==================== note_sequencer
[config.mk]
export PLATFORM = sky130hd
export DESIGN_NAME = note_sequencer
export DESIGN_NICKNAME = d
export VERILOG_FILES = /design/src/rtl/note_sequencer.sv
export SDC_FILE = /design/constraint.sdc
export NUM_CORES = 1
export LEC_CHECK = 0
export ABC_AREA = 1
export CORE_ASPECT_RATIO = 1.4
export CORE_MARGIN = 2
export CORE_UTILIZATION = 40
export DETAILED_ROUTE_END_ITERATION = 8
export PLACE_DENSITY = 0.65
export SYNTH_ARGS = -nofsm -noshare
export SYNTH_HDL_FRONTEND = slang
export SYNTH_SLANG_ARGS = --single-unit
[constraint.sdc]
create_clock -name clk -period 3.3 [get_ports clk]
set_input_delay 0.495 -clock clk [delete_from_list [all_inputs] [get_ports clk]]
set_output_delay 0.495 -clock clk [all_outputs]
set_load 0.02 [all_outputs]
[src/rtl/note_sequencer.sv]
// -----------------------------------------------------------------------------
// note_sequencer
//
// Melody source for the PWM audio stage. It steps through a 32-entry note ROM
// for the selected track and synthesises a square wave at the note's
// half-period. It emits one unsigned 8-bit sample per SAMPLE_DIV clocks, with a
// one-cycle valid strobe.
//
// Optional feature macro: NOTE_SEQ_ENVELOPE_EN
//   defined   -> the amplitude envelope decays by env>>3 every DECAY_SAMPLES
//                ticks and reloads at each note.
//   undefined -> the envelope is fixed at 0xF0 and no decay counter exists.
//
// Parameters
//   SAMPLE_DIV     clock cycles per sample (>= 2)
//   NOTE_SAMPLES   samples per note step
//   DECAY_SAMPLES  samples between envelope decay steps
//
// Ports
//   clk           system clock
//   rst_n         asynchronous active-low reset
//   enable        run (1) / pause (0)
//   audio_select  track select, latched at note boundaries
//   sample        unsigned audio sample, 0x80 = silence
//   sample_valid  one-cycle strobe marking a new sample
//   note_idx      index of the note currently playing
// -----------------------------------------------------------------------------
module note_sequencer #(
  parameter int SAMPLE_DIV    = 256,
  parameter int NOTE_SAMPLES  = 12288,
  parameter int DECAY_SAMPLES = 64
) (
  input  logic       clk,
  input  logic       rst_n,
  input  logic       enable,
  input  logic [1:0] audio_select,
  output logic [7:0] sample,
  output logic       sample_valid,
  output logic [4:0] note_idx
);

  localparam int SCNT_W = (SAMPLE_DIV   > 1) ? $clog2(SAMPLE_DIV)   : 1;
  localparam int NCNT_W = (NOTE_SAMPLES > 1) ? $clog2(NOTE_SAMPLES) : 1;

  localparam logic [SCNT_W-1:0] SCNT_MAX = SCNT_W'(SAMPLE_DIV - 1);
  localparam logic [NCNT_W-1:0] NCNT_MAX = NCNT_W'(NOTE_SAMPLES - 1);

  localparam logic [7:0] SILENCE  = 8'h80;
  localparam logic [7:0] ENV_INIT = 8'hF0;

  // Half-periods in samples; 0 is a rest.
  localparam logic [7:0] TRACK0 [32] = '{
    8'd93,  8'd0,   8'd93,  8'd83,  8'd74,  8'd0,   8'd62,  8'd74,
    8'd83,  8'd93,  8'd99,  8'd0,   8'd111, 8'd111, 8'd99,  8'd93,
    8'd74,  8'd74,  8'd83,  8'd93,  8'd99,  8'd0,   8'd93,  8'd83,
    8'd74,  8'd70,  8'd62,  8'd0,   8'd62,  8'd74,  8'd93,  8'd0
  };
  localparam logic [7:0] TRACK1 [32] = '{
    8'd124, 8'd124, 8'd111, 8'd0,   8'd99,  8'd99,  8'd93,  8'd0,
    8'd83,  8'd83,  8'd74,  8'd0,   8'd62,  8'd62,  8'd0,   8'd0,
    8'd62,  8'd70,  8'd74,  8'd83,  8'd93,  8'd99,  8'd111, 8'd0,
    8'd124, 8'd0,   8'd124, 8'd0,   8'd111, 8'd99,  8'd124, 8'd0
  };
  localparam logic [7:0] TRACK2 [32] = '{
    8'd148, 8'd0,   8'd124, 8'd0,   8'd148, 8'd0,   8'd124, 8'd0,
    8'd111, 8'd111, 8'd99,  8'd99,  8'd93,  8'd93,  8'd83,  8'd0,
    8'd74,  8'd0,   8'd62,  8'd0,   8'd74,  8'd0,   8'd83,  8'd0,
    8'd93,  8'd93,  8'd99,  8'd99,  8'd111, 8'd0,   8'd148, 8'd0
  };

  typedef enum logic [1:0] {
    S_IDLE,
    S_LOAD,
    S_PLAY,
    S_PAUSE
  } state_t;

  state_t            r_state;
  logic              r_paused_in_load;
  logic [1:0]        r_track;
  logic [4:0]        r_step;
  logic [7:0]        r_hp;
  logic [7:0]        r_hcnt;
  logic              r_phase;
  logic [SCNT_W-1:0] r_scnt;
  logic [NCNT_W-1:0] r_ncnt;
  logic [7:0]        r_sample;
  logic              r_valid;
  logic [4:0]        r_note_idx;

  logic [7:0]        w_rom_hp;
  logic [7:0]        w_env;
  logic [7:0]        w_amp;
  logic [7:0]        w_sample_calc;
  logic              w_tick;
  logic [SCNT_W-1:0] w_scnt_next;

`ifdef NOTE_SEQ_ENVELOPE_EN
  localparam int DCNT_W = (DECAY_SAMPLES > 1) ? $clog2(DECAY_SAMPLES) : 1;
  localparam logic [DCNT_W-1:0] DCNT_MAX = DCNT_W'(DECAY_SAMPLES - 1);

  logic [7:0]        r_env;
  logic [DCNT_W-1:0] r_dcnt;

  assign w_env = r_env;
`else
  // Without the envelope the decay interval has no effect.
  logic w_unused_decay;
  assign w_unused_decay = (DECAY_SAMPLES > 0);
  assign w_env = ENV_INIT;
`endif

  // Track 3 is a test ramp: the entry value equals its index.
  always_comb begin
    w_rom_hp = 8'h00;
    case (r_track)
      2'd0:    w_rom_hp = TRACK0[r_step];
      2'd1:    w_rom_hp = TRACK1[r_step];
      2'd2:    w_rom_hp = TRACK2[r_step];
      default: w_rom_hp = {3'b000, r_step};
    endcase
  end

  assign w_tick      = (r_scnt == SCNT_MAX);
  assign w_scnt_next = w_tick ? '0 : r_scnt + 1'b1;

  // env <= 0xF0, so amp <= 0x78 and the sum/difference stays inside 8 bits.
  assign w_amp         = w_env >> 1;
  assign w_sample_calc = (r_hp == 8'h00) ? SILENCE :
                         (r_phase ? SILENCE + w_amp : SILENCE - w_amp);

  always_ff @(posedge clk or negedge rst_n) begin
    if (!rst_n) begin
      r_state          <= S_IDLE;
      r_paused_in_load <= 1'b0;
      r_track          <= 2'd0;
      r_step           <= 5'd0;
      r_hp             <= 8'h00;
      r_hcnt           <= 8'h00;
      r_phase          <= 1'b1;
      r_scnt           <= '0;
      r_ncnt           <= '0;
      r_sample         <= SILENCE;
      r_valid          <= 1'b0;
      r_note_idx       <= 5'd0;
`ifdef NOTE_SEQ_ENVELOPE_EN
      r_env            <= ENV_INIT;
      r_dcnt           <= '0;
`endif
    end else begin
      r_valid <= 1'b0;
      case (r_state)
        S_IDLE: begin
          r_scnt <= '0;
          if (enable) begin
            r_track <= audio_select;
            r_step  <= 5'd0;
            r_state <= S_LOAD;
          end
        end

        S_LOAD: begin
          if (!enable) begin
            // The load itself is deferred until playback resumes.
            r_paused_in_load <= 1'b1;
            r_sample         <= SILENCE;
            r_state          <= S_PAUSE;
          end else begin
            r_hp       <= w_rom_hp;
            r_hcnt     <= 8'h00;
            r_phase    <= 1'b1;
            r_ncnt     <= '0;
            r_note_idx <= r_step;
            // The sample counter keeps running so the sample rate does not
            // slip across note boundaries.
            r_scnt     <= w_scnt_next;
`ifdef NOTE_SEQ_ENVELOPE_EN
            r_env      <= ENV_INIT;
            r_dcnt     <= '0;
`endif
            r_state    <= S_PLAY;
          end
        end

        S_PLAY: begin
          if (!enable) begin
            // A tick that coincides with this edge is held back, not issued.
            r_paused_in_load <= 1'b0;
            r_sample         <= SILENCE;
            r_state          <= S_PAUSE;
          end else begin
            r_scnt <= w_scnt_next;
            if (w_tick) begin
              r_sample <= w_sample_calc;
              r_valid  <= 1'b1;

              if (r_hp != 8'h00) begin
                if (r_hcnt == r_hp - 8'd1) begin
                  r_hcnt  <= 8'h00;
                  r_phase <= ~r_phase;
                end else begin
                  r_hcnt <= r_hcnt + 8'd1;
                end
              end

`ifdef NOTE_SEQ_ENVELOPE_EN
              if (r_dcnt == DCNT_MAX) begin
                r_dcnt <= '0;
                r_env  <= r_env - (r_env >> 3);
              end else begin
                r_dcnt <= r_dcnt + 1'b1;
              end
`endif

              if (r_ncnt == NCNT_MAX) begin
                r_ncnt  <= '0;
                r_step  <= r_step + 5'd1;  // 31 wraps to 0
                r_track <= audio_select;
                r_state <= S_LOAD;
              end else begin
                r_ncnt <= r_ncnt + 1'b1;
              end
            end
          end
        end

        S_PAUSE: begin
          r_sample <= SILENCE;
          if (enable) begin
            r_state <= r_paused_in_load ? S_LOAD : S_PLAY;
          end
        end

        default: r_state <= S_IDLE;
      endcase
    end
  end

  assign sample       = r_sample;
  assign sample_valid = r_valid;
  assign note_idx     = r_note_idx;

endmodule

Fig. 1: note_sequencer, signal wires by layer
Bar = 20 um.
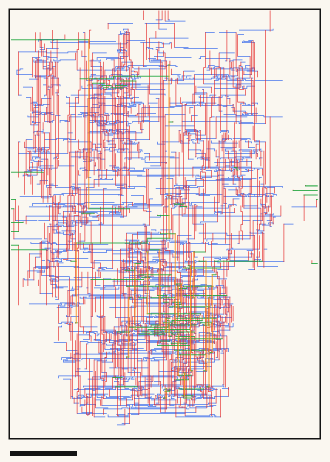
legend:
  green:
    layer: M3
    wire_length: 515 um
  blue:
    layer: M1
    wire_length: 4,900 um
  red:
    layer: M2
    wire_length: 5,660 um
  orange:
    layer: M4
    wire_length: 403 um

==> commit_impl_results.txt <==
Store results of the implementation flow

- Die H: 128 um
* Largest fanout on the critical path: 13
- Power spread over the standard cell area amounts to 743 nW/um^2.
- Number of buffers on the longest clock path: 2
- Detailed-route iteration 0 reported a violation count of 468.
- Buffers added to address setup during post-CTS repair amount to 0.
- DRT antenna net count: 0
- Per the detailed-route log, wirelength across all metal layers totals 11.5 mm.
* Final count of hold timing violations: 0
- The run finished with clean final reports.
* Count of tool warnings: 39
- Remaining global-route overflow: 0
- Most used flip-flop cell: dfrtp_1
- Max-Cap Viols: 0
- Minimum setup slack among reg-to-reg paths: 1.09 ns
- Cell-by-cell trace of the critical path: inv_1, ha_1, inv_1, o21ai_0, o21ai_0, nand2_1, nand3_1, nand3_1, nand2_1, o21ai_0
- Cell taking the most area after synthesis: dfrtp_1
* First-pass detailed-route iteration total: 5
- The most common logic cell in the final layout is nand2_1.
- Pre-placement core utilization: between 40% and 50%
* Reg-to-reg critical path endpoint: r_hp[5]
* Minimum period implied by the final worst setup slack: 2.21 ns
* GR Util met2: 35.7%
* Largest non-sequential cell family by area: simple AND/OR/NAND/NOR gates
- The number of global-route vias before repair came to 4,122.
* Total negative setup slack: 0 ns
* Overall track demand over capacity in global routing: a little over a fifth
- Per STA, the startpoint of the critical path is r_step[1].
- Number of standard-cell rows in the floorplan: 45
- Switching share of power: 43.9%
Fig. 2: note_sequencer, cells by drive strength
Bar = 20 um.
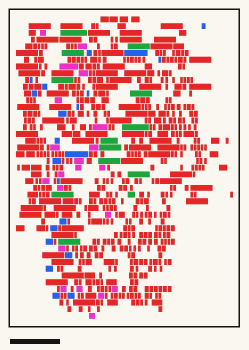
legend:
  red:
    size: x1 and smaller
    cells: 593
  green:
    size: x6 and larger
    cells: 13
  magenta:
    size: x3 and x4
    cells: 21
  blue:
    size: x2
    cells: 21

==> kinds of logic after synthesis <==
| group | Yosys count |
|---|---|
| AND-OR/OR-AND | 125 |
| XOR/XNOR | 17 |
| adder cells (fa/ha/maj) | 20 |
| buffers and inverters | 107 |
| flip-flops | 58 |
| other | 1 |
| AND/OR/NAND/NOR | 301 |
==> metrics by stage <==
step | cells | hold WS [ns] | util (%) | cell area, um^2
floorplan | 631 | 0.199 | - | 4370
global placement | 773 | 0.459 | 43.0 | 4620
detailed placement | 773 | 0.462 | 43.0 | 4620
CTS | 789 | 0.344 | 46.0 | 4950
global route | 789 | 0.393 | 46.0 | 4950
finish | 789 | 0.307 | 46.0 | 4950
==> routing by layer <==
layer / part of all wire (%) / wire length [um] / up-vias
li1: - / - / 2068
met1: 43 / 4900 / 1953
met2: 49 / 5660 / 157
met3: 4.5 / 514 / 45
met4: 3.5 / 403 / 0
met5: 0 / 0 / -
==> area by class of cell <==
type                            count  area [um^2]
Fill cell                        1064         5800
Multi-Input combinational cell    466         2460
Sequential cell                    58         1450
Inverter                           83          312
Clock buffer                        9          225
Timing Repair Buffer               25          220
Tap cell                          141          176
Clock inverter                      7          103

==================== fetch_unit
Fig. 3: fetch_unit, the metal 3 layer
Bar = 50 um.
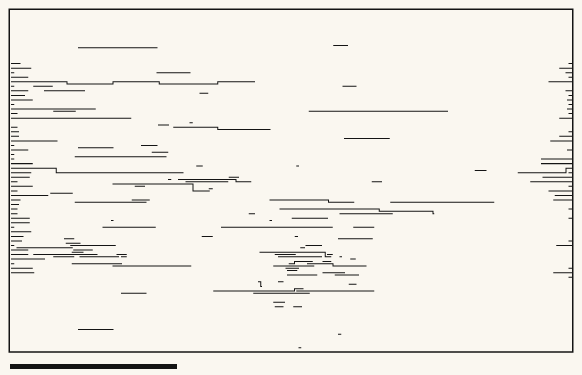
Fig. 4: fetch_unit, the metal 4 layer
Supply wires on this layer in gray. Cells faint in the background.
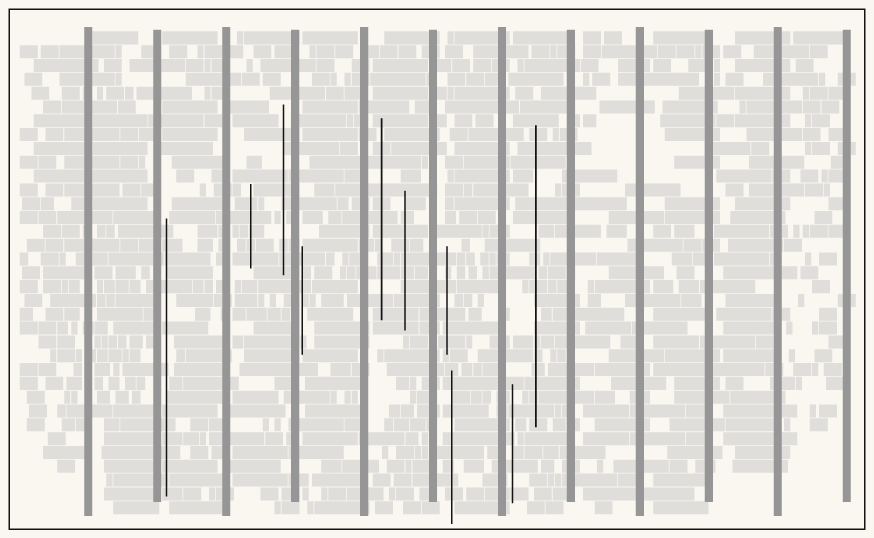
`src/rtl/fetch_unit.sv`:
```
// Instruction fetch stage: owns the PC, issues in-order word fetches to instruction
// memory, buffers returned words for decode and squashes wrong-path fetches on redirect.

module fetch_unit_chk #(
   parameter int DEPTH = 2,
   parameter int CW    = 2
) (
   input logic          clk,
   input logic          rst_n,
   input logic          imem_rvalid,
   input logic [CW-1:0] outstanding,
   input logic [CW-1:0] occupancy
);
   rsp_without_req: assert property (@(posedge clk) disable iff (!rst_n)
      imem_rvalid |-> (outstanding != '0));
   credit_bound: assert property (@(posedge clk) disable iff (!rst_n)
      (int'(outstanding) + int'(occupancy)) <= DEPTH);
endmodule

module fetch_unit #(
   parameter logic [31:0] RESET_PC = 32'h0000_0000,
   parameter int          DEPTH    = 2
) (
   input  logic        clk,
   input  logic        rst_n,
   output logic        imem_req,
   output logic [31:0] imem_addr,
   input  logic        imem_gnt,
   input  logic        imem_rvalid,
   input  logic [31:0] imem_rdata,
   input  logic        redirect_valid,
   input  logic [31:0] redirect_pc,
   output logic        if_valid,
   output logic [31:0] if_inst,
   output logic [31:0] if_pc,
   input  logic        if_ready
);
   localparam int          CW  = $clog2(DEPTH + 1);
   localparam int          SW  = CW + 1;
   localparam int          PW  = (DEPTH > 1) ? $clog2(DEPTH) : 1;
   localparam logic [31:0] NOP = 32'h0000_0013;

   logic [31:0]   fetch_pc_r;
   logic [31:0]   pcq_mem_r  [DEPTH];
   logic [PW-1:0] pcq_head_r;
   logic [PW-1:0] pcq_tail_r;
   logic [31:0]   buf_pc_r   [DEPTH];
   logic [31:0]   buf_inst_r [DEPTH];
   logic [PW-1:0] buf_head_r;
   logic [PW-1:0] buf_tail_r;
   logic [CW-1:0] outstanding_r;
   logic [CW-1:0] occupancy_r;
   logic [CW-1:0] discard_r;
   logic          run_r;
   logic          credit_s;
   logic          grant_s;
   logic          rsp_s;
   logic          push_s;
   logic          pop_s;
   logic          unused_bits_s;

   function automatic logic [PW-1:0] ptr_inc(input logic [PW-1:0] p);
      logic [PW-1:0] n;
      if (p == PW'(DEPTH - 1)) n = '0;
      else n = p + PW'(1);
      return n;
   endfunction

   // Handshake qualifiers and decode-facing view of the buffer head.
   always_comb begin
      credit_s  = ({1'b0, outstanding_r} + {1'b0, occupancy_r}) < SW'(DEPTH);
      imem_req  = run_r && !redirect_valid && credit_s;
      imem_addr = fetch_pc_r;
      if_valid  = (occupancy_r != '0) && !redirect_valid;
      if_inst   = NOP;
      if_pc     = 32'h0000_0000;
      if (occupancy_r != '0) begin
         if_inst = buf_inst_r[buf_head_r];
         if_pc   = buf_pc_r[buf_head_r];
      end else begin
         if_inst = NOP;
         if_pc   = 32'h0000_0000;
      end
      grant_s = imem_req && imem_gnt;
      rsp_s   = imem_rvalid && (outstanding_r != '0);
      push_s  = rsp_s && (discard_r == '0) && !redirect_valid;
      pop_s   = if_valid && if_ready;
   end

   assign unused_bits_s = ^redirect_pc[1:0];

   // PC, queue pointers, credit and discard bookkeeping.
   always_ff @(posedge clk or negedge rst_n) begin
      if (!rst_n) begin
         fetch_pc_r    <= RESET_PC;
         pcq_head_r    <= '0;
         pcq_tail_r    <= '0;
         buf_head_r    <= '0;
         buf_tail_r    <= '0;
         outstanding_r <= '0;
         occupancy_r   <= '0;
         discard_r     <= '0;
         run_r         <= 1'b0;
      end else begin
         run_r <= 1'b1;
         if (redirect_valid) begin
            // Everything still in flight belongs to the old path and must be dropped.
            fetch_pc_r    <= {redirect_pc[31:2], 2'b00};
            pcq_head_r    <= '0;
            pcq_tail_r    <= '0;
            buf_head_r    <= '0;
            buf_tail_r    <= '0;
            occupancy_r   <= '0;
            discard_r     <= outstanding_r - CW'(rsp_s);
            outstanding_r <= outstanding_r - CW'(rsp_s);
         end else begin
            if (grant_s) begin
               fetch_pc_r <= fetch_pc_r + 32'd4;
               pcq_tail_r <= ptr_inc(pcq_tail_r);
            end
            if (push_s) begin
               pcq_head_r <= ptr_inc(pcq_head_r);
               buf_tail_r <= ptr_inc(buf_tail_r);
            end
            if (pop_s) buf_head_r <= ptr_inc(buf_head_r);
            if (rsp_s && (discard_r != '0)) discard_r <= discard_r - CW'(1);
            case ({grant_s, rsp_s})
               2'b10:   outstanding_r <= outstanding_r + CW'(1);
               2'b01:   outstanding_r <= outstanding_r - CW'(1);
               default: outstanding_r <= outstanding_r;
            endcase
            case ({push_s, pop_s})
               2'b10:   occupancy_r <= occupancy_r + CW'(1);
               2'b01:   occupancy_r <= occupancy_r - CW'(1);
               default: occupancy_r <= occupancy_r;
            endcase
         end
      end
   end

   // Queue payloads; only read behind a nonzero count, so they carry no reset.
   always_ff @(posedge clk) begin
      if (grant_s) pcq_mem_r[pcq_tail_r] <= fetch_pc_r;
      if (push_s) begin
         buf_pc_r[buf_tail_r]   <= pcq_mem_r[pcq_head_r];
         buf_inst_r[buf_tail_r] <= imem_rdata;
      end
   end

   fetch_unit_chk #(.DEPTH(DEPTH), .CW(CW)) u_chk (
      .clk         (clk),
      .rst_n       (rst_n),
      .imem_rvalid (imem_rvalid),
      .outstanding (outstanding_r),
      .occupancy   (occupancy_r)
   );
endmodule

```
`config.mk`:
```
export PLATFORM = sky130hd
export DESIGN_NAME = fetch_unit
export DESIGN_NICKNAME = d
export VERILOG_FILES = /design/src/rtl/fetch_unit.sv
export SDC_FILE = /design/constraint.sdc
export NUM_CORES = 1
export LEC_CHECK = 0
export CORE_ASPECT_RATIO = 0.6
export CORE_MARGIN = 1.5
export CORE_UTILIZATION = 56
export DETAILED_ROUTE_END_ITERATION = 8
export GPL_ROUTABILITY_DRIVEN = 1
export PLACE_DENSITY = 0.85
export SETUP_SLACK_MARGIN = 0.02
export SLEW_MARGIN = 30
export SYNTH_ARGS = -nofsm -noshare
export SYNTH_HDL_FRONTEND = slang
export SYNTH_SLANG_ARGS = --single-unit
export TNS_END_PERCENT = 5
```
`constraint.sdc`:
```
create_clock -name clk -period 16.5 [get_ports clk]
set_input_delay 3.3 -clock clk [delete_from_list [all_inputs] [get_ports clk]]
set_output_delay 3.3 -clock clk [all_outputs]
set_load 0.05 [all_outputs]
```
==> commit_impl_results.txt <==
Store results of the implementation flow

* Minimum setup slack among reg-to-reg paths: 13.14 ns
- Cell internal power was estimated by the tool at 0.00106 W.
* Status: finished clean
- Stages on the worst setup path: 4
* Cell taking the most area after synthesis: edfxtp_1
- Flop+latch power: 0.000702 W
- Pin count of the biggest net entering global routing: 50
- Largest register FFs: 64
- Part of the total power dissipated in sequential elements: 46.5%
- Number of standard-cell rows in the floorplan: 35
* Number of diodes added for antenna fixing: 0
- Per the cell usage report, the commonest logic cells after layout are edfxtp_1 (184), clkdlybuf4s50_1 (159), nor2_1 (75).
- Largest fanout on the critical path: 49
- Clock tree from TritonCTS: built
- H-tree level count: 1
- Count of tool warnings: 28
- Per the synthesis report, the simple-gate share of the synthesized area is 9.02%.
* Total clock buffers created by CTS: 20
- After global routing the overflow that remains totals 0.
- Root buffer selected by CTS: clkbuf_16
- Clk sinks: 225
- The worst register-to-register path depth is 7.
- Of the total synthesized cell area, the portion taken by full adders, half adders and majority gates is 0.629%.
- For the finished layout, the period the worst path requires is 8.33 ns.
* Most used flip-flop cell: edfxtp_1
- Counting tap cells, the placed design contains a total of 968 instances.
- Number of standard cells after synthesis: 623
- Fin crit share: 50.5%
* Critical path's top delay family: buffers and inverters
About Fig. 3:
longest straight run: 41.4 um
main direction: horizontal
wire length on this layer: 1,330 um
share of all routed wire: 6.7%
nets with wire on the layer: 132
final routed wirelength across all metal layers: 19.9 mm
M3 GR Usage: 4.11%
Via Count: 5,818

About Fig. 4:
main direction: vertical
nets with wire on the layer: 9
wire length on this layer: 325 um
share of all routed wire: 1.6%

## through the flow
step	area (um^2)	setup WS [ns]	hold slack, ns	power (W)
after floorplan	9170	7.67	0.519	0.000944
after global placement	11000	8.20	0.523	0.00105
after detailed placement	11000	8.19	0.545	0.00107
after CTS	11600	8.17	0.567	0.00152
after global routing	11700	8.10	0.580	0.00156
final	11700	8.17	0.566	0.00151
## final cells by class
cell class | count | area [um^2]
Multi-Input combinational cell | 359 | 2470
Inverter | 10 | 37.5
Sequential cell | 225 | 6560
Timing Repair Buffer | 172 | 1730
Clock buffer | 29 | 577
Tap cell | 203 | 254
Fill cell | 970 | 4010
Clock inverter | 5 | 48.8
## layer usage
layer | wire length, um | track usage, % | share of wire, %
met3 | 1330 | 4.11 | 6.7
met4 | 325 | 6.25 | 1.6
met5 | 0 | 0 | 0
met2 | 9510 | 38.2 | 48
met1 | 8740 | 32.4 | 44
## final timing paths
kind	to	from
worst max-delay path	imem_req	redirect_valid
worst min-delay path	buf_pc_r[0][22]	pcq_mem_r[1][22]
worst max register to register	imem_addr[23]	occupancy_r[0]
worst min register to register	buf_pc_r[0][22]	pcq_mem_r[1][22]
max in group asynchronous	buf_head_r	rst_n
min in group asynchronous	imem_addr[2]	rst_n

==================== pipe_stage_elastic
===== src/rtl/pipe_stage_elastic_pkg.sv =====
// Shared types for the elastic execute-to-writeback stage boundary.
// pipe_pkg fixes the default field widths and the payload/FSM types.
package pipe_pkg;

  localparam int XLEN_C     = 32;
  localparam int REG_AW_C   = 5;
  localparam int WB_SEL_W_C = 2;

  // Field order is the packing order used on the stage boundary.
  typedef struct packed {
    logic [XLEN_C-1:0]     pc;
    logic [XLEN_C-1:0]     alu;
    logic [REG_AW_C-1:0]   rd;
    logic                  reg_wr;
    logic                  wr_en;
    logic                  rd_en;
    logic [WB_SEL_W_C-1:0] wb_sel;
  } stage_payload_t;

  typedef enum logic [1:0] {
    EMPTY = 2'd0,
    ONE   = 2'd1,
    FULL  = 2'd2
  } stage_state_e;

endpackage


===== src/rtl/pipe_skid_entry.sv =====
// One storage slot of the elastic stage: payload register plus valid bit.
// Clear wins over load, so a flush can never leave a slot valid.
module pipe_skid_entry #(
  parameter int W = 8
) (
  input  logic         clk,
  input  logic         reset,
  input  logic         ld_i,
  input  logic         clr_i,
  input  logic [W-1:0] d_i,
  output logic [W-1:0] q_o,
  output logic         vld_o
);

  logic [W-1:0] data_d, data_q;
  logic         vld_d, vld_q;

  // Next-state: clear drops validity only, load captures data and marks valid.
  always_comb begin
    data_d = data_q;
    vld_d  = vld_q;
    if (clr_i) begin
      vld_d = 1'b0;
    end else if (ld_i) begin
      data_d = d_i;
      vld_d  = 1'b1;
    end
  end

  // Slot registers; data is zeroed too so outputs read 0 straight out of reset.
  always_ff @(posedge clk or negedge reset) begin
    if (!reset) begin
      data_q <= '0;
      vld_q  <= 1'b0;
    end else begin
      data_q <= data_d;
      vld_q  <= vld_d;
    end
  end

  assign q_o   = data_q;
  assign vld_o = vld_q;

endmodule


===== src/rtl/pipe_stage_elastic.sv =====
// Elastic pipeline register between execute and memory/write-back.
// SKID_EN_DEPTH=2: main (M) + skid (S) slots, registered ready_o.
// SKID_EN_DEPTH=1: single register, ready_o = ready_i | ~valid_o.
// Optional macro PIPE_STAGE_PERF_EN adds stall/flush event counters.
module pipe_stage_elastic
  import pipe_pkg::*;
#(
  parameter int XLEN          = 32,
  parameter int REG_AW        = 5,
  parameter int WB_SEL_W      = 2,
  parameter int SKID_EN_DEPTH = 2
) (
  input  logic                clk,
  input  logic                reset,
  input  logic                valid_i,
  output logic                ready_o,
  input  logic [XLEN-1:0]     pc_i,
  input  logic [XLEN-1:0]     alu_i,
  input  logic [REG_AW-1:0]   rd_i,
  input  logic                reg_wr_i,
  input  logic                wr_en_i,
  input  logic                rd_en_i,
  input  logic [WB_SEL_W-1:0] wb_sel_i,
  input  logic                flush_i,
  output logic                valid_o,
  input  logic                ready_i,
  output logic [XLEN-1:0]     pc_o,
  output logic [XLEN-1:0]     alu_o,
  output logic [REG_AW-1:0]   rd_o,
  output logic [WB_SEL_W-1:0] wb_sel_o,
  output logic                reg_wr_o,
  output logic                wr_en_o,
  output logic                rd_en_o
`ifdef PIPE_STAGE_PERF_EN
  ,
  output logic [31:0]         stall_cnt_o,
  output logic [31:0]         flush_cnt_o
`endif
);

  // Same layout as stage_payload_t, but sized from this instance's parameters.
  typedef struct packed {
    logic [XLEN-1:0]     pc;
    logic [XLEN-1:0]     alu;
    logic [REG_AW-1:0]   rd;
    logic                reg_wr;
    logic                wr_en;
    logic                rd_en;
    logic [WB_SEL_W-1:0] wb_sel;
  } pl_t;

  localparam int PW = $bits(pl_t);

  pl_t  in_pl, m_din, m_q;
  logic m_ld, m_clr, m_vld;
  logic acc, emit;

  assign in_pl = {pc_i, alu_i, rd_i, reg_wr_i, wr_en_i, rd_en_i, wb_sel_i};
  assign acc   = valid_i & ready_o;
  assign emit  = valid_o & ready_i;

  pipe_skid_entry #(.W(PW)) u_m (
    .clk   (clk),
    .reset (reset),
    .ld_i  (m_ld),
    .clr_i (m_clr),
    .d_i   (m_din),
    .q_o   (m_q),
    .vld_o (m_vld)
  );

  if (SKID_EN_DEPTH >= 2) begin : g_skid
    stage_state_e state_d, state_q;
    logic         s_ld, s_clr, s_vld;
    pl_t          s_q;

    pipe_skid_entry #(.W(PW)) u_s (
      .clk   (clk),
      .reset (reset),
      .ld_i  (s_ld),
      .clr_i (s_clr),
      .d_i   (in_pl),
      .q_o   (s_q),
      .vld_o (s_vld)
    );

    // Occupancy FSM; flush empties both slots and drops the incoming beat.
    always_comb begin
      state_d = state_q;
      m_din   = in_pl;
      m_ld    = 1'b0;
      m_clr   = 1'b0;
      s_ld    = 1'b0;
      s_clr   = 1'b0;
      if (flush_i) begin
        state_d = EMPTY;
        m_clr   = 1'b1;
        s_clr   = 1'b1;
      end else begin
        case (state_q)
          EMPTY: if (acc) begin
            m_ld    = 1'b1;
            state_d = ONE;
          end
          ONE: case ({acc, emit})
            2'b10: begin s_ld = 1'b1; state_d = FULL; end
            2'b01: begin m_clr = 1'b1; state_d = EMPTY; end
            2'b11: m_ld = 1'b1;
            default: ;
          endcase
          FULL: if (emit) begin
            // Skid slot slides into the head; ready_o is low so no accept here.
            m_din   = s_q;
            m_ld    = 1'b1;
            s_clr   = 1'b1;
            state_d = ONE;
          end
          default: state_d = EMPTY;
        endcase
      end
    end

    // State register.
    always_ff @(posedge clk or negedge reset) begin
      if (!reset) state_q <= EMPTY;
      else        state_q <= state_d;
    end

    // Skid slot occupied means FULL, so ready_o comes straight from a flop.
    assign ready_o = ~s_vld;
  end else begin : g_reg
    // Plain register: reload on accept, clear when drained with nothing behind.
    always_comb begin
      m_din = in_pl;
      m_ld  = acc & ~flush_i;
      m_clr = flush_i | (emit & ~acc);
    end

    assign ready_o = ready_i | ~m_vld;
  end

  assign valid_o  = m_vld;
  assign pc_o     = m_q.pc;
  assign alu_o    = m_q.alu;
  assign rd_o     = m_q.rd;
  assign wb_sel_o = m_q.wb_sel;
  // Bubbles must never write the register file or memory.
  assign reg_wr_o = m_q.reg_wr & m_vld;
  assign wr_en_o  = m_q.wr_en  & m_vld;
  assign rd_en_o  = m_q.rd_en  & m_vld;

`ifdef PIPE_STAGE_PERF_EN
  logic [31:0] stall_cnt_d, stall_cnt_q, flush_cnt_d, flush_cnt_q;

  // Event counters, free-running and wrapping.
  always_comb begin
    stall_cnt_d = stall_cnt_q + 32'(valid_o & ~ready_i);
    flush_cnt_d = flush_cnt_q + 32'(flush_i);
  end

  // Counter registers.
  always_ff @(posedge clk or negedge reset) begin
    if (!reset) begin
      stall_cnt_q <= '0;
      flush_cnt_q <= '0;
    end else begin
      stall_cnt_q <= stall_cnt_d;
      flush_cnt_q <= flush_cnt_d;
    end
  end

  assign stall_cnt_o = stall_cnt_q;
  assign flush_cnt_o = flush_cnt_q;
`endif

endmodule


===== config.mk =====
export PLATFORM = sky130hd
export DESIGN_NAME = pipe_stage_elastic
export DESIGN_NICKNAME = d
export VERILOG_FILES = /design/src/rtl/pipe_stage_elastic_pkg.sv /design/src/rtl/pipe_skid_entry.sv /design/src/rtl/pipe_stage_elastic.sv
export SDC_FILE = /design/constraint.sdc
export NUM_CORES = 1
export LEC_CHECK = 0
export CELL_PAD_IN_SITES_DETAIL_PLACEMENT = 1
export CELL_PAD_IN_SITES_GLOBAL_PLACEMENT = 1
export CORE_MARGIN = 5
export CORE_UTILIZATION = 40
export CTS_CLUSTER_DIAMETER = 120
export DETAILED_ROUTE_END_ITERATION = 7
export GPL_TIMING_DRIVEN = 0
export PLACE_DENSITY_LB_ADDON = 0.1
export SYNTH_ARGS = -nofsm -noshare
export SYNTH_HDL_FRONTEND = slang
export SYNTH_SLANG_ARGS = --single-unit

===== constraint.sdc =====
create_clock -name clk -period 2.7 [get_ports clk]
set_clock_uncertainty 0.15 [all_clocks]
set_input_delay 0.675 -clock clk [delete_from_list [all_inputs] [get_ports clk]]
set_output_delay 0.675 -clock clk [all_outputs]
set_load 0.005 [all_outputs]

Fig. 5: pipe_stage_elastic, cells by drive strength
Bar = 50 um.
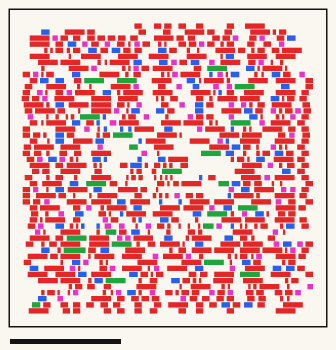
legend:
  green:
    size: x6 and larger
    cells: 23
  magenta:
    size: x3 and x4
    cells: 90
  blue:
    size: x2
    cells: 98
  red:
    size: x1 and smaller
    cells: 556
Buffers, non-clock: 259
synth-to-layout area growth: 34.2%
worst setup slack after layout: 0.148 ns
post-route design area: 9330 um^2

Fig. 6: pipe_stage_elastic, cell placement
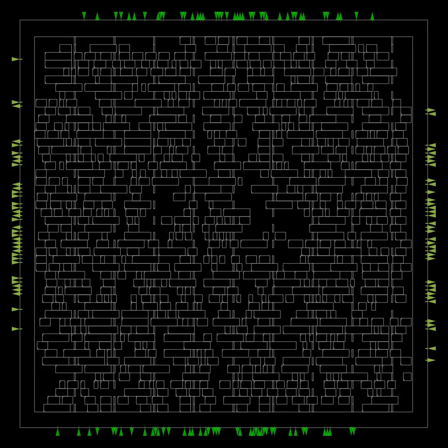
number of standard-cell rows in the floorplan: 48
total number of sequential cells: 152
number of fill cells: 1,807

==> commit_impl_results.txt <==
Store results of the implementation flow

* Number of diodes added for antenna fixing: 0
- Endpoints failing hold in the final report were tallied at 0.
- In the final layout, the share of cells above drive strength 1 is 27.5%.
- The data required time reported for the critical path is 2.85 ns.
- According to the floorplan report, the total die area is 20,100 um^2.
- Summing every instance area after synthesis gives between 6000 and 7000 um^2.
* Number of remaining DRC errors: 0
- During I/O placement, the number of pins put on the boundary was between 150 and 200.
* Status: finished clean
- Power spread over the standard cell area amounts to 998 nW/um^2.
- Count of placed standard cells including taps: 962
* Adder-cell share of the synthesized area: 0%
- Post-synth area from yosys stat: 6950 um^2
- The routed design shows a wire length per standard cell of about 17 um.
* End-of-flow core utilization: 54.3%
* Final routed wirelength across all metal layers: ~17 mm
- Vias in the first global route: 5,514
- Worst IR drop on VDD: 461 uV
- Count of tool warnings: 26
- Via Count: 4,835
- The initial antenna violation count was 0.
* Minimum period implied by the final worst setup slack: around 2.6 ns
- Standard cell core area: 17,200 um^2
* Count of hold buffers inserted by post-cts repair: 0
- Cell taking the most area after synthesis: dfrtp_1
* Number of standard cells after synthesis: 582
- After the flow finishes, the layout carries non-filler instances totaling 992.
- The endpoint identified for the worst register-to-register timing path is g_skid.u_s.q_o[28].
- Dividing the synthesized area by the synthesized cell count gives 11.9 um^2.
- Worst hold margin: 0.104 ns
Fig. 7: pipe_stage_elastic, signal wires by layer
Bar = 50 um.
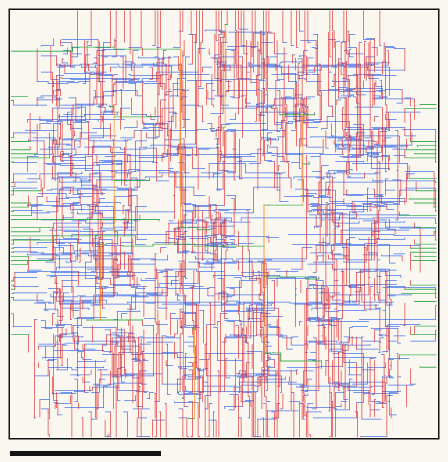
legend:
  orange:
    layer: M4
    wire_length: 309 um
  green:
    layer: M3
    wire_length: 696 um
  blue:
    layer: M1
    wire_length: 7,380 um
  red:
    layer: M2
    wire_length: 8,880 um

-- routing by layer --
metal	routed length [um]	global-route usage, %
met5	0	0
met4	308	6.21
met3	696	4.25
met2	8880	30.7
met1	7380	22.2
-- flip-flops by register name (all words and copies together), names as in the netlist --
register	cells
g_skid.state_q	2
u_m.q_o	74
g_skid.u_s.vld_o	1
g_skid.u_s.q_o	74
u_m.vld_o	1
-- worst max-delay path, cell delays in order --
cell and delay [ns]:
clkdlybuf4s50_1 0.50, or3b_1 0.42, nor3_1 0.25, buf_4 0.25, buf_4 0.23, mux2_2 0.37
-- cell families (layout without fill, tap and decap cells) --
family / count (synthesis) / in the layout
AND/OR/NAND/NOR: 92 / 92
buffers and inverters: 106 / 291
AND-OR/OR-AND: 83 / 83
flip-flops: 152 / 152
multiplexers: 149 / 149
-- area by class of cell --
| class | count | area share [%] |
|---|---|---|
| Tap cell | 225 | 3.02 |
| Clock inverter | 7 | 0.510 |
| Timing Repair Buffer | 155 | 16.8 |
| Buffer | 104 | 7.95 |
| Multi-Input combinational cell | 324 | 25.7 |
| Clock buffer | 23 | 5.12 |
| Sequential cell | 152 | 40.8 |
| Inverter | 2 | 0.0805 |

==================== serial_data_compare
`src/rtl/serial_data_compare.sv`:
```
// Nibble-serial magnitude comparator: walks two wide operands MSB nibble first,
// one 4-bit compare per clock, and stops on the first differing nibble.
module serial_data_compare #(
  parameter int NIBBLES = 4
) (
  input  logic                 iClk,
  input  logic                 iReset,
  input  logic                 iStart,
  input  logic [4*NIBBLES-1:0] iData_a,
  input  logic [4*NIBBLES-1:0] iData_b,
  input  logic [2:0]           iData,
  output logic                 oBusy,
  output logic                 oDone,
  output logic [2:0]           oData
);

  localparam int W  = 4 * NIBBLES;
  localparam int CW = $clog2(NIBBLES);
  localparam logic [CW-1:0] LAST_NIB = CW'(NIBBLES - 1);

  typedef enum logic {IDLE, COMPARE} state_t;

  state_t          r_state;
  logic [W-1:0]    r_a;
  logic [W-1:0]    r_b;
  logic [2:0]      r_cascade;
  logic [CW-1:0]   r_idx;

  logic [3:0]      w_a_nib;
  logic [3:0]      w_b_nib;
  logic            w_gt;
  logic            w_lt;
  logic            w_last;
  logic            w_decide;
  logic [2:0]      w_result;

  // Operands shift left once per equal nibble, so nibble k always sits at the top.
  assign w_a_nib  = r_a[W-1 -: 4];
  assign w_b_nib  = r_b[W-1 -: 4];
  assign w_gt     = (w_a_nib > w_b_nib);
  assign w_lt     = (w_a_nib < w_b_nib);
  assign w_last   = (r_idx == LAST_NIB);
  assign w_decide = w_gt || w_lt || w_last;

  always_comb begin
    w_result = r_cascade;
    if (w_gt)
      w_result = 3'b100;
    else if (w_lt)
      w_result = 3'b010;
  end

  always_ff @(posedge iClk or posedge iReset) begin
    if (iReset) begin
      r_state   <= IDLE;
      r_a       <= '0;
      r_b       <= '0;
      r_cascade <= '0;
      r_idx     <= '0;
      oBusy     <= 1'b0;
      oDone     <= 1'b0;
      oData     <= 3'b000;
    end else begin
      oDone <= 1'b0;
      case (r_state)
        IDLE: begin
          if (iStart) begin
            r_a       <= iData_a;
            r_b       <= iData_b;
            r_cascade <= iData;
            r_idx     <= '0;
            oBusy     <= 1'b1;
            r_state   <= COMPARE;
          end
        end
        COMPARE: begin
          if (w_decide) begin
            oData   <= w_result;
            oDone   <= 1'b1;
            oBusy   <= 1'b0;
            r_state <= IDLE;
          end else begin
            r_idx <= r_idx + 1'b1;
            r_a   <= r_a << 4;
            r_b   <= r_b << 4;
          end
        end
      endcase
    end
  end

endmodule

```
`config.mk`:
```
export PLATFORM = sky130hd
export DESIGN_NAME = serial_data_compare
export DESIGN_NICKNAME = d
export VERILOG_FILES = /design/src/rtl/serial_data_compare.sv
export SDC_FILE = /design/constraint.sdc
export NUM_CORES = 1
export LEC_CHECK = 0
export CAP_MARGIN = 20
export CORE_UTILIZATION = 38
export CTS_CLUSTER_SIZE = 16
export DETAILED_ROUTE_END_ITERATION = 16
export SYNTH_ARGS = -nofsm -noshare
export SYNTH_HDL_FRONTEND = slang
export SYNTH_SLANG_ARGS = --single-unit
```
`constraint.sdc`:
```
create_clock -name iClk -period 2.3 [get_ports iClk]
set_input_delay 0.23 -clock iClk [delete_from_list [all_inputs] [get_ports iClk]]
set_output_delay 0.23 -clock iClk [all_outputs]
set_load 0.02 [all_outputs]
```
Fig. 8: serial_data_compare, cell placement
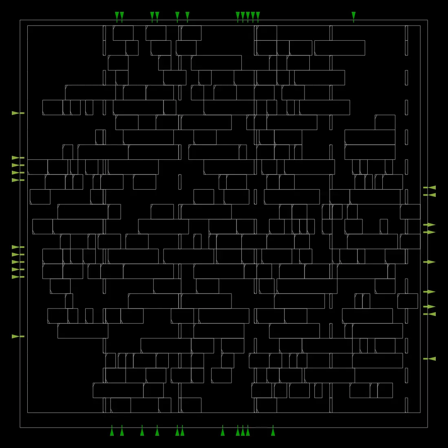
standard cell core area: 5070 um^2
Taps Inserted: 70
number of standard-cell rows in the floorplan: 26

==> commit_impl_results.txt <==
Store results of the implementation flow

- The run finished with clean final reports.
* IO Port Bufs: 42
* Flop share of the area: 41.1%
- The setup check on the worst reg-to-reg path leaves a slack of 0.33 ns.
- Yosys cell types: 30
* Worst Path Buf+Inv: 2
* Vias in the first global route: between 1,000 and 1,500
- Largest non-sequential cell family by area: AND-OR/OR-AND gates
- TritonRoute output was used to compute an average wire per cell of 13.9 um.
- Number of buffers added for setup after CTS: 0
- Compared with the post-synthesis result, the final layout area differs by 31.2%.
* Maximum clock frequency: 507 MHz
* Minimum period implied by the final worst setup slack: 1.97 ns
- Per the post-synthesis stats, the area per cell is 11.5 um^2.
- The detailed router reports a met3 wire length of 152 um.
- The finished cells cover 2620 um^2.
* Worst hold margin: between 0.3 and 0.4 ns
Fig. 9: serial_data_compare, cells by drive strength
Bar = 20 um.
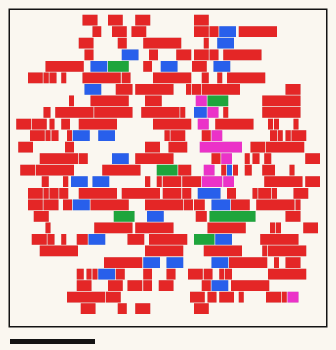
legend:
  red:
    size: x1 and smaller
    cells: 181
  magenta:
    size: x3 and x4
    cells: 10
  blue:
    size: x2
    cells: 25
  green:
    size: x6 and larger
    cells: 6

## logic make-up (layout without fill, tap and decap cells)
group           count (synthesis)  after routing
compound gates                 41             41
fa+ha+maj                       5              5
simple gates                   64             64
mux                             2              2
flops                          43             43
buf+inv                        19             67
## worst min-delay path, stage by stage
cell             delay [ns]
clkdlybuf4s50_1        0.39
inv_1                  0.05
buf_4                  0.44
## how the worst max path moves through the flow
stage                     depth (start not counted)  slack (ns)       to  startpoint
after global routing                              6        0.22   r_a[7]     r_b[15]
after global placement                            6        0.42  r_a[13]     r_b[15]
after detailed placement                          6        0.36   r_a[7]     r_b[15]
after CTS                                         6        0.32   r_a[7]     r_b[15]
after floorplan                                   5        0.56  r_a[15]     r_a[13]
final                                             6        0.33   r_a[7]     r_b[15]
## state kept, by name (all words and copies together) (netlist names)
signal	flops
r_a	16
r_b	16
oData	3
r_cascade	3
r_idx	2
oBusy	1
oDone	1
r_state	1
## report_power, final
part           internal (W)  switching (W)  leakage (nW)
logic              0.000571       0.000534         0.529
clock network      0.000317       0.000244        0.0502
registers           0.00109       0.000202         0.502
## layer usage
metal	GRT usage, %	vias to the layer above
met2	29.1	29
met1	18.5	724
li1	-	721
met4	6.29	0
met5	0	-
met3	3.79	6

==================== id_ex_stage_buffer_flat
Fig. 10: id_ex_stage_buffer_flat, cells by drive strength
Bar = 50 um.
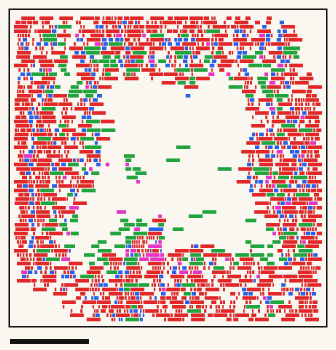
Fig. 11: id_ex_stage_buffer_flat, cell placement
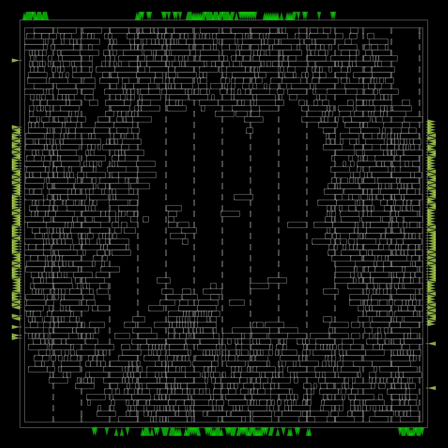
Fig. 12: id_ex_stage_buffer_flat, the metal 3 layer
Bar = 50 um.
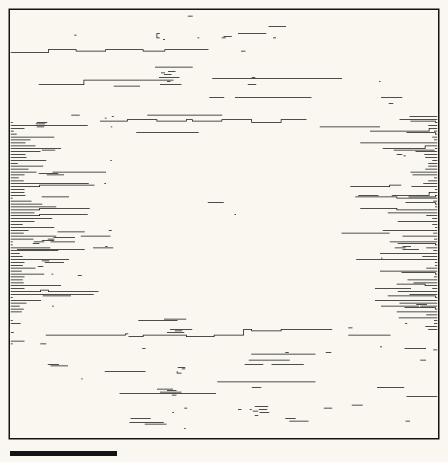
===== config.mk =====
export PLATFORM = sky130hd
export DESIGN_NAME = id_ex_stage_buffer_flat
export DESIGN_NICKNAME = d
export VERILOG_FILES = /design/src/rtl/id_ex_stage_buffer_pkg.sv /design/src/rtl/id_ex_stage_buffer_if.sv /design/src/rtl/pipe_skid_reg.sv /design/src/rtl/id_ex_stage_buffer.sv /design/src/flat_wrapper.sv
export SDC_FILE = /design/constraint.sdc
export NUM_CORES = 1
export LEC_CHECK = 0
export ABC_AREA = 1
export CAP_MARGIN = 20
export CORE_MARGIN = 2
export CORE_UTILIZATION = 35
export DETAILED_ROUTE_END_ITERATION = 10
export DONT_BUFFER_PORTS = 1
export GPL_TIMING_DRIVEN = 0
export SKIP_CTS_REPAIR_TIMING = 1
export SLEW_MARGIN = 0
export SYNTH_ARGS = -nofsm -noshare
export SYNTH_HDL_FRONTEND = slang
export SYNTH_HIERARCHICAL = 1
export SYNTH_SLANG_ARGS = --single-unit

===== constraint.sdc =====
create_clock -name i_clock -period 1.6 [get_ports i_clock]
set_input_delay 0.32 -clock i_clock [delete_from_list [all_inputs] [get_ports i_clock]]
set_output_delay 0.32 -clock i_clock [all_outputs]
set_load 0.005 [all_outputs]

===== src/rtl/id_ex_stage_buffer_pkg.sv =====
// Shared pipeline definitions for the ID->EX stage: default widths, NOP control
// encodings, the packed payload layout and the skid-register state encoding.
package pipeline_pkg;

  localparam int unsigned DEF_DATA_WIDTH     = 32;
  localparam int unsigned DEF_REG_ADDR_WIDTH = 5;
  localparam int unsigned DEF_EX_WIDTH       = 4;
  localparam int unsigned DEF_MEM_WIDTH      = 3;
  localparam int unsigned DEF_WB_WIDTH       = 2;

  localparam logic [DEF_EX_WIDTH-1:0]  NOP_EX  = '0;
  localparam logic [DEF_MEM_WIDTH-1:0] NOP_MEM = '0;
  localparam logic [DEF_WB_WIDTH-1:0]  NOP_WB  = '0;

  // Field order here is the bit order of the word carried through the skid register.
  typedef struct packed {
    logic [DEF_DATA_WIDTH-1:0]     reg_a;
    logic [DEF_DATA_WIDTH-1:0]     reg_b;
    logic [DEF_DATA_WIDTH-1:0]     extendido;
    logic [DEF_DATA_WIDTH-1:0]     pc;
    logic [DEF_REG_ADDR_WIDTH-1:0] rs;
    logic [DEF_REG_ADDR_WIDTH-1:0] rt;
    logic [DEF_REG_ADDR_WIDTH-1:0] rd;
    logic [DEF_EX_WIDTH-1:0]       ex;
    logic [DEF_MEM_WIDTH-1:0]      mem;
    logic [DEF_WB_WIDTH-1:0]       wb;
  } id_ex_payload_t;

  // {skid_valid, main_valid}
  typedef enum logic [1:0] {
    EMPTY = 2'b00,
    FULL  = 2'b01,
    SKID  = 2'b11
  } skid_state_e;

  function automatic int unsigned payload_width(
    input int unsigned data_w, input int unsigned reg_w,
    input int unsigned ex_w, input int unsigned mem_w, input int unsigned wb_w
  );
    return 4 * data_w + 3 * reg_w + ex_w + mem_w + wb_w;
  endfunction

endpackage


===== src/rtl/id_ex_stage_buffer_if.sv =====
// Valid/ready channel carrying one ID->EX instruction; master drives the payload.
interface id_ex_stage_buffer_if #(
  parameter int unsigned DATA_WIDTH     = pipeline_pkg::DEF_DATA_WIDTH,
  parameter int unsigned REG_ADDR_WIDTH = pipeline_pkg::DEF_REG_ADDR_WIDTH,
  parameter int unsigned EX_WIDTH       = pipeline_pkg::DEF_EX_WIDTH,
  parameter int unsigned MEM_WIDTH      = pipeline_pkg::DEF_MEM_WIDTH,
  parameter int unsigned WB_WIDTH       = pipeline_pkg::DEF_WB_WIDTH
);
  logic                      valid;
  logic                      ready;
  logic [DATA_WIDTH-1:0]     reg_a;
  logic [DATA_WIDTH-1:0]     reg_b;
  logic [DATA_WIDTH-1:0]     extendido;
  logic [DATA_WIDTH-1:0]     pc;
  logic [REG_ADDR_WIDTH-1:0] rs;
  logic [REG_ADDR_WIDTH-1:0] rt;
  logic [REG_ADDR_WIDTH-1:0] rd;
  logic [EX_WIDTH-1:0]       ex;
  logic [MEM_WIDTH-1:0]      mem;
  logic [WB_WIDTH-1:0]       wb;

  modport master (
    output valid, reg_a, reg_b, extendido, pc, rs, rt, rd, ex, mem, wb,
    input  ready
  );

  modport slave (
    input  valid, reg_a, reg_b, extendido, pc, rs, rt, rd, ex, mem, wb,
    output ready
  );
endinterface


===== src/rtl/pipe_skid_reg.sv =====
// Generic 2-entry skid register: outputs always come from the main entry, the skid
// entry absorbs one beat of back-pressure so ready never depends on i_ready.
module pipe_skid_reg #(
  parameter int unsigned WIDTH = 8
) (
  input  logic             i_clock,
  input  logic             i_reset,
  input  logic             i_flush,
  input  logic             i_valid,
  output logic             o_ready,
  input  logic [WIDTH-1:0] i_data,
  output logic             o_valid,
  input  logic             i_ready,
  output logic [WIDTH-1:0] o_data
);
  import pipeline_pkg::*;

  skid_state_e      state, state_next;
  logic [WIDTH-1:0] main_data, skid_data;
  logic             load_main_in, load_main_skid, load_skid;

  assign o_valid = (state != EMPTY);
  assign o_ready = (state != SKID);
  assign o_data  = main_data;

  always_ff @(posedge i_clock or negedge i_reset) begin
    if (!i_reset) state <= EMPTY;
    else          state <= state_next;
  end

  always_comb begin
    state_next     = state;
    load_main_in   = 1'b0;
    load_main_skid = 1'b0;
    load_skid      = 1'b0;
    if (i_flush) begin
      // Flush wins over any concurrent accept; data registers keep their contents.
      state_next = EMPTY;
    end else begin
      unique case (state)
        EMPTY: if (i_valid) begin
          load_main_in = 1'b1;
          state_next   = FULL;
        end
        FULL: begin
          if (i_valid && i_ready) begin
            load_main_in = 1'b1;
          end else if (i_valid) begin
            load_skid  = 1'b1;
            state_next = SKID;
          end else if (i_ready) begin
            state_next = EMPTY;
          end
        end
        SKID: if (i_ready) begin
          load_main_skid = 1'b1;
          state_next     = FULL;
        end
        default: state_next = EMPTY;
      endcase
    end
  end

  always_ff @(posedge i_clock or negedge i_reset) begin
    if (!i_reset) begin
      main_data <= '0;
      skid_data <= '0;
    end else begin
      if (load_main_in)        main_data <= i_data;
      else if (load_main_skid) main_data <= skid_data;
      if (load_skid)           skid_data <= i_data;
    end
  end

endmodule


===== src/rtl/id_ex_stage_buffer.sv =====
// ID->EX stage register with valid/ready handshake, skid buffer, flush and NOP
// control on bubbles. Define ID_EX_PERF_CNT_EN to add stall/bubble counters.
module id_ex_stage_buffer #(
  parameter int unsigned DATA_WIDTH     = pipeline_pkg::DEF_DATA_WIDTH,
  parameter int unsigned REG_ADDR_WIDTH = pipeline_pkg::DEF_REG_ADDR_WIDTH,
  parameter int unsigned EX_WIDTH       = pipeline_pkg::DEF_EX_WIDTH,
  parameter int unsigned MEM_WIDTH      = pipeline_pkg::DEF_MEM_WIDTH,
  parameter int unsigned WB_WIDTH       = pipeline_pkg::DEF_WB_WIDTH
) (
  input  logic                 i_clock,
  input  logic                 i_reset,
  input  logic                 i_flush,
  id_ex_stage_buffer_if.slave  up,
  id_ex_stage_buffer_if.master dn
`ifdef ID_EX_PERF_CNT_EN
  ,
  output logic [31:0]          o_stall_cnt,
  output logic [31:0]          o_bubble_cnt
`endif
);
  import pipeline_pkg::*;

  localparam int unsigned PAYLOAD_WIDTH =
    payload_width(DATA_WIDTH, REG_ADDR_WIDTH, EX_WIDTH, MEM_WIDTH, WB_WIDTH);

  logic [PAYLOAD_WIDTH-1:0] in_word, out_word;
  logic                     main_valid;
  logic [EX_WIDTH-1:0]      ex_held;
  logic [MEM_WIDTH-1:0]     mem_held;
  logic [WB_WIDTH-1:0]      wb_held;

  assign in_word = {up.reg_a, up.reg_b, up.extendido, up.pc,
                    up.rs, up.rt, up.rd, up.ex, up.mem, up.wb};

  pipe_skid_reg #(.WIDTH(PAYLOAD_WIDTH)) u_skid (
    .i_clock (i_clock),
    .i_reset (i_reset),
    .i_flush (i_flush),
    .i_valid (up.valid),
    .o_ready (up.ready),
    .i_data  (in_word),
    .o_valid (main_valid),
    .i_ready (dn.ready),
    .o_data  (out_word)
  );

  assign {dn.reg_a, dn.reg_b, dn.extendido, dn.pc,
          dn.rs, dn.rt, dn.rd, ex_held, mem_held, wb_held} = out_word;

  // Control fields read as NOP whenever the slot is empty; data fields simply hold.
  assign dn.valid = main_valid;
  assign dn.ex    = main_valid ? ex_held  : EX_WIDTH'(NOP_EX);
  assign dn.mem   = main_valid ? mem_held : MEM_WIDTH'(NOP_MEM);
  assign dn.wb    = main_valid ? wb_held  : WB_WIDTH'(NOP_WB);

`ifdef ID_EX_PERF_CNT_EN
  always_ff @(posedge i_clock or negedge i_reset) begin
    if (!i_reset) begin
      o_stall_cnt  <= '0;
      o_bubble_cnt <= '0;
    end else begin
      if (main_valid && !dn.ready && (o_stall_cnt != '1))
        o_stall_cnt <= o_stall_cnt + 32'd1;
      if (!main_valid && (o_bubble_cnt != '1))
        o_bubble_cnt <= o_bubble_cnt + 32'd1;
    end
  end
`endif

endmodule


===== src/flat_wrapper.sv =====
// flat-port wrapper written by rule: the top's interface ports become plain ports
module id_ex_stage_buffer_flat import pipeline_pkg::*;
#(
  parameter int unsigned DATA_WIDTH     = pipeline_pkg::DEF_DATA_WIDTH,
  parameter int unsigned REG_ADDR_WIDTH = pipeline_pkg::DEF_REG_ADDR_WIDTH,
  parameter int unsigned EX_WIDTH       = pipeline_pkg::DEF_EX_WIDTH,
  parameter int unsigned MEM_WIDTH      = pipeline_pkg::DEF_MEM_WIDTH,
  parameter int unsigned WB_WIDTH       = pipeline_pkg::DEF_WB_WIDTH
)
  (i_clock, i_reset, i_flush, up_valid, up_reg_a, up_reg_b, up_extendido, up_pc, up_rs, up_rt, up_rd, up_ex, up_mem, up_wb, up_ready, dn_valid, dn_reg_a, dn_reg_b, dn_extendido, dn_pc, dn_rs, dn_rt, dn_rd, dn_ex, dn_mem, dn_wb, dn_ready);
  id_ex_stage_buffer_if #(.DATA_WIDTH(DATA_WIDTH), .REG_ADDR_WIDTH(REG_ADDR_WIDTH), .EX_WIDTH(EX_WIDTH), .MEM_WIDTH(MEM_WIDTH), .WB_WIDTH(WB_WIDTH)) up_i ();
  id_ex_stage_buffer_if #(.DATA_WIDTH(DATA_WIDTH), .REG_ADDR_WIDTH(REG_ADDR_WIDTH), .EX_WIDTH(EX_WIDTH), .MEM_WIDTH(MEM_WIDTH), .WB_WIDTH(WB_WIDTH)) dn_i ();
  input  logic i_clock;
  input  logic i_reset;
  input  logic i_flush;
  input wire logic [$bits(up_i.valid)-1:0] up_valid;
  input wire logic [$bits(up_i.reg_a)-1:0] up_reg_a;
  input wire logic [$bits(up_i.reg_b)-1:0] up_reg_b;
  input wire logic [$bits(up_i.extendido)-1:0] up_extendido;
  input wire logic [$bits(up_i.pc)-1:0] up_pc;
  input wire logic [$bits(up_i.rs)-1:0] up_rs;
  input wire logic [$bits(up_i.rt)-1:0] up_rt;
  input wire logic [$bits(up_i.rd)-1:0] up_rd;
  input wire logic [$bits(up_i.ex)-1:0] up_ex;
  input wire logic [$bits(up_i.mem)-1:0] up_mem;
  input wire logic [$bits(up_i.wb)-1:0] up_wb;
  output wire logic [$bits(up_i.ready)-1:0] up_ready;
  output wire logic [$bits(dn_i.valid)-1:0] dn_valid;
  output wire logic [$bits(dn_i.reg_a)-1:0] dn_reg_a;
  output wire logic [$bits(dn_i.reg_b)-1:0] dn_reg_b;
  output wire logic [$bits(dn_i.extendido)-1:0] dn_extendido;
  output wire logic [$bits(dn_i.pc)-1:0] dn_pc;
  output wire logic [$bits(dn_i.rs)-1:0] dn_rs;
  output wire logic [$bits(dn_i.rt)-1:0] dn_rt;
  output wire logic [$bits(dn_i.rd)-1:0] dn_rd;
  output wire logic [$bits(dn_i.ex)-1:0] dn_ex;
  output wire logic [$bits(dn_i.mem)-1:0] dn_mem;
  output wire logic [$bits(dn_i.wb)-1:0] dn_wb;
  input wire logic [$bits(dn_i.ready)-1:0] dn_ready;
  assign up_i.valid = up_valid;
  assign up_i.reg_a = up_reg_a;
  assign up_i.reg_b = up_reg_b;
  assign up_i.extendido = up_extendido;
  assign up_i.pc = up_pc;
  assign up_i.rs = up_rs;
  assign up_i.rt = up_rt;
  assign up_i.rd = up_rd;
  assign up_i.ex = up_ex;
  assign up_i.mem = up_mem;
  assign up_i.wb = up_wb;
  assign up_ready = up_i.ready;
  assign dn_valid = dn_i.valid;
  assign dn_reg_a = dn_i.reg_a;
  assign dn_reg_b = dn_i.reg_b;
  assign dn_extendido = dn_i.extendido;
  assign dn_pc = dn_i.pc;
  assign dn_rs = dn_i.rs;
  assign dn_rt = dn_i.rt;
  assign dn_rd = dn_i.rd;
  assign dn_ex = dn_i.ex;
  assign dn_mem = dn_i.mem;
  assign dn_wb = dn_i.wb;
  assign dn_i.ready = dn_ready;
  id_ex_stage_buffer #(.DATA_WIDTH(DATA_WIDTH), .REG_ADDR_WIDTH(REG_ADDR_WIDTH), .EX_WIDTH(EX_WIDTH), .MEM_WIDTH(MEM_WIDTH), .WB_WIDTH(WB_WIDTH)) u_core (.i_clock(i_clock), .i_reset(i_reset), .i_flush(i_flush), .up(up_i), .dn(dn_i));
endmodule

==> commit_impl_results.txt <==
Store results of the implementation flow

* Minimum setup slack among reg-to-reg paths: -0.21 ns
- Across all setup checks in the final design, the least slack found is -0.222 ns.
* Unrepaired setup endpoints after global routing: true
* Total negative setup slack: -29.06 ns
- Subtracting the final worst setup slack from the clock period gives 1.82 ns.
* Cell type taking the most area: registers
- Biggest cell delay along the critical path: approximately 0.40 ns
- Part of the total power dissipated in sequential elements: roughly 45%
- The die covers between 30,000 and 40,000 um^2.
- Slowest stage cell on the critical path: dfrtp_2
- Violations in the final reports: hold timing, setup timing
* Cell-by-cell trace of the critical path: inv_2, ha_4, inv_6, buf_6, nand2_1, inv_1
- Status: finished, violations left
- Setup-violating endpoint count in the final report: 310
- Number of standard cells after synthesis: 1,547
- Summed over all combinational cells, the power is 0.00835 W.
- The cell-mix breakdown from Yosys lists the simple-gate area share as 15.4%.
- Worst hold margin: -0.524 ns
- Endpoints failing hold in the final report were tallied at 307.
- Die extent in x: 200 um
* Non-clock inverters: between 150 and 200
* Max-Cap Viols: 0
- The flow reports that the clock network draws 27.8% of the design power.
- Clock tree buffers and inverters occupy 6.15% of the routed design's cell area.
- Summing all multiplexer cells gives an area fraction of 0%.
* Number of DRC violations after detailed-routing iteration 0: 546
Notes on Fig. 10 above:
legend:
  blue:
    size: x2
    cells: 264
  green:
    size: x6 and larger
    cells: 178
  magenta:
    size: x3 and x4
    cells: 58
  red:
    size: x1 and smaller
    cells: 1,316

Notes on Fig. 11 above:
standard cell core area: 37,700 um^2
number of fill cells: 3,340
final standard cell count with taps included and fillers excluded: 2,327
flop share of the area: 39.0%
end-of-flow core utilization: 52.1%

Notes on Fig. 12 above:
nets with wire on the layer: 235
wire length on this layer: 3,180 um
main direction: horizontal
share of all routed wire: 7.1%
longest straight run: 60.3 um
M3 GR Usage: 7.21%
final routed wirelength across all metal layers: 44.5 mm

cell usage in the layout, fill, tap and decap left out, types with 2 or more instances in the layout:
cell | synthesis | layout
buf_2 | 79 | 6
o21ai_4 | 0 | 5
nand2_2 | 1 | 8
inv_1 | 169 | 159
a21oi_1 | 153 | 120
a21oi_2 | 0 | 33
clkbuf_8 | 0 | 4
buf_4 | 12 | 18
nand4_1 | 2 | 2
inv_2 | 1 | 10
clkinv_2 | 0 | 5
nor2_1 | 156 | 98
nand2_8 | 0 | 3
inv_6 | 0 | 4
clkbuf_2 | 0 | 4
o21ai_2 | 0 | 138
nand3_4 | 0 | 3
buf_12 | 0 | 23
bufinv_16 | 0 | 5
ha_4 | 0 | 3
o21ai_1 | 239 | 125
nand3_1 | 154 | 138
nor2_4 | 0 | 15
buf_6 | 17 | 38
dfrtp_1 | 306 | 305
nand3_2 | 1 | 15
o21ai_0 | 65 | 36
clkbuf_16 | 0 | 63
dlygate4sd3_1 | 0 | 152
clkbuf_4 | 0 | 13
nor2_2 | 1 | 44
clkbuf_1 | 9 | 12
nand2_1 | 178 | 168
buf_8 | 0 | 37

==================== camac_cycle_sequencer
Fig. 13: camac_cycle_sequencer, cells by drive strength
Bar = 10 um.
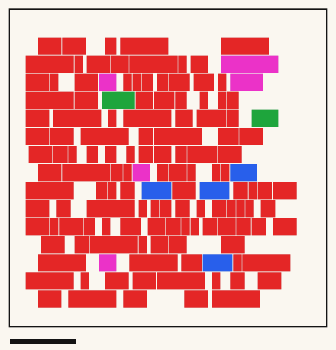
### src/rtl/camac_seq_pkg.sv
// Shared state encoding and default phase timing for the CAMAC cycle sequencer.
package camac_seq_pkg;

    typedef enum logic [2:0] {
        ST_IDLE,
        ST_SETUP,
        ST_XWAIT,
        ST_S1,
        ST_GAP,
        ST_S2,
        ST_HOLD,
        ST_RELEASE
    } state_t;

    localparam int DEF_ADDR_W  = 2;
    localparam int DEF_T_SETUP = 2;
    localparam int DEF_T_S1    = 3;
    localparam int DEF_T_GAP   = 1;
    localparam int DEF_T_S2    = 3;
    localparam int DEF_T_HOLD  = 1;
    localparam int DEF_TIMEOUT = 16;

    function automatic int max2(input int x, input int y);
        return (x > y) ? x : y;
    endfunction

endpackage

### src/rtl/camac_phase_timer.sv
// Phase down-counter: loaded on every state entry, stops at zero (never wraps).
module camac_phase_timer #(
    parameter int W = 4
) (
    input  logic         clk,
    input  logic         reset,
    input  logic         load,
    input  logic [W-1:0] load_val,
    output logic         zero
);

    logic [W-1:0] count;

    always_ff @(posedge clk) begin
        if (reset)
            count <= '0;
        else if (load)
            count <= load_val;
        else if (count != '0)
            count <= count - 1'b1;
    end

    assign zero = (count == '0);

endmodule

### src/rtl/camac_cycle_sequencer.sv
// Turns one ISA access into one timed CAMAC dataway cycle, holding rdy low until it ends.
module camac_cycle_sequencer
    import camac_seq_pkg::*;
#(
    parameter int ADDR_W  = DEF_ADDR_W,
    parameter int T_SETUP = DEF_T_SETUP,
    parameter int T_S1    = DEF_T_S1,
    parameter int T_GAP   = DEF_T_GAP,
    parameter int T_S2    = DEF_T_S2,
    parameter int T_HOLD  = DEF_T_HOLD,
    parameter int TIMEOUT = DEF_TIMEOUT
) (
    input  logic              clk,
    input  logic              reset,
    input  logic              sel,
    input  logic [ADDR_W-1:0] a,
    input  logic              w,
    input  logic              ie,
    input  logic              cx1,
    input  logic              cq,
    output logic              rdy,
    output logic              c1,
    output logic              c2,
    output logic              sel2,
    output logic [ADDR_W-1:0] addr_l,
    output logic              wr_l,
    output logic              x0,
    output logic              x1,
    output logic              tmo,
    output logic              irq
);

    localparam int TMAX = max2(max2(max2(T_SETUP, T_S1), max2(T_GAP, T_S2)),
                               max2(T_HOLD, TIMEOUT));
    localparam int TW   = $clog2(TMAX + 1);

    state_t            state, next;
    logic              done, done_n;
    logic              x0_n, x1_n, tmo_n, wr_n;
    logic [ADDR_W-1:0] addr_n;
    logic              tmr_load, tmr_zero;
    logic [TW-1:0]     tmr_val;
    logic              busy_n;

    camac_phase_timer #(.W(TW)) u_timer (
        .clk      (clk),
        .reset    (reset),
        .load     (tmr_load),
        .load_val (tmr_val),
        .zero     (tmr_zero)
    );

    // Each timed state is loaded with (duration-1) and exits when the timer reads zero.
    always_comb begin
        next     = state;
        tmr_load = 1'b0;
        tmr_val  = '0;
        done_n   = done;
        x0_n     = x0;
        x1_n     = x1;
        tmo_n    = tmo;
        addr_n   = addr_l;
        wr_n     = wr_l;
        unique case (state)
            ST_IDLE: if (sel) begin
                next     = ST_SETUP;
                tmr_load = 1'b1;
                tmr_val  = TW'(T_SETUP - 1);
                addr_n   = a;
                wr_n     = w;
                x0_n     = 1'b0;
                x1_n     = 1'b0;
                tmo_n    = 1'b0;
                done_n   = 1'b0;
            end
            ST_SETUP: begin
                if (!sel)
                    next = ST_IDLE;
                else if (tmr_zero) begin
                    next     = ST_XWAIT;
                    tmr_load = 1'b1;
                    tmr_val  = TW'(TIMEOUT - 1);
                end
            end
            // Abort beats both X acceptance and timeout on the same edge.
            ST_XWAIT: begin
                if (!sel)
                    next = ST_IDLE;
                else if (cx1) begin
                    next     = ST_S1;
                    tmr_load = 1'b1;
                    tmr_val  = TW'(T_S1 - 1);
                    x0_n     = 1'b1;
                end else if (tmr_zero) begin
                    next   = ST_RELEASE;
                    tmo_n  = 1'b1;
                    done_n = 1'b1;
                end
            end
            ST_S1: if (tmr_zero) begin
                next     = ST_GAP;
                tmr_load = 1'b1;
                tmr_val  = TW'(T_GAP - 1);
                x1_n     = cq;
            end
            ST_GAP: if (tmr_zero) begin
                next     = ST_S2;
                tmr_load = 1'b1;
                tmr_val  = TW'(T_S2 - 1);
            end
            ST_S2: if (tmr_zero) begin
                next     = ST_HOLD;
                tmr_load = 1'b1;
                tmr_val  = TW'(T_HOLD - 1);
            end
            ST_HOLD: if (tmr_zero) begin
                next   = ST_RELEASE;
                done_n = 1'b1;
            end
            ST_RELEASE: if (!sel) next = ST_IDLE;
            default: next = ST_IDLE;
        endcase
    end

    assign busy_n = (next != ST_IDLE) && (next != ST_RELEASE);

    // Outputs are registered from the next state so they line up with the state register.
    always_ff @(posedge clk) begin
        if (reset) begin
            state  <= ST_IDLE;
            rdy    <= 1'b1;
            c1     <= 1'b0;
            c2     <= 1'b0;
            sel2   <= 1'b0;
            addr_l <= '0;
            wr_l   <= 1'b0;
            x0     <= 1'b0;
            x1     <= 1'b0;
            tmo    <= 1'b0;
            done   <= 1'b0;
            irq    <= 1'b0;
        end else begin
            state  <= next;
            rdy    <= !busy_n;
            sel2   <= busy_n;
            c1     <= (next == ST_S1);
            c2     <= (next == ST_S2);
            addr_l <= addr_n;
            wr_l   <= wr_n;
            x0     <= x0_n;
            x1     <= x1_n;
            tmo    <= tmo_n;
            done   <= done_n;
            irq    <= ie & done_n;
        end
    end

endmodule

### config.mk
export PLATFORM = sky130hd
export DESIGN_NAME = camac_cycle_sequencer
export DESIGN_NICKNAME = d
export VERILOG_FILES = /design/src/rtl/camac_seq_pkg.sv /design/src/rtl/camac_phase_timer.sv /design/src/rtl/camac_cycle_sequencer.sv
export SDC_FILE = /design/constraint.sdc
export NUM_CORES = 1
export LEC_CHECK = 0
export CAP_MARGIN = 20
export CORE_MARGIN = 2
export CORE_UTILIZATION = 54
export CTS_CLUSTER_DIAMETER = 200
export CTS_CLUSTER_SIZE = 16
export DETAILED_ROUTE_END_ITERATION = 10
export GPL_TIMING_DRIVEN = 0
export HOLD_SLACK_MARGIN = 0.03
export PLACE_DENSITY_LB_ADDON = 0.3
export SLEW_MARGIN = 30
export SYNTH_ARGS = -nofsm -noshare
export SYNTH_HDL_FRONTEND = slang
export SYNTH_SLANG_ARGS = --single-unit
### constraint.sdc
create_clock -name clk -period 4.4 [get_ports clk]
set_clock_uncertainty 0.2 [all_clocks]
set_input_delay 1.1 -clock clk [delete_from_list [all_inputs] [get_ports clk]]
set_output_delay 1.1 -clock clk [all_outputs]
set_load 0.02 [all_outputs]
==> commit_impl_results.txt <==
Store results of the implementation flow

- Status: finished clean
* DRT antenna net count: 0
- More flip-flops sit in one register than any other, and that register is u_timer.count.
* Vias in the first global route: 810
- Static leakage: 0.487 nW
- Portion of total power attributed to combinational logic: 53.2%
- The stage logs contain a warning count of 27.
- Final count of hold timing violations: 0
- Compound-gate portion of the synthesized area: 21.3%
- Of the total synthesized cell area, the portion taken by full adders, half adders and majority gates is 2.44%.
- Cell area after placement: approximately 1200 um^2
* Count of hold buffers inserted by post-cts repair: 0
* Top-level port count: 20
- H-tree level count: 1
* Slowest stage cell on the critical path: clkdlybuf4s50_1
- The placement report lists the number of port buffers as 18.
- Synth top area share: 39.0%
## Picture notes: Fig. 13
legend:
  red:
    size: x1 and smaller
    cells: 126
  green:
    size: x6 and larger
    cells: 2
  blue:
    size: x2
    cells: 4
  magenta:
    size: x3 and x4
    cells: 5

power by group through the flow:
stage                     registers [W]  logic (W)  clock network (W)
after floorplan                0.000254   0.000301                  0
after global placement         0.000247   0.000380                  0
after detailed placement       0.000249   0.000393                  0
after CTS                      0.000244   0.000399           0.000107
after global routing           0.000248   0.000432           0.000114
final                          0.000245   0.000399           0.000106
synthesized netlist by cell type, types with 2 or more instances:
| library cell | instances |
|---|---|
| dfxtp_1 | 20 |
| nor2_1 | 16 |
| a21oi_1 | 8 |
| clkbuf_1 | 6 |
| nand2_1 | 6 |
| nor3_1 | 6 |
| nor2b_1 | 5 |
| mux2i_1 | 4 |
| nand2b_1 | 4 |
| a211oi_1 | 3 |
| inv_1 | 3 |
| a211oi_2 | 2 |
| a21o_1 | 2 |
| ha_1 | 2 |
| nor3b_1 | 2 |
| o22ai_1 | 2 |
| o32a_1 | 2 |
| xor2_1 | 2 |
cell type report:
class,count,area share [%]
Sequential cell,20,31.4
Inverter,3,0.883
Multi-Input combinational cell,85,45.6
Clock buffer,4,2.85
Timing Repair Buffer,18,14.1
Buffer,7,2.65
Tap cell,25,2.45

==================== psum_acc_buf
`src/rtl/psum_acc_buf.sv`:
```
// Partial-sum accumulation buffer: sums cfg_npass passes of psums per output pixel,
// then adds bias, applies optional ReLU, a rounding shift and saturation on the last pass.
module psum_acc_buf #(
    parameter int DWIDTH = 32,
    parameter int OWIDTH = 16,
    parameter int DEPTH  = 16,
    parameter int AWIDTH = 4,
    parameter int PWIDTH = 8
) (
    input  logic                     clk,
    input  logic                     rstn,
    input  logic                     cfg_start,
    input  logic [PWIDTH-1:0]        cfg_npass,
    input  logic [AWIDTH:0]          cfg_len,
    input  logic [4:0]               cfg_shift,
    input  logic                     cfg_relu,
    input  logic signed [DWIDTH-1:0] bias,
    input  logic                     in_valid,
    output logic                     in_ready,
    input  logic signed [DWIDTH-1:0] in_data,
    output logic                     out_valid,
    input  logic                     out_ready,
    output logic signed [OWIDTH-1:0] out_data,
    output logic                     out_last,
    output logic                     busy,
    output logic                     done
);

    typedef enum logic [1:0] {IDLE, ACC, FLUSH} state_t;

    localparam logic signed [DWIDTH+1:0] SAT_MAX = {{(DWIDTH+3-OWIDTH){1'b0}}, {(OWIDTH-1){1'b1}}};
    localparam logic signed [DWIDTH+1:0] SAT_MIN = ~SAT_MAX;
    localparam logic signed [DWIDTH+1:0] ONE     = {{(DWIDTH+1){1'b0}}, 1'b1};

    state_t state, state_nxt;

    logic [PWIDTH-1:0]        npass_r, pass;
    logic [AWIDTH:0]          len_r;
    logic [4:0]               shift_r;
    logic                     relu_r;
    logic signed [DWIDTH-1:0] bias_r;
    logic [AWIDTH-1:0]        addr;
    logic signed [DWIDTH-1:0] mem [DEPTH];

    logic                     last_pass, addr_end, accept, fin_beat, out_take, start_empty;
    logic signed [DWIDTH-1:0] sum;
    logic signed [DWIDTH+1:0] xe, xr, rnd;
    logic signed [OWIDTH-1:0] sat;

    assign last_pass   = (pass == npass_r - PWIDTH'(1));
    assign addr_end    = ({1'b0, addr} == len_r - (AWIDTH+1)'(1));
    assign out_take    = out_valid && out_ready;
    // On the final pass a beat is only taken if the output register can make room for it.
    assign in_ready    = (state == ACC) && (!last_pass || !out_valid || out_ready);
    assign accept      = in_valid && in_ready;
    assign fin_beat    = accept && last_pass;
    assign start_empty = (cfg_npass == '0) || (cfg_len == '0);
    assign busy        = (state != IDLE);

    assign sum = (pass == '0) ? in_data : mem[addr] + in_data;

    // Two guard bits: one for sum+bias, one so adding the rounding constant cannot overflow.
    always_comb begin
        // NOTE: every combinational output gets a default first so no path can infer a latch.
        xe  = {{2{sum[DWIDTH-1]}}, sum} + {{2{bias_r[DWIDTH-1]}}, bias_r};
        rnd = '0;
        if (relu_r && xe[DWIDTH+1])
            xe = '0;
        if (shift_r != 5'd0)
            rnd = ONE << (shift_r - 5'd1);
        xr = (xe + rnd) >>> shift_r;
        if (xr > SAT_MAX)
            sat = SAT_MAX[OWIDTH-1:0];
        else if (xr < SAT_MIN)
            sat = SAT_MIN[OWIDTH-1:0];
        else
            sat = xr[OWIDTH-1:0];
    end

    always_comb begin
        state_nxt = state;
        case (state)
            IDLE:    if (cfg_start && !start_empty) state_nxt = ACC;
            ACC:     if (fin_beat && addr_end)      state_nxt = FLUSH;
            FLUSH:   if (out_take)                  state_nxt = IDLE;
            default: state_nxt = IDLE;
        endcase
    end

    // NOTE: sequential state uses non-blocking assignments so every register samples pre-edge values.
    always_ff @(posedge clk or negedge rstn) begin
        if (!rstn) begin
            state     <= IDLE;
            addr      <= '0;
            pass      <= '0;
            npass_r   <= '0;
            len_r     <= '0;
            shift_r   <= '0;
            relu_r    <= 1'b0;
            bias_r    <= '0;
            out_valid <= 1'b0;
            out_data  <= '0;
            out_last  <= 1'b0;
            done      <= 1'b0;
        end else begin
            state <= state_nxt;
            done  <= 1'b0;
            if (state == IDLE && cfg_start) begin
                npass_r <= cfg_npass;
                len_r   <= cfg_len;
                shift_r <= cfg_shift;
                relu_r  <= cfg_relu;
                bias_r  <= bias;
                addr    <= '0;
                pass    <= '0;
                done    <= start_empty;
            end
            if (accept) begin
                if (addr_end) begin
                    addr <= '0;
                    pass <= pass + PWIDTH'(1);
                end else begin
                    addr <= addr + AWIDTH'(1);
                end
            end
            if (fin_beat) begin
                out_valid <= 1'b1;
                out_data  <= sat;
                out_last  <= addr_end;
            end else if (out_take) begin
                out_valid <= 1'b0;
                out_last  <= 1'b0;
            end
            if (state == FLUSH && out_take)
                done <= 1'b1;
        end
    end

    // NOTE: the buffer has no reset; pass 0 always overwrites an entry before it is read.
    always_ff @(posedge clk) begin
        if (accept && !last_pass)
            mem[addr] <= sum;
    end

endmodule
```
`config.mk`:
```
export PLATFORM = sky130hd
export DESIGN_NAME = psum_acc_buf
export DESIGN_NICKNAME = d
export VERILOG_FILES = /design/src/rtl/psum_acc_buf.sv
export SDC_FILE = /design/constraint.sdc
export NUM_CORES = 1
export LEC_CHECK = 0
export CAP_MARGIN = 20
export CORE_MARGIN = 5
export CORE_UTILIZATION = 35
export CTS_CLUSTER_SIZE = 24
export DETAILED_ROUTE_END_ITERATION = 8
export GPL_TIMING_DRIVEN = 0
export SETUP_SLACK_MARGIN = 0.5
export SYNTH_ARGS = -nofsm -noshare
export SYNTH_HDL_FRONTEND = slang
export SYNTH_SLANG_ARGS = --single-unit
```
`constraint.sdc`:
```
create_clock -name clk -period 15.05 [get_ports clk]
set_input_delay 2.2575 -clock clk [delete_from_list [all_inputs] [get_ports clk]]
set_output_delay 2.2575 -clock clk [all_outputs]
set_load 0.005 [all_outputs]
```
Fig. 14: psum_acc_buf, the metal 3 layer
Bar = 100 um.
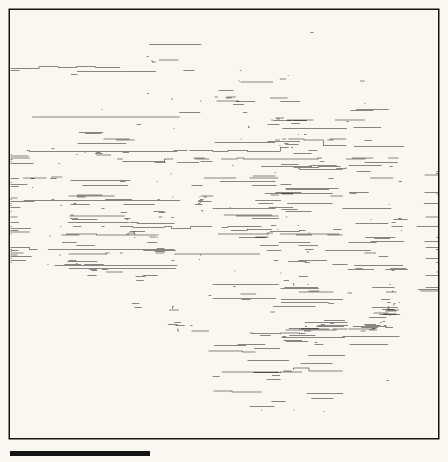
longest straight run: 112 um
main direction: horizontal
wire length on this layer: 5,780 um

Fig. 15: psum_acc_buf, signal wires by layer
Bar = 100 um.
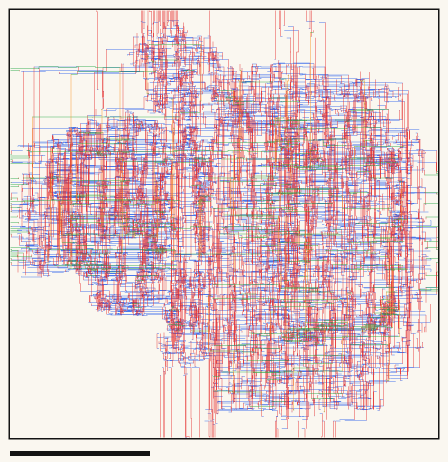
legend:
  green:
    layer: M3
    wire_length: 5,780 um
  blue:
    layer: M1
    wire_length: 37.6 mm
  orange:
    layer: M4
    wire_length: 2,520 um
  red:
    layer: M2
    wire_length: 44.8 mm

==> commit_impl_results.txt <==
Store results of the implementation flow

* Multiplexer area fraction after synthesis: around 14%
- Worst hold margin: 0.483 ns
* Die area: 93,700 um^2
- The flow ran to the end, and the final reports show no timing, DRC or antenna violations.
- Post-Place Worst Slack: -0.952 ns
* Netlist Area Pre-Place: 30,700 um^2
- Per the synthesis report, the AND-OR/OR-AND share of the synthesized area is 10.1%.
- The flow inserted 1,155 tap cells.
- The critical path in the final layout is reported with a setup slack of approximately 1.1 ns.
- The number of global-route vias before repair was 21,600.
- Standard cell core area: 86,900 um^2
- The final report gives the core utilization as between 40% and 50%.
- STA puts the critical path data arrival time at 14.47 ns.
- HP Start: bias_r[0]
- Post-synthesis share of cell area spent on and, or, nand and nor gates: 9.75%
* Cell area after placement: 34,100 um^2
- Most used flip-flop cell: edfxtp_1
-- synth_stat cells (all sizes together) (17+ instances only) --
| master | number | area (um^2) |
|---|---|---|
| a211oi | 29 | 223 |
| a21o | 37 | 278 |
| a21oi | 126 | 634 |
| and3 | 20 | 125 |
| buf | 32 | 161 |
| clkbuf | 85 | 319 |
| dfrtp | 84 | 2100 |
| edfxtp | 512 | 15400 |
| ha | 103 | 1290 |
| inv | 46 | 173 |
| mux2 | 17 | 191 |
| mux2i | 40 | 400 |
| mux4 | 164 | 3690 |
| nand2 | 265 | 995 |
| nand2b | 21 | 131 |
| nand3 | 36 | 180 |
| nor2 | 195 | 732 |
| nor3 | 45 | 225 |
| o21ai | 103 | 527 |
| xnor2 | 57 | 499 |
| xor2 | 37 | 324 |
-- sequential cells by signal, indices dropped and copies added, names as in the netlist, 2 cells and up --
| signal | flops |
|---|---|
| state | 2 |
| out_data | 16 |
| addr | 4 |
| npass_r | 8 |
| len_r | 5 |
| shift_r | 5 |
| bias_r | 32 |
| pass | 8 |
| mem | 512 |
-- routing by layer --
metal  vias up  track usage [%]  wire length, um
li1       9474                -                -
met1     10600             25.1            37600
met2       749             32.6            44800
met3       152             2.77             5780
met4         0             5.25             2520
met5         -                0                0

==================== hazard_forward_unit_flat
File: src/rtl/pipe_pkg.sv
// pipe_pkg: shared forwarding codes and the per-stage shadow record for the hazard/forward unit
package pipe_pkg;
  localparam int STAGE_AW = 5;
  localparam logic [1:0] FWD_RF  = 2'b00;
  localparam logic [1:0] FWD_MEM = 2'b01;
  localparam logic [1:0] FWD_WB  = 2'b10;
  typedef struct packed {
    logic                valid;
    logic [STAGE_AW-1:0] src1;
    logic [STAGE_AW-1:0] src2;
    logic                src1_used;
    logic                src2_used;
    logic [STAGE_AW-1:0] dest;
    logic                wb_en;
    logic                is_load;
  } stage_info_t;
endpackage

File: src/rtl/hazard_forward_unit_if.sv
// hazard_forward_unit_if: ID decode, control inputs and EXE/hazard outputs of the forwarding unit
interface hazard_forward_unit_if #(parameter int REG_AW = 5, parameter int CNT_W = 16);
  logic              id_valid;
  logic [REG_AW-1:0] id_src1;
  logic [REG_AW-1:0] id_src2;
  logic              id_src1_used;
  logic              id_src2_used;
  logic [REG_AW-1:0] id_dest;
  logic              id_wb_en;
  logic              id_is_load;
  logic              flush;
  logic              mem_busy;
  logic [1:0]        val1_sel;
  logic [1:0]        val2_sel;
  logic              stall;
  logic              bubble;
  logic              freeze;
  logic [CNT_W-1:0]  stall_cnt;
  modport master (
    output id_valid, id_src1, id_src2, id_src1_used, id_src2_used, id_dest, id_wb_en, id_is_load,
           flush, mem_busy,
    input  val1_sel, val2_sel, stall, bubble, freeze, stall_cnt
  );
  modport slave (
    input  id_valid, id_src1, id_src2, id_src1_used, id_src2_used, id_dest, id_wb_en, id_is_load,
           flush, mem_busy,
    output val1_sel, val2_sel, stall, bubble, freeze, stall_cnt
  );
endinterface

File: src/rtl/hazard_match.sv
// hazard_match: flags a pipeline stage that will write register r
module hazard_match
  import pipe_pkg::*;
#(
  parameter bit ZERO_REG = 1'b1
) (
  input  logic [STAGE_AW-1:0] r,
  input  stage_info_t         s,
  output logic                hit
);
  assign hit = s.valid && s.wb_en && s.dest == r && !(ZERO_REG && r == '0);
endmodule

File: src/rtl/hazard_forward_unit.sv
// hazard_forward_unit: shadow EX/MEM/WB destinations, EX operand forwarding selects,
// load-use / interlock stalls, memory-wait freeze and a saturating stall counter
module hazard_forward_unit
  import pipe_pkg::*;
#(
  parameter int REG_AW           = STAGE_AW,
  parameter bit FWD_EN           = 1'b1,
  parameter bit RF_WRITE_THROUGH = 1'b1,
  parameter bit ZERO_REG         = 1'b1,
  parameter int CNT_W            = 16
) (
  input logic                 clk,
  input logic                 rst_n,
  hazard_forward_unit_if.slave bus
);
  stage_info_t ex_q, mem_q, wb_q, ex_d, mem_d, wb_d, id_info;
  logic [CNT_W-1:0] stall_cnt_q, stall_cnt_d;
  logic [1:0][STAGE_AW-1:0] ex_src, id_src;
  logic [1:0] ex_used, id_used, ex_mem_hit, ex_wb_hit, id_ex_hit, id_mem_hit, id_wb_hit, id_dep;
  logic [1:0] sel [2];
  logic hazard, stall, bubble, freeze;
  assign ex_src  = {ex_q.src2, ex_q.src1};
  assign ex_used = {ex_q.src2_used, ex_q.src1_used};
  assign id_src  = {bus.id_src2, bus.id_src1};
  assign id_used = {bus.id_src2_used, bus.id_src1_used};
  for (genvar i = 0; i < 2; i++) begin : g_src
    hazard_match #(.ZERO_REG(ZERO_REG)) u_ex_mem (.r(ex_src[i]), .s(mem_q), .hit(ex_mem_hit[i]));
    hazard_match #(.ZERO_REG(ZERO_REG)) u_ex_wb  (.r(ex_src[i]), .s(wb_q),  .hit(ex_wb_hit[i]));
    hazard_match #(.ZERO_REG(ZERO_REG)) u_id_ex  (.r(id_src[i]), .s(ex_q),  .hit(id_ex_hit[i]));
    hazard_match #(.ZERO_REG(ZERO_REG)) u_id_mem (.r(id_src[i]), .s(mem_q), .hit(id_mem_hit[i]));
    hazard_match #(.ZERO_REG(ZERO_REG)) u_id_wb  (.r(id_src[i]), .s(wb_q),  .hit(id_wb_hit[i]));
    // MEM is the younger producer, so it wins over WB
    assign sel[i] = (!FWD_EN || !ex_q.valid || !ex_used[i]) ? FWD_RF :
                    ex_mem_hit[i] ? FWD_MEM : ex_wb_hit[i] ? FWD_WB : FWD_RF;
    assign id_dep[i] = id_used[i] && (FWD_EN ? (ex_q.is_load && id_ex_hit[i]) :
                       (id_ex_hit[i] || id_mem_hit[i] || (!RF_WRITE_THROUGH && id_wb_hit[i])));
  end
  assign hazard = bus.id_valid && |id_dep;
  assign freeze = bus.mem_busy;
  assign bubble = !bus.mem_busy && (bus.flush || hazard);
  assign stall  = !bus.mem_busy && !bus.flush && hazard;
  assign bus.val1_sel  = sel[0];
  assign bus.val2_sel  = sel[1];
  assign bus.stall     = stall;
  assign bus.bubble    = bubble;
  assign bus.freeze    = freeze;
  assign bus.stall_cnt = stall_cnt_q;
  always_comb begin
    id_info = '{valid: bus.id_valid, src1: bus.id_src1, src2: bus.id_src2,
                src1_used: bus.id_src1_used, src2_used: bus.id_src2_used,
                dest: bus.id_dest, wb_en: bus.id_wb_en, is_load: bus.id_is_load};
    ex_d  = bus.mem_busy ? ex_q : bubble ? stage_info_t'('0) : id_info;
    mem_d = bus.mem_busy ? mem_q : ex_q;
    wb_d  = bus.mem_busy ? wb_q : mem_q;
    stall_cnt_d = ((stall || freeze) && stall_cnt_q != '1) ? stall_cnt_q + 1'b1 : stall_cnt_q;
  end
  always_ff @(posedge clk or negedge rst_n) begin
    if (!rst_n) begin
      ex_q        <= '0;
      mem_q       <= '0;
      wb_q        <= '0;
      stall_cnt_q <= '0;
    end else begin
      ex_q        <= ex_d;
      mem_q       <= mem_d;
      wb_q        <= wb_d;
      stall_cnt_q <= stall_cnt_d;
    end
  end
endmodule

File: src/flat_wrapper.sv
// flat-port wrapper written by rule: the top's interface ports become plain ports
module hazard_forward_unit_flat import pipe_pkg::*;
#(
  parameter int REG_AW           = STAGE_AW,
  parameter bit FWD_EN           = 1'b1,
  parameter bit RF_WRITE_THROUGH = 1'b1,
  parameter bit ZERO_REG         = 1'b1,
  parameter int CNT_W            = 16
)
  (clk, rst_n, bus_id_valid, bus_id_src1, bus_id_src2, bus_id_src1_used, bus_id_src2_used, bus_id_dest, bus_id_wb_en, bus_id_is_load, bus_flush, bus_mem_busy, bus_val1_sel, bus_val2_sel, bus_stall, bus_bubble, bus_freeze, bus_stall_cnt);
  hazard_forward_unit_if #(.REG_AW(REG_AW), .CNT_W(CNT_W)) bus_i ();
  input logic clk;
  input logic rst_n;
  input wire logic [$bits(bus_i.id_valid)-1:0] bus_id_valid;
  input wire logic [$bits(bus_i.id_src1)-1:0] bus_id_src1;
  input wire logic [$bits(bus_i.id_src2)-1:0] bus_id_src2;
  input wire logic [$bits(bus_i.id_src1_used)-1:0] bus_id_src1_used;
  input wire logic [$bits(bus_i.id_src2_used)-1:0] bus_id_src2_used;
  input wire logic [$bits(bus_i.id_dest)-1:0] bus_id_dest;
  input wire logic [$bits(bus_i.id_wb_en)-1:0] bus_id_wb_en;
  input wire logic [$bits(bus_i.id_is_load)-1:0] bus_id_is_load;
  input wire logic [$bits(bus_i.flush)-1:0] bus_flush;
  input wire logic [$bits(bus_i.mem_busy)-1:0] bus_mem_busy;
  output wire logic [$bits(bus_i.val1_sel)-1:0] bus_val1_sel;
  output wire logic [$bits(bus_i.val2_sel)-1:0] bus_val2_sel;
  output wire logic [$bits(bus_i.stall)-1:0] bus_stall;
  output wire logic [$bits(bus_i.bubble)-1:0] bus_bubble;
  output wire logic [$bits(bus_i.freeze)-1:0] bus_freeze;
  output wire logic [$bits(bus_i.stall_cnt)-1:0] bus_stall_cnt;
  assign bus_i.id_valid = bus_id_valid;
  assign bus_i.id_src1 = bus_id_src1;
  assign bus_i.id_src2 = bus_id_src2;
  assign bus_i.id_src1_used = bus_id_src1_used;
  assign bus_i.id_src2_used = bus_id_src2_used;
  assign bus_i.id_dest = bus_id_dest;
  assign bus_i.id_wb_en = bus_id_wb_en;
  assign bus_i.id_is_load = bus_id_is_load;
  assign bus_i.flush = bus_flush;
  assign bus_i.mem_busy = bus_mem_busy;
  assign bus_val1_sel = bus_i.val1_sel;
  assign bus_val2_sel = bus_i.val2_sel;
  assign bus_stall = bus_i.stall;
  assign bus_bubble = bus_i.bubble;
  assign bus_freeze = bus_i.freeze;
  assign bus_stall_cnt = bus_i.stall_cnt;
  hazard_forward_unit #(.REG_AW(REG_AW), .FWD_EN(FWD_EN), .RF_WRITE_THROUGH(RF_WRITE_THROUGH), .ZERO_REG(ZERO_REG), .CNT_W(CNT_W)) u_core (.clk(clk), .rst_n(rst_n), .bus(bus_i));
endmodule
File: config.mk
export PLATFORM = sky130hd
export DESIGN_NAME = hazard_forward_unit_flat
export DESIGN_NICKNAME = d
export VERILOG_FILES = /design/src/rtl/pipe_pkg.sv /design/src/rtl/hazard_forward_unit_if.sv /design/src/rtl/hazard_match.sv /design/src/rtl/hazard_forward_unit.sv /design/src/flat_wrapper.sv
export SDC_FILE = /design/constraint.sdc
export NUM_CORES = 1
export LEC_CHECK = 0
export CORE_UTILIZATION = 55
export DETAILED_ROUTE_END_ITERATION = 12
export HOLD_SLACK_MARGIN = 0.12
export PLACE_DENSITY = 0.92
export SYNTH_ARGS = -nofsm -noshare
export SYNTH_HDL_FRONTEND = slang
export SYNTH_SLANG_ARGS = --single-unit
File: constraint.sdc
create_clock -name clk -period 5.8 [get_ports clk]
set_clock_uncertainty 0.2 [all_clocks]
set_input_delay 1.74 -clock clk [delete_from_list [all_inputs] [get_ports clk]]
set_output_delay 1.74 -clock clk [all_outputs]
set_load 0.01 [all_outputs]
Fig. 16: hazard_forward_unit_flat, cells by drive strength
Bar = 20 um.
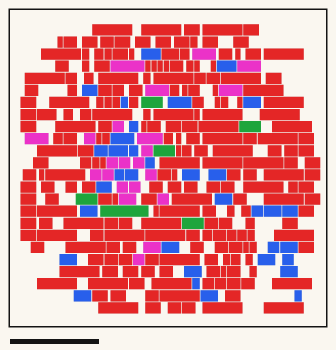
legend:
  magenta:
    size: x3 and x4
    cells: 22
  green:
    size: x6 and larger
    cells: 6
  blue:
    size: x2
    cells: 34
  red:
    size: x1 and smaller
    cells: 226
Buffers, non-clock: 59
post-route design area: 3330 um^2
synth-to-layout area growth: 26.8%

## critical path, delay by kind of cell
kind | cells | cell delay, ns
AND-OR/OR-AND | 1 | 0.07
buffers and inverters | 4 | 0.98
AND/OR/NAND/NOR | 3 | 1.01
## state kept, by name (all words and copies together) (netlist names)
register,flops
u_core.ex_q,20
u_core.wb_q,7
u_core.mem_q,7
u_core.bus.stall_cnt,16
## kinds of logic (layout without fill, tap and decap cells)
| kind of cell | after synthesis | in the layout |
|---|---|---|
| compound gates | 35 | 35 |
| xor+xnor | 33 | 33 |
| fa+ha+maj | 1 | 1 |
| buf+inv | 10 | 69 |
| flops | 50 | 50 |
| mux | 20 | 20 |
| simple gates | 80 | 80 |
## final cells by class
cell class	instances	share of cell area, %
well taps	52	1.95
flip-flops and latches	50	37.5
multi-input cells	169	40.5
inverters	2	0.225
clock buffers	5	2.06
clock inverters	3	1.20
repair buffers	59	16.5
## power by group
part | internal [W] | switching, W | total, W | leakage, nW
Combinational | 0.000145 | 0.000103 | 0.000248 | 0.683
Clock | 0.000127 | 0.000115 | 0.000242 | 0.0579
Sequential | 0.000399 | 0.0000684 | 0.000468 | 0.649
==> commit_impl_results.txt <==
Store results of the implementation flow

- The clock passes through at most 2 buffers.
* Pin count of the biggest net entering global routing: slightly above 50
- First-pass detailed-route iteration total: 9
- Critical Path Source Type: input port
- The tool warning count for the run is 26.
- The core region is 4470 um^2.
* Biggest cell delay along the critical path: 0.62 ns
- Number of remaining DRC errors: 2
- Clk sinks: around 50
- For the final routed database, the setup TNS stands at 0 ns.
* Top Usage Layer GRT: met2
- Status: finished, violations left
- Crit end category: primary output
- Number of DRC violations after detailed-routing iteration 0: 154
* Netlist Area Pre-Place: 2630 um^2
- GR Util met2: 41.8%
- Cell Pwr Density: 288 nW/um^2
- The checks that failed: DRC.
* Final routed wirelength across all metal layers: 6.13 mm

==================== ex_muldiv
File: config.mk
export PLATFORM = sky130hd
export DESIGN_NAME = ex_muldiv
export DESIGN_NICKNAME = d
export VERILOG_FILES = /design/src/rtl/muldiv_pkg.sv /design/src/rtl/muldiv_step.sv /design/src/rtl/ex_muldiv.sv
export SDC_FILE = /design/constraint.sdc
export NUM_CORES = 2
export LEC_CHECK = 0
export CAP_MARGIN = 15
export CELL_PAD_IN_SITES_DETAIL_PLACEMENT = 0
export CELL_PAD_IN_SITES_GLOBAL_PLACEMENT = 1
export CORE_AREA = 10 10 299 301
export CTS_CLUSTER_DIAMETER = 100
export DETAILED_ROUTE_END_ITERATION = 7
export DIE_AREA = 0 0 309 311
export GPL_TIMING_DRIVEN = 0
export PLACE_DENSITY = 0.94
export SYNTH_ARGS = -nofsm -noshare
export SYNTH_HDL_FRONTEND = slang
export SYNTH_HIERARCHICAL = 1
export SYNTH_SLANG_ARGS = --single-unit
export TNS_END_PERCENT = 50
File: constraint.sdc
create_clock -name clk -period 8.9 [get_ports clk]
set_clock_uncertainty 0.2 [all_clocks]
set_input_delay 1.78 -clock clk [delete_from_list [all_inputs] [get_ports clk]]
set_output_delay 1.78 -clock clk [all_outputs]
set_load 0.005 [all_outputs]
File: src/rtl/muldiv_pkg.sv
// Shared encodings, FSM states and the sign helper for the RV64M multiply/divide unit.
package muldiv_pkg;

    localparam logic [2:0] MD_MUL    = 3'd0;
    localparam logic [2:0] MD_MULH   = 3'd1;
    localparam logic [2:0] MD_MULHSU = 3'd2;
    localparam logic [2:0] MD_MULHU  = 3'd3;
    localparam logic [2:0] MD_DIV    = 3'd4;
    localparam logic [2:0] MD_DIVU   = 3'd5;
    localparam logic [2:0] MD_REM    = 3'd6;
    localparam logic [2:0] MD_REMU   = 3'd7;
    localparam int         MD_W      = 3;

    // Widest value the sign helper handles: the 2*XLEN product for XLEN=64.
    localparam int MD_ACC_W = 128;

    typedef enum logic [1:0] {IDLE, CALC, DONE} md_state_e;

    function automatic logic [MD_ACC_W-1:0] neg_if(input logic sign,
                                                   input logic [MD_ACC_W-1:0] val);
        return sign ? (~val + 1'b1) : val;
    endfunction

endpackage

File: src/rtl/muldiv_step.sv
// One iteration of the multi-cycle datapath: MSB-first shift-add for multiply,
// restoring shift-subtract for divide ({remainder, quotient} share the accumulator).
module muldiv_step #(
    parameter int XLEN = 64
) (
    input  logic              is_div_i,
    input  logic [2*XLEN-1:0] acc_i,
    input  logic [XLEN-1:0]   mpl_i,
    input  logic [XLEN-1:0]   b_i,
    output logic [2*XLEN-1:0] acc_o,
    output logic [XLEN-1:0]   mpl_o
);

    logic [XLEN:0] top;
    logic [XLEN:0] diff;

    always_comb begin
        top   = acc_i[2*XLEN-1:XLEN-1];
        diff  = top - {1'b0, b_i};
        mpl_o = {mpl_i[XLEN-2:0], 1'b0};
        acc_o = {acc_i[2*XLEN-2:0], 1'b0} + (mpl_i[XLEN-1] ? {{XLEN{1'b0}}, b_i} : '0);
        if (is_div_i) begin
            // Shifted partial remainder is below 2*divisor, so diff[XLEN] is a true sign.
            if (!diff[XLEN]) acc_o = {diff[XLEN-1:0], acc_i[XLEN-2:0], 1'b1};
            else             acc_o = {top[XLEN-1:0],  acc_i[XLEN-2:0], 1'b0};
        end
    end

endmodule

File: src/rtl/ex_muldiv.sv
// Multi-cycle RV64M multiply/divide unit beside the EX ALU; stalls the pipe while
// computing and pulses a one-cycle register write when the result is ready.
module ex_muldiv
    import muldiv_pkg::*;
#(
    parameter int XLEN   = 64,
    parameter int UNROLL = 1
) (
    input  logic            clk,
    input  logic            rst,
    input  logic            start_i,
    input  logic [3:0]      op_i,
    input  logic [XLEN-1:0] op1_i,
    input  logic [XLEN-1:0] op2_i,
    input  logic [4:0]      rd_addr_i,
    input  logic            flush_i,
    output logic            hold_flag_o,
    output logic            busy_o,
    output logic [XLEN-1:0] rd_wdata_o,
    output logic [4:0]      rd_waddr_o,
    output logic            reg_wen_o
);

    localparam int HALF  = XLEN / 2;
    localparam int CNT_W = $clog2(XLEN / UNROLL) + 1;
    localparam logic [CNT_W-1:0] LAST_FULL = CNT_W'(XLEN / UNROLL - 1);
    localparam logic [CNT_W-1:0] LAST_HALF = CNT_W'(HALF / UNROLL - 1);

    md_state_e         state_q, state_d;
    logic [CNT_W-1:0]  cnt_q;
    logic [3:0]        op_q;
    logic [4:0]        rd_q;
    logic              quot_neg_q, rem_neg_q;
    logic [2*XLEN-1:0] acc_q;
    logic [XLEN-1:0]   mpl_q, b_q, result_q;

    logic              accept, calc_last, s1, s2, is_w, is_div, a_neg, b_neg, special;
    logic [XLEN-1:0]   a_ext, b_ext, a_mag, b_mag, min_val, special_res, raw, final_res;
    logic [MD_ACC_W-1:0] a_t, b_t, prod_t, q_t, r_t;
    logic [2*XLEN-1:0] acc_ch [0:UNROLL];
    logic [XLEN-1:0]   mpl_ch [0:UNROLL];

    assign accept    = (state_q == IDLE) && start_i && !flush_i;
    assign calc_last = (cnt_q == (op_q[MD_W] ? LAST_HALF : LAST_FULL));

    // Issue decode: extension, magnitudes and the divide corner cases.
    always_comb begin
        is_w   = op_i[MD_W];
        is_div = op_i[2];
        s1     = op_i[2:0] inside {MD_MUL, MD_MULH, MD_MULHSU, MD_DIV, MD_REM};
        s2     = op_i[2:0] inside {MD_MUL, MD_MULH, MD_DIV, MD_REM};
        a_ext  = is_w ? {{HALF{s1 & op1_i[HALF-1]}}, op1_i[HALF-1:0]} : op1_i;
        b_ext  = is_w ? {{HALF{s2 & op2_i[HALF-1]}}, op2_i[HALF-1:0]} : op2_i;
        a_neg  = s1 & a_ext[XLEN-1];
        b_neg  = s2 & b_ext[XLEN-1];
        a_t    = neg_if(a_neg, MD_ACC_W'(a_ext));
        b_t    = neg_if(b_neg, MD_ACC_W'(b_ext));
        a_mag  = a_t[XLEN-1:0];
        b_mag  = b_t[XLEN-1:0];
        min_val = is_w ? {{(HALF+1){1'b1}}, {(HALF-1){1'b0}}} : {1'b1, {(XLEN-1){1'b0}}};
        special     = 1'b0;
        special_res = '0;
        if (is_div && (b_ext == '0)) begin
            special     = 1'b1;
            special_res = op_i[1] ? (is_w ? {{HALF{op1_i[HALF-1]}}, op1_i[HALF-1:0]} : op1_i)
                                  : {XLEN{1'b1}};
        end else if (is_div && s1 && (a_ext == min_val) && (b_ext == {XLEN{1'b1}})) begin
            special     = 1'b1;
            special_res = op_i[1] ? '0 : min_val;
        end
    end

    assign acc_ch[0] = acc_q;
    assign mpl_ch[0] = mpl_q;

    for (genvar g = 0; g < UNROLL; g++) begin : g_step
        muldiv_step #(.XLEN(XLEN)) u_step (
            .is_div_i (op_q[2]),
            .acc_i    (acc_ch[g]),
            .mpl_i    (mpl_ch[g]),
            .b_i      (b_q),
            .acc_o    (acc_ch[g+1]),
            .mpl_o    (mpl_ch[g+1])
        );
    end

    // Sign fix-up and result selection from the accumulator after the last step.
    always_comb begin
        prod_t = neg_if(quot_neg_q, MD_ACC_W'(acc_ch[UNROLL]));
        q_t    = neg_if(quot_neg_q, MD_ACC_W'(acc_ch[UNROLL][XLEN-1:0]));
        r_t    = neg_if(rem_neg_q,  MD_ACC_W'(acc_ch[UNROLL][2*XLEN-1:XLEN]));
        if (op_q[2])                  raw = op_q[1] ? r_t[XLEN-1:0] : q_t[XLEN-1:0];
        else if (op_q[2:0] == MD_MUL) raw = prod_t[XLEN-1:0];
        else                          raw = prod_t[2*XLEN-1:XLEN];
        final_res = op_q[MD_W] ? {{HALF{raw[HALF-1]}}, raw[HALF-1:0]} : raw;
    end

    always_comb begin
        state_d = state_q;
        case (state_q)
            IDLE: if (accept) state_d = special ? DONE : CALC;
            CALC: if (flush_i) state_d = IDLE;
                  else if (calc_last) state_d = DONE;
            DONE: state_d = IDLE;
            default: state_d = IDLE;
        endcase
    end

    always_ff @(posedge clk or negedge rst) begin
        if (!rst) begin
            state_q    <= IDLE;
            cnt_q      <= '0;
            op_q       <= '0;
            rd_q       <= '0;
            quot_neg_q <= 1'b0;
            rem_neg_q  <= 1'b0;
            acc_q      <= '0;
            mpl_q      <= '0;
            b_q        <= '0;
            result_q   <= '0;
        end else begin
            state_q <= state_d;
            if (accept) begin
                op_q       <= op_i;
                rd_q       <= rd_addr_i;
                cnt_q      <= '0;
                quot_neg_q <= a_neg ^ b_neg;
                rem_neg_q  <= a_neg;
                b_q        <= b_mag;
                result_q   <= special_res;
                // W operands go to the top half so MSB-first stepping needs only HALF steps.
                if (is_div) begin
                    acc_q <= {{XLEN{1'b0}}, (is_w ? {a_mag[HALF-1:0], {HALF{1'b0}}} : a_mag)};
                    mpl_q <= '0;
                end else begin
                    acc_q <= '0;
                    mpl_q <= is_w ? {a_mag[HALF-1:0], {HALF{1'b0}}} : a_mag;
                end
            end else if (state_q == CALC && !flush_i) begin
                acc_q <= acc_ch[UNROLL];
                mpl_q <= mpl_ch[UNROLL];
                cnt_q <= cnt_q + 1'b1;
                if (calc_last) result_q <= final_res;
            end
        end
    end

    assign hold_flag_o = accept || (state_q == CALC);
    assign busy_o      = (state_q != IDLE);
    assign reg_wen_o   = (state_q == DONE);
    assign rd_wdata_o  = (state_q == DONE) ? result_q : '0;
    assign rd_waddr_o  = (state_q == DONE) ? rd_q : '0;

endmodule

Fig. 17: ex_muldiv, signal wires by layer
Bar = 100 um.
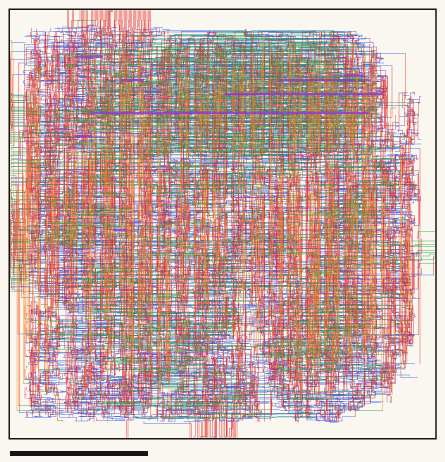
legend:
  green:
    layer: M3
    wire_length: 36.6 mm
  orange:
    layer: M4
    wire_length: 21.9 mm
  blue:
    layer: M1
    wire_length: 84.0 mm
  purple:
    layer: M5
    wire_length: 431 um
  red:
    layer: M2
    wire_length: 88.4 mm

state kept, by name (all words and copies together) (netlist names):
name        count
rd_q            5
b_q            64
acc_q         128
rem_neg_q       1
result_q       64
quot_neg_q      1
op_q            4
mpl_q          64
cnt_q           7
state_q         2
per-layer routing:
layer / up-vias / global-route usage (%) / share of wire [%]
met4: 16 / 32.1 / 9.5
met5: - / 2.43 / 0.19
met3: 1030 / 21.4 / 16
met1: 22800 / 55.7 / 36
li1: 20000 / - / -
met2: 4064 / 62.0 / 38
final timing paths:
check                                  start            to  slack, ns  cells after the start
max in group asynchronous                rst       b_q[61]       5.78                      4
min in group asynchronous                rst   result_q[2]       0.79                      1
worst max register to register     mpl_q[63]  result_q[63]      -0.35                     23
worst max-delay path               mpl_q[63]  result_q[63]      -0.35                     23
worst min-delay path            result_q[18]  result_q[18]       0.27                      2
worst min register to register  result_q[18]  result_q[18]       0.27                      2
what timing repair did:
action	in CTS	in global routing
gates cloned	0	0
setup buffers	3	2
resized	23	32
endpoints found under the setup margin	43	40
pin swaps	2	3
endpoints found under the hold margin	0	0
==> commit_impl_results.txt <==
Store results of the implementation flow

- Slowest stage cell on the critical path: a221oi_1
- Timing would allow up to 108 MHz.
- Root buffer selected by CTS: clkbuf_16
- Most used flip-flop cell: dfrtp_1
- Overall track demand over capacity in global routing: between 40% and 50%
- Combinational fraction of the cell area: 62.1%
- Worst setup slack after layout: -0.352 ns
- Largest non-sequential cell family by area: AND-OR/OR-AND gates
* Async S/R FF share, synth: 100%
* Die extent in x: 309 um
- Cell area after placement: 41,900 um^2
- Status: finished, violations left
- Post-route period utilization is reported as 104%.
- The checks that failed: DRC, setup timing.
- The number of global-route vias before repair is 43,100.
* Cell-by-cell trace of the critical path: clkbuf_1, and2_1, ha_1, a21oi_1, o21a_1, nand3_1, o21ai_1, a41o_1, a211oi_4, o311ai_4, buf_6, o31ai_1, a21oi_1, a311oi_1, clkbuf_1, or4_1, or4b_1, nor4_1, nand2_1, mux2i_1, nand4_1, a221oi_1, a21oi_1
- Cells fill a little over half of the core in the end.
* Pin count of the biggest net entering global routing: 112
- Clock edge transition at the registers on the reported setup and hold paths: approximately 0.060 ns
- From the final report, the count of setup violators was given as 29.
* Number of remaining DRC errors: 77
- Number of standard-cell rows in the floorplan: about 110
* Worst-case headroom to the max-slew limit: 4.55%
* Number of clock buffer instances in the layout: 56
* Critical path's top delay family: AND-OR/OR-AND gates
* Critical path arrival: 9.50 ns
- The HPWL after detailed placement is 183 mm.
- Total number of sequential cells: 340

==================== window_streamer_flat
Fig. 18: window_streamer_flat, the metal 3 layer
Bar = 20 um.
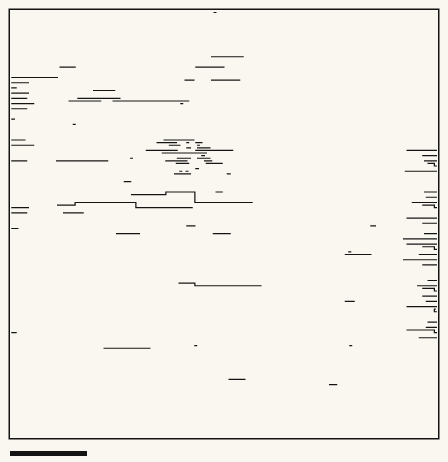
Fig. 19: window_streamer_flat, cells by drive strength
Bar = 20 um.
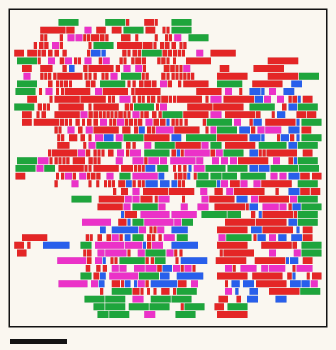
$ cat src/rtl/window_streamer_if.sv
// Window RAM read port plus the streamed-sample output handshake of window_streamer.
// master = streamer side, slave = RAM/consumer side.
interface window_streamer_if #(
  parameter int ADDR_W = 12,
  parameter int DATA_W = 16
);
  logic [ADDR_W-1:0] rd_addr;
  logic              rd_en;
  logic [DATA_W-1:0] rd_data;
  logic [DATA_W-1:0] out_data;
  logic              out_valid;
  logic              out_ready;
  logic              out_last;
  logic [ADDR_W-1:0] out_idx;

  modport master (
    output rd_addr, rd_en, out_data, out_valid, out_last, out_idx,
    input  rd_data, out_ready
  );

  modport slave (
    input  rd_addr, rd_en, out_data, out_valid, out_last, out_idx,
    output rd_data, out_ready
  );
endinterface

$ cat src/rtl/window_streamer.sv
// Streams one SAMPLE_SIZE frame out of a sliding-window RAM, oldest sample first.
// Define OFFSET_BINARY_EN to convert offset-binary samples to two's complement on the way out.
module window_streamer #(
  parameter int SAMPLE_SIZE = 4096,
  parameter int ADDR_W      = 12,
  parameter int DATA_W      = 16
) (
  input  logic              clk,
  input  logic              rst_n,
  input  logic              enable_process,
  input  logic [ADDR_W-1:0] wr_idx,
  output logic              busy,
  output logic              req_drop,
  window_streamer_if.master bus
);

  localparam logic [ADDR_W-1:0] LAST_IDX = ADDR_W'(SAMPLE_SIZE - 1);

  typedef enum logic [1:0] {IDLE, STREAM, FLUSH} state_t;

  function automatic logic [DATA_W-1:0] to_out(input logic [DATA_W-1:0] d);
`ifdef OFFSET_BINARY_EN
    return {~d[DATA_W-1], d[DATA_W-2:0]};
`else
    return d;
`endif
  endfunction

  // Assert asynchronously, release on a single clock edge for every flop.
  logic [1:0] rst_sync;
  logic       rst_int;

  always_ff @(posedge clk or negedge rst_n) begin
    if (!rst_n) rst_sync <= 2'b00;
    else        rst_sync <= {rst_sync[0], 1'b1};
  end

  assign rst_int = rst_sync[1];

  state_t            state;
  logic              rd_en_p0;
  logic [ADDR_W-1:0] rd_addr_p0;
  logic [ADDR_W-1:0] rd_k;
  logic              vld_p1;
  logic [DATA_W-1:0] buf_mem [2];
  logic              wp, rp;
  logic [1:0]        cnt;
  logic [ADDR_W-1:0] idx;

  logic              valid, bypass, xfer, push, pop, issue;
  logic [1:0]        cnt_nxt;
  logic [DATA_W-1:0] head;

  // The RAM word arriving this cycle is presented directly when the buffer is empty,
  // so the read latency costs no throughput; it is parked only if not accepted.
  always_comb begin
    valid   = (cnt != 2'd0) || vld_p1;
    bypass  = (cnt == 2'd0) && vld_p1;
    head    = (cnt != 2'd0) ? buf_mem[rp] : bus.rd_data;
    xfer    = valid && bus.out_ready;
    pop     = xfer && (cnt != 2'd0);
    push    = vld_p1 && !(bypass && bus.out_ready);
    cnt_nxt = cnt + 2'(push) - 2'(pop);
    issue   = (cnt_nxt + 2'(rd_en_p0)) < 2'd2;
  end

  assign bus.rd_en     = rd_en_p0;
  assign bus.rd_addr   = rd_addr_p0;
  assign bus.out_valid = valid;
  assign bus.out_data  = valid ? to_out(head) : '0;
  assign bus.out_idx   = idx;
  assign bus.out_last  = valid && (idx == LAST_IDX);
  assign busy          = (state != IDLE);
  assign req_drop      = enable_process && busy;

  // Stage p0: read issue / frame control; stage p1: returning RAM data and output buffer.
  always_ff @(posedge clk or negedge rst_int) begin
    if (!rst_int) begin
      state      <= IDLE;
      rd_en_p0   <= 1'b0;
      rd_addr_p0 <= '0;
      rd_k       <= '0;
      vld_p1     <= 1'b0;
      cnt        <= 2'd0;
      wp         <= 1'b0;
      rp         <= 1'b0;
      idx        <= '0;
    end else begin
      vld_p1 <= rd_en_p0;
      cnt    <= cnt_nxt;
      if (push) wp <= ~wp;
      if (pop)  rp <= ~rp;
      if (xfer) idx <= idx + 1'b1;

      case (state)
        IDLE: begin
          rd_en_p0 <= 1'b0;
          if (enable_process) begin
            state      <= STREAM;
            rd_en_p0   <= 1'b1;
            rd_addr_p0 <= wr_idx;
            rd_k       <= '0;
            idx        <= '0;
          end
        end
        STREAM: begin
          if (issue) begin
            rd_en_p0   <= 1'b1;
            rd_addr_p0 <= rd_addr_p0 + 1'b1;
            rd_k       <= rd_k + 1'b1;
            if (rd_k == LAST_IDX - 1'b1) state <= FLUSH;
          end else begin
            rd_en_p0 <= 1'b0;
          end
        end
        FLUSH: begin
          rd_en_p0 <= 1'b0;
          if (xfer && bus.out_last) state <= IDLE;
        end
        default: state <= IDLE;
      endcase
    end
  end

  always_ff @(posedge clk) begin
    if (push) buf_mem[wp] <= bus.rd_data;
  end

endmodule

$ cat src/flat_wrapper.sv
// flat-port wrapper written by rule: the top's interface ports become plain ports
module window_streamer_flat 
#(
  parameter int SAMPLE_SIZE = 4096,
  parameter int ADDR_W      = 12,
  parameter int DATA_W      = 16
)
  (clk, rst_n, enable_process, wr_idx, busy, req_drop, bus_rd_addr, bus_rd_en, bus_out_data, bus_out_valid, bus_out_last, bus_out_idx, bus_rd_data, bus_out_ready);
  window_streamer_if #(.ADDR_W(ADDR_W), .DATA_W(DATA_W)) bus_i ();
  input  logic clk;
  input  logic rst_n;
  input  logic enable_process;
  input  logic [ADDR_W-1:0] wr_idx;
  output logic busy;
  output logic req_drop;
  output wire logic [$bits(bus_i.rd_addr)-1:0] bus_rd_addr;
  output wire logic [$bits(bus_i.rd_en)-1:0] bus_rd_en;
  output wire logic [$bits(bus_i.out_data)-1:0] bus_out_data;
  output wire logic [$bits(bus_i.out_valid)-1:0] bus_out_valid;
  output wire logic [$bits(bus_i.out_last)-1:0] bus_out_last;
  output wire logic [$bits(bus_i.out_idx)-1:0] bus_out_idx;
  input wire logic [$bits(bus_i.rd_data)-1:0] bus_rd_data;
  input wire logic [$bits(bus_i.out_ready)-1:0] bus_out_ready;
  assign bus_rd_addr = bus_i.rd_addr;
  assign bus_rd_en = bus_i.rd_en;
  assign bus_out_data = bus_i.out_data;
  assign bus_out_valid = bus_i.out_valid;
  assign bus_out_last = bus_i.out_last;
  assign bus_out_idx = bus_i.out_idx;
  assign bus_i.rd_data = bus_rd_data;
  assign bus_i.out_ready = bus_out_ready;
  window_streamer #(.SAMPLE_SIZE(SAMPLE_SIZE), .ADDR_W(ADDR_W), .DATA_W(DATA_W)) u_core (.clk(clk), .rst_n(rst_n), .enable_process(enable_process), .wr_idx(wr_idx), .busy(busy), .req_drop(req_drop), .bus(bus_i));
endmodule
$ cat config.mk
export PLATFORM = sky130hd
export DESIGN_NAME = window_streamer_flat
export DESIGN_NICKNAME = d
export VERILOG_FILES = /design/src/rtl/window_streamer_if.sv /design/src/rtl/window_streamer.sv /design/src/flat_wrapper.sv
export SDC_FILE = /design/constraint.sdc
export NUM_CORES = 1
export LEC_CHECK = 0
export ABC_AREA = 1
export ABC_CLOCK_PERIOD_IN_PS = 1450
export CAP_MARGIN = 20
export CORE_UTILIZATION = 35
export DETAILED_ROUTE_END_ITERATION = 8
export PLACE_DENSITY = 0.7
export SLEW_MARGIN = 15
export SYNTH_ARGS = -nofsm -noshare
export SYNTH_HDL_FRONTEND = slang
export SYNTH_SLANG_ARGS = --single-unit
$ cat constraint.sdc
create_clock -name clk -period 1.45 [get_ports clk]
set_clock_uncertainty 0.15 [all_clocks]
set_input_delay 0.145 -clock clk [delete_from_list [all_inputs] [get_ports clk]]
set_output_delay 0.145 -clock clk [all_outputs]
set_load 0.1 [all_outputs]
==> commit_impl_results.txt <==
Store results of the implementation flow

* Status: finished, violations left
* Violations in the final reports: DRC, setup timing
- Post-synth area from yosys stat: 4220 um^2
* Count of tool warnings: 33
- TritonRoute reported its final design rule violation total as 7.
* H-tree level count: 3
- After synthesis, the largest area contributor takes up 27.3% of total cell area.
* Worst setup slack after layout: -0.967 ns
- The pre-CTS setup check shows a worst slack of -1.08 ns.
* Count of hold buffers inserted by post-cts repair: 1
* Root buffer selected by CTS: clkbuf_16
- CTS saw 78 sinks.
- For this run, the post-layout net count is 732.
- Endpoints with negative setup slack in the final report add up to between 90 and 100.
* Number of gates resized after cts: 100
- DRT antenna net count: 0
- Cell area after placement: around 6500 um^2
- STA classifies the critical path endpoint as a register.
* Critical Path Source Type: register
## Picture notes: Fig. 18
share of all routed wire: 4.3%
wire length on this layer: 508 um
nets with wire on the layer: 80
main direction: horizontal
longest straight run: 19.8 um

## Picture notes: Fig. 19
legend:
  blue:
    size: x2
    cells: 80
  red:
    size: x1 and smaller
    cells: 401
  green:
    size: x6 and larger
    cells: 86
  magenta:
    size: x3 and x4
    cells: 128
synth-to-layout area growth: 74.4%
worst setup slack after layout: -0.967 ns
post-route design area: 7360 um^2
Buffers, non-clock: 185

==> cells in the final DEF, fill, tap and decap left out, types with 3 or more instances in the layout <==
master / n
nand2_1: 125
buf_4: 83
buf_12: 50
inv_1: 45
nand3_1: 36
dfrtp_1: 33
edfxtp_1: 32
clkdlybuf4s50_1: 31
nor2_1: 28
inv_2: 21
o21ai_2: 17
mux2_2: 16
o21ai_1: 16
buf_6: 15
a21oi_1: 13
clkbuf_16: 11
nor2_4: 10
clkinvlp_4: 8
xor2_1: 7
o21ai_0: 7
dfrtp_4: 7
nand2_2: 6
nand3_2: 6
nand2_4: 6
ha_1: 6
dfrtp_2: 6
nand2_8: 5
o21ai_4: 5
nand4_1: 5
nor3_1: 5
ha_4: 4
nand3b_1: 3
nor2_2: 3
==> final cells by class <==
type                            count  area [um^2]  share of cell area [%]
Timing Repair Buffer              185         2230                    30.3
Multi-Input combinational cell    342         2200                    29.9
Sequential cell                    78         2150                    29.1
Inverter                           74          303                    4.11
Clock buffer                       11          243                    3.30
Tap cell                          143          179                    2.43
Clock inverter                      5         58.8                   0.799


==> screenshots <==
The metal 3 layer.
panel A
Bar = 10 um.
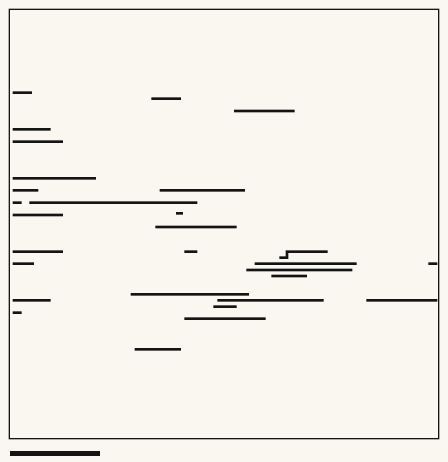
panel B
Bar = 20 um.
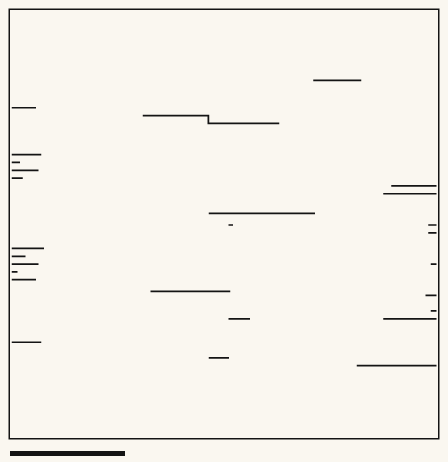
panel C
Bar = 50 um.
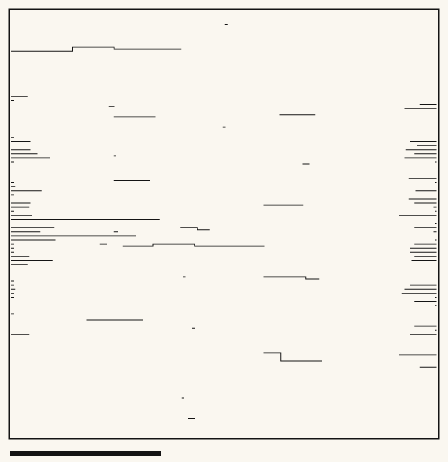
panel D
Bar = 100 um.
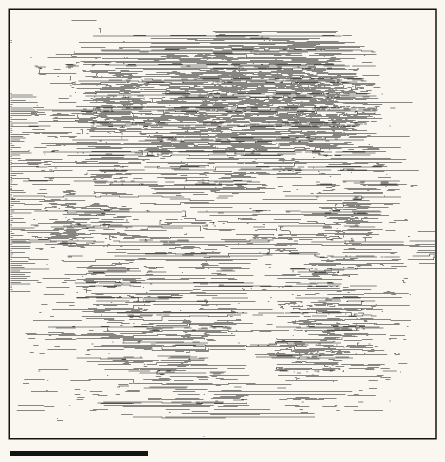
panel E
Bar = 20 um.
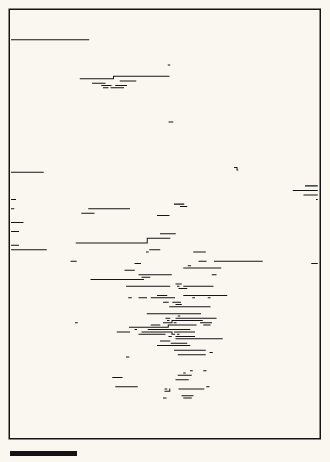
panel F
Bar = 20 um.
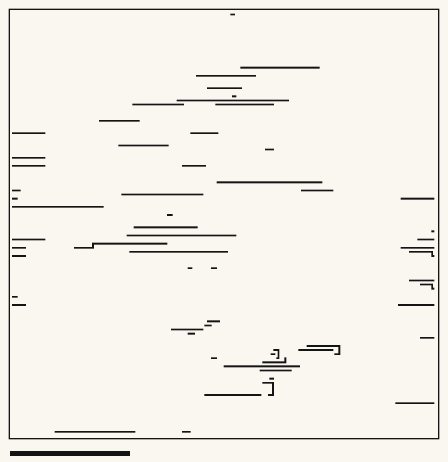
The one with the largest die is panel D.
The one with the smallest die is panel A.
Panel D comes from ex_muldiv.
Panel B comes from serial_data_compare.
Panel A comes from camac_cycle_sequencer.
Panel F comes from hazard_forward_unit_flat.
Panel C comes from pipe_stage_elastic.
Panel E comes from note_sequencer.


==> notes/layouts.md <==
Pictures saved along the way, in no particular order.

The metal 4 layer.
Supply wires on this layer in gray. Cells faint in the background.
image #1
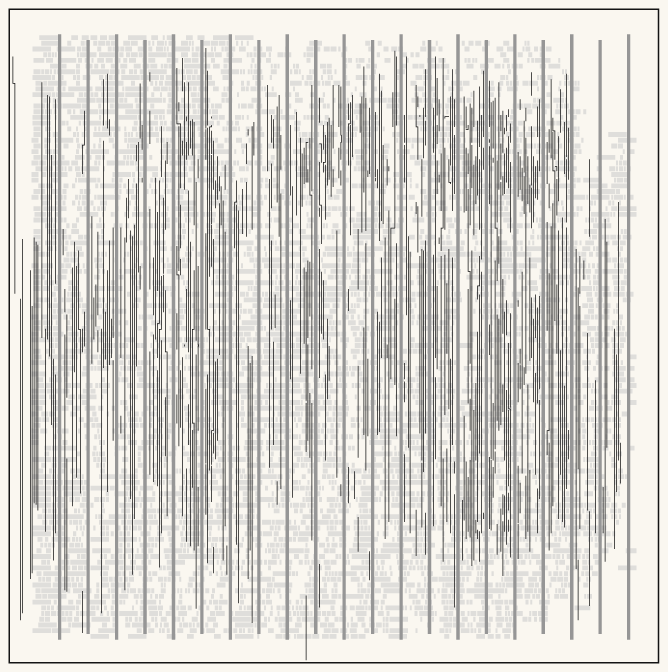
image #2
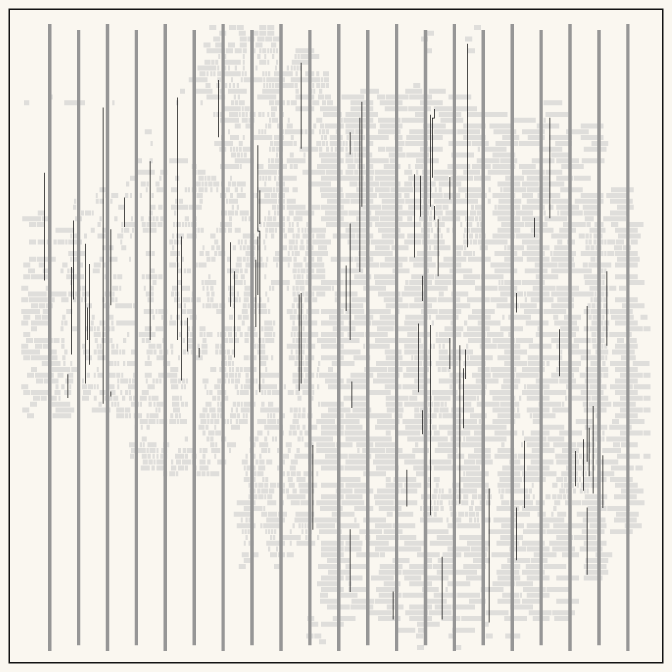
image #3
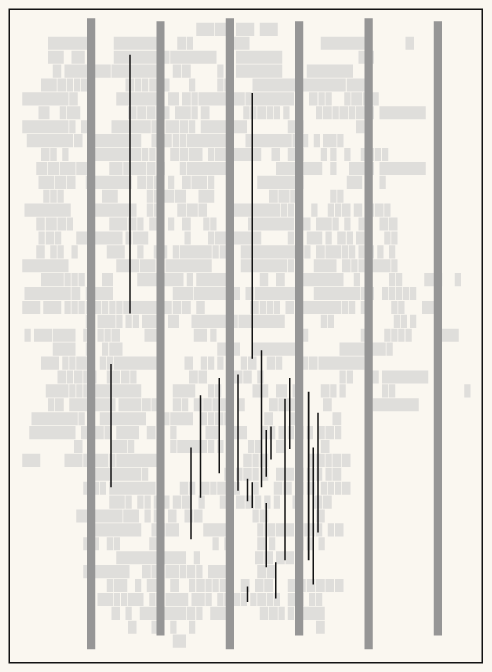
image #4
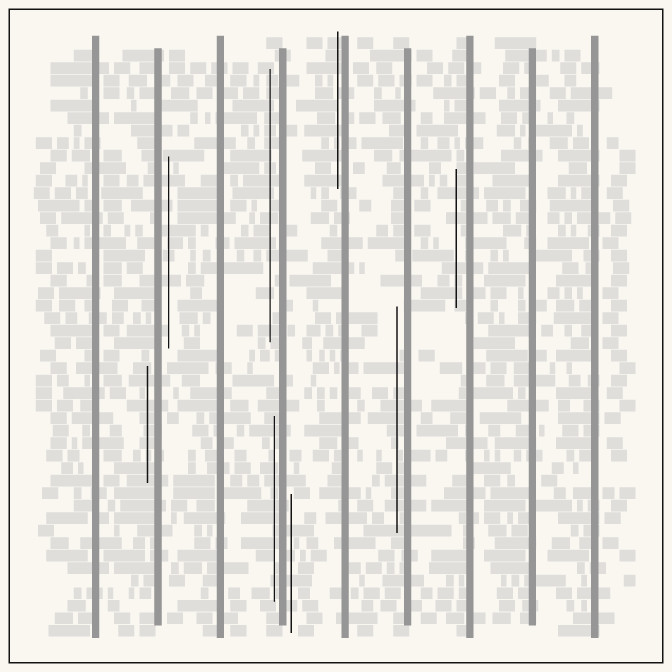
image #5
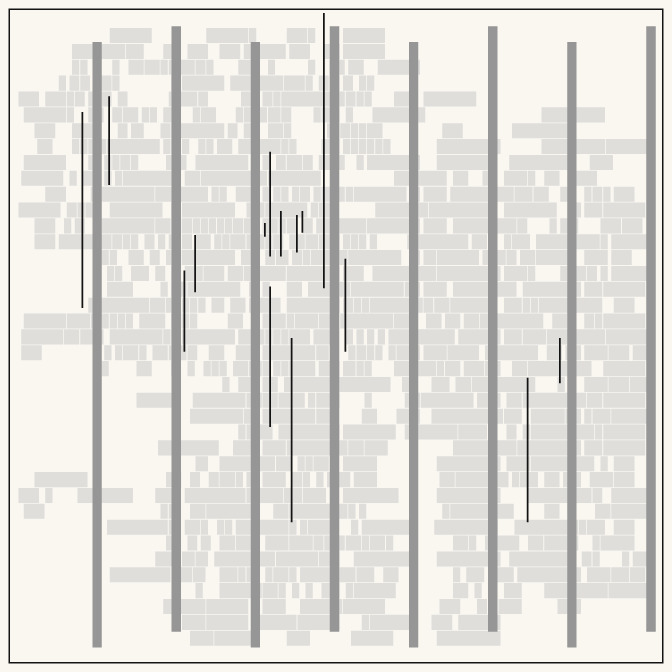
image #6
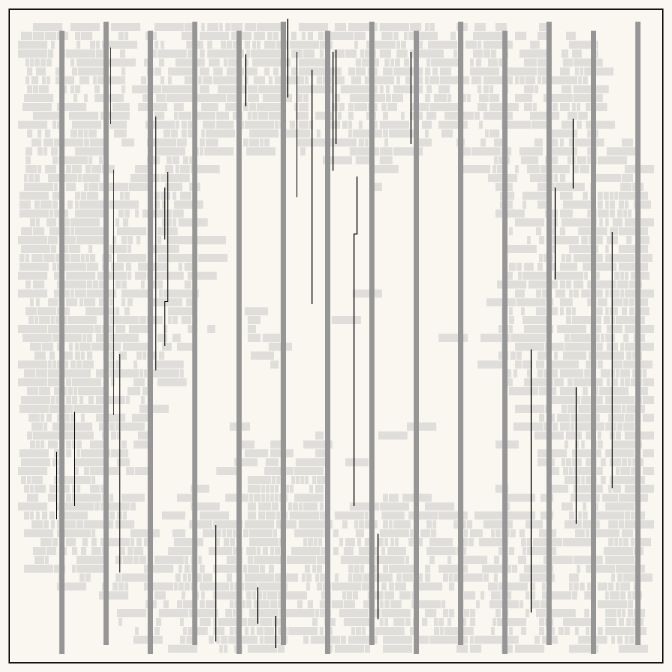
psum_acc_buf is image #2.
window_streamer_flat is image #5.
id_ex_stage_buffer_flat is image #6.
ex_muldiv is image #1.
note_sequencer is image #3.
pipe_stage_elastic is image #4.

Power is estimated from default activity; no workload was simulated.
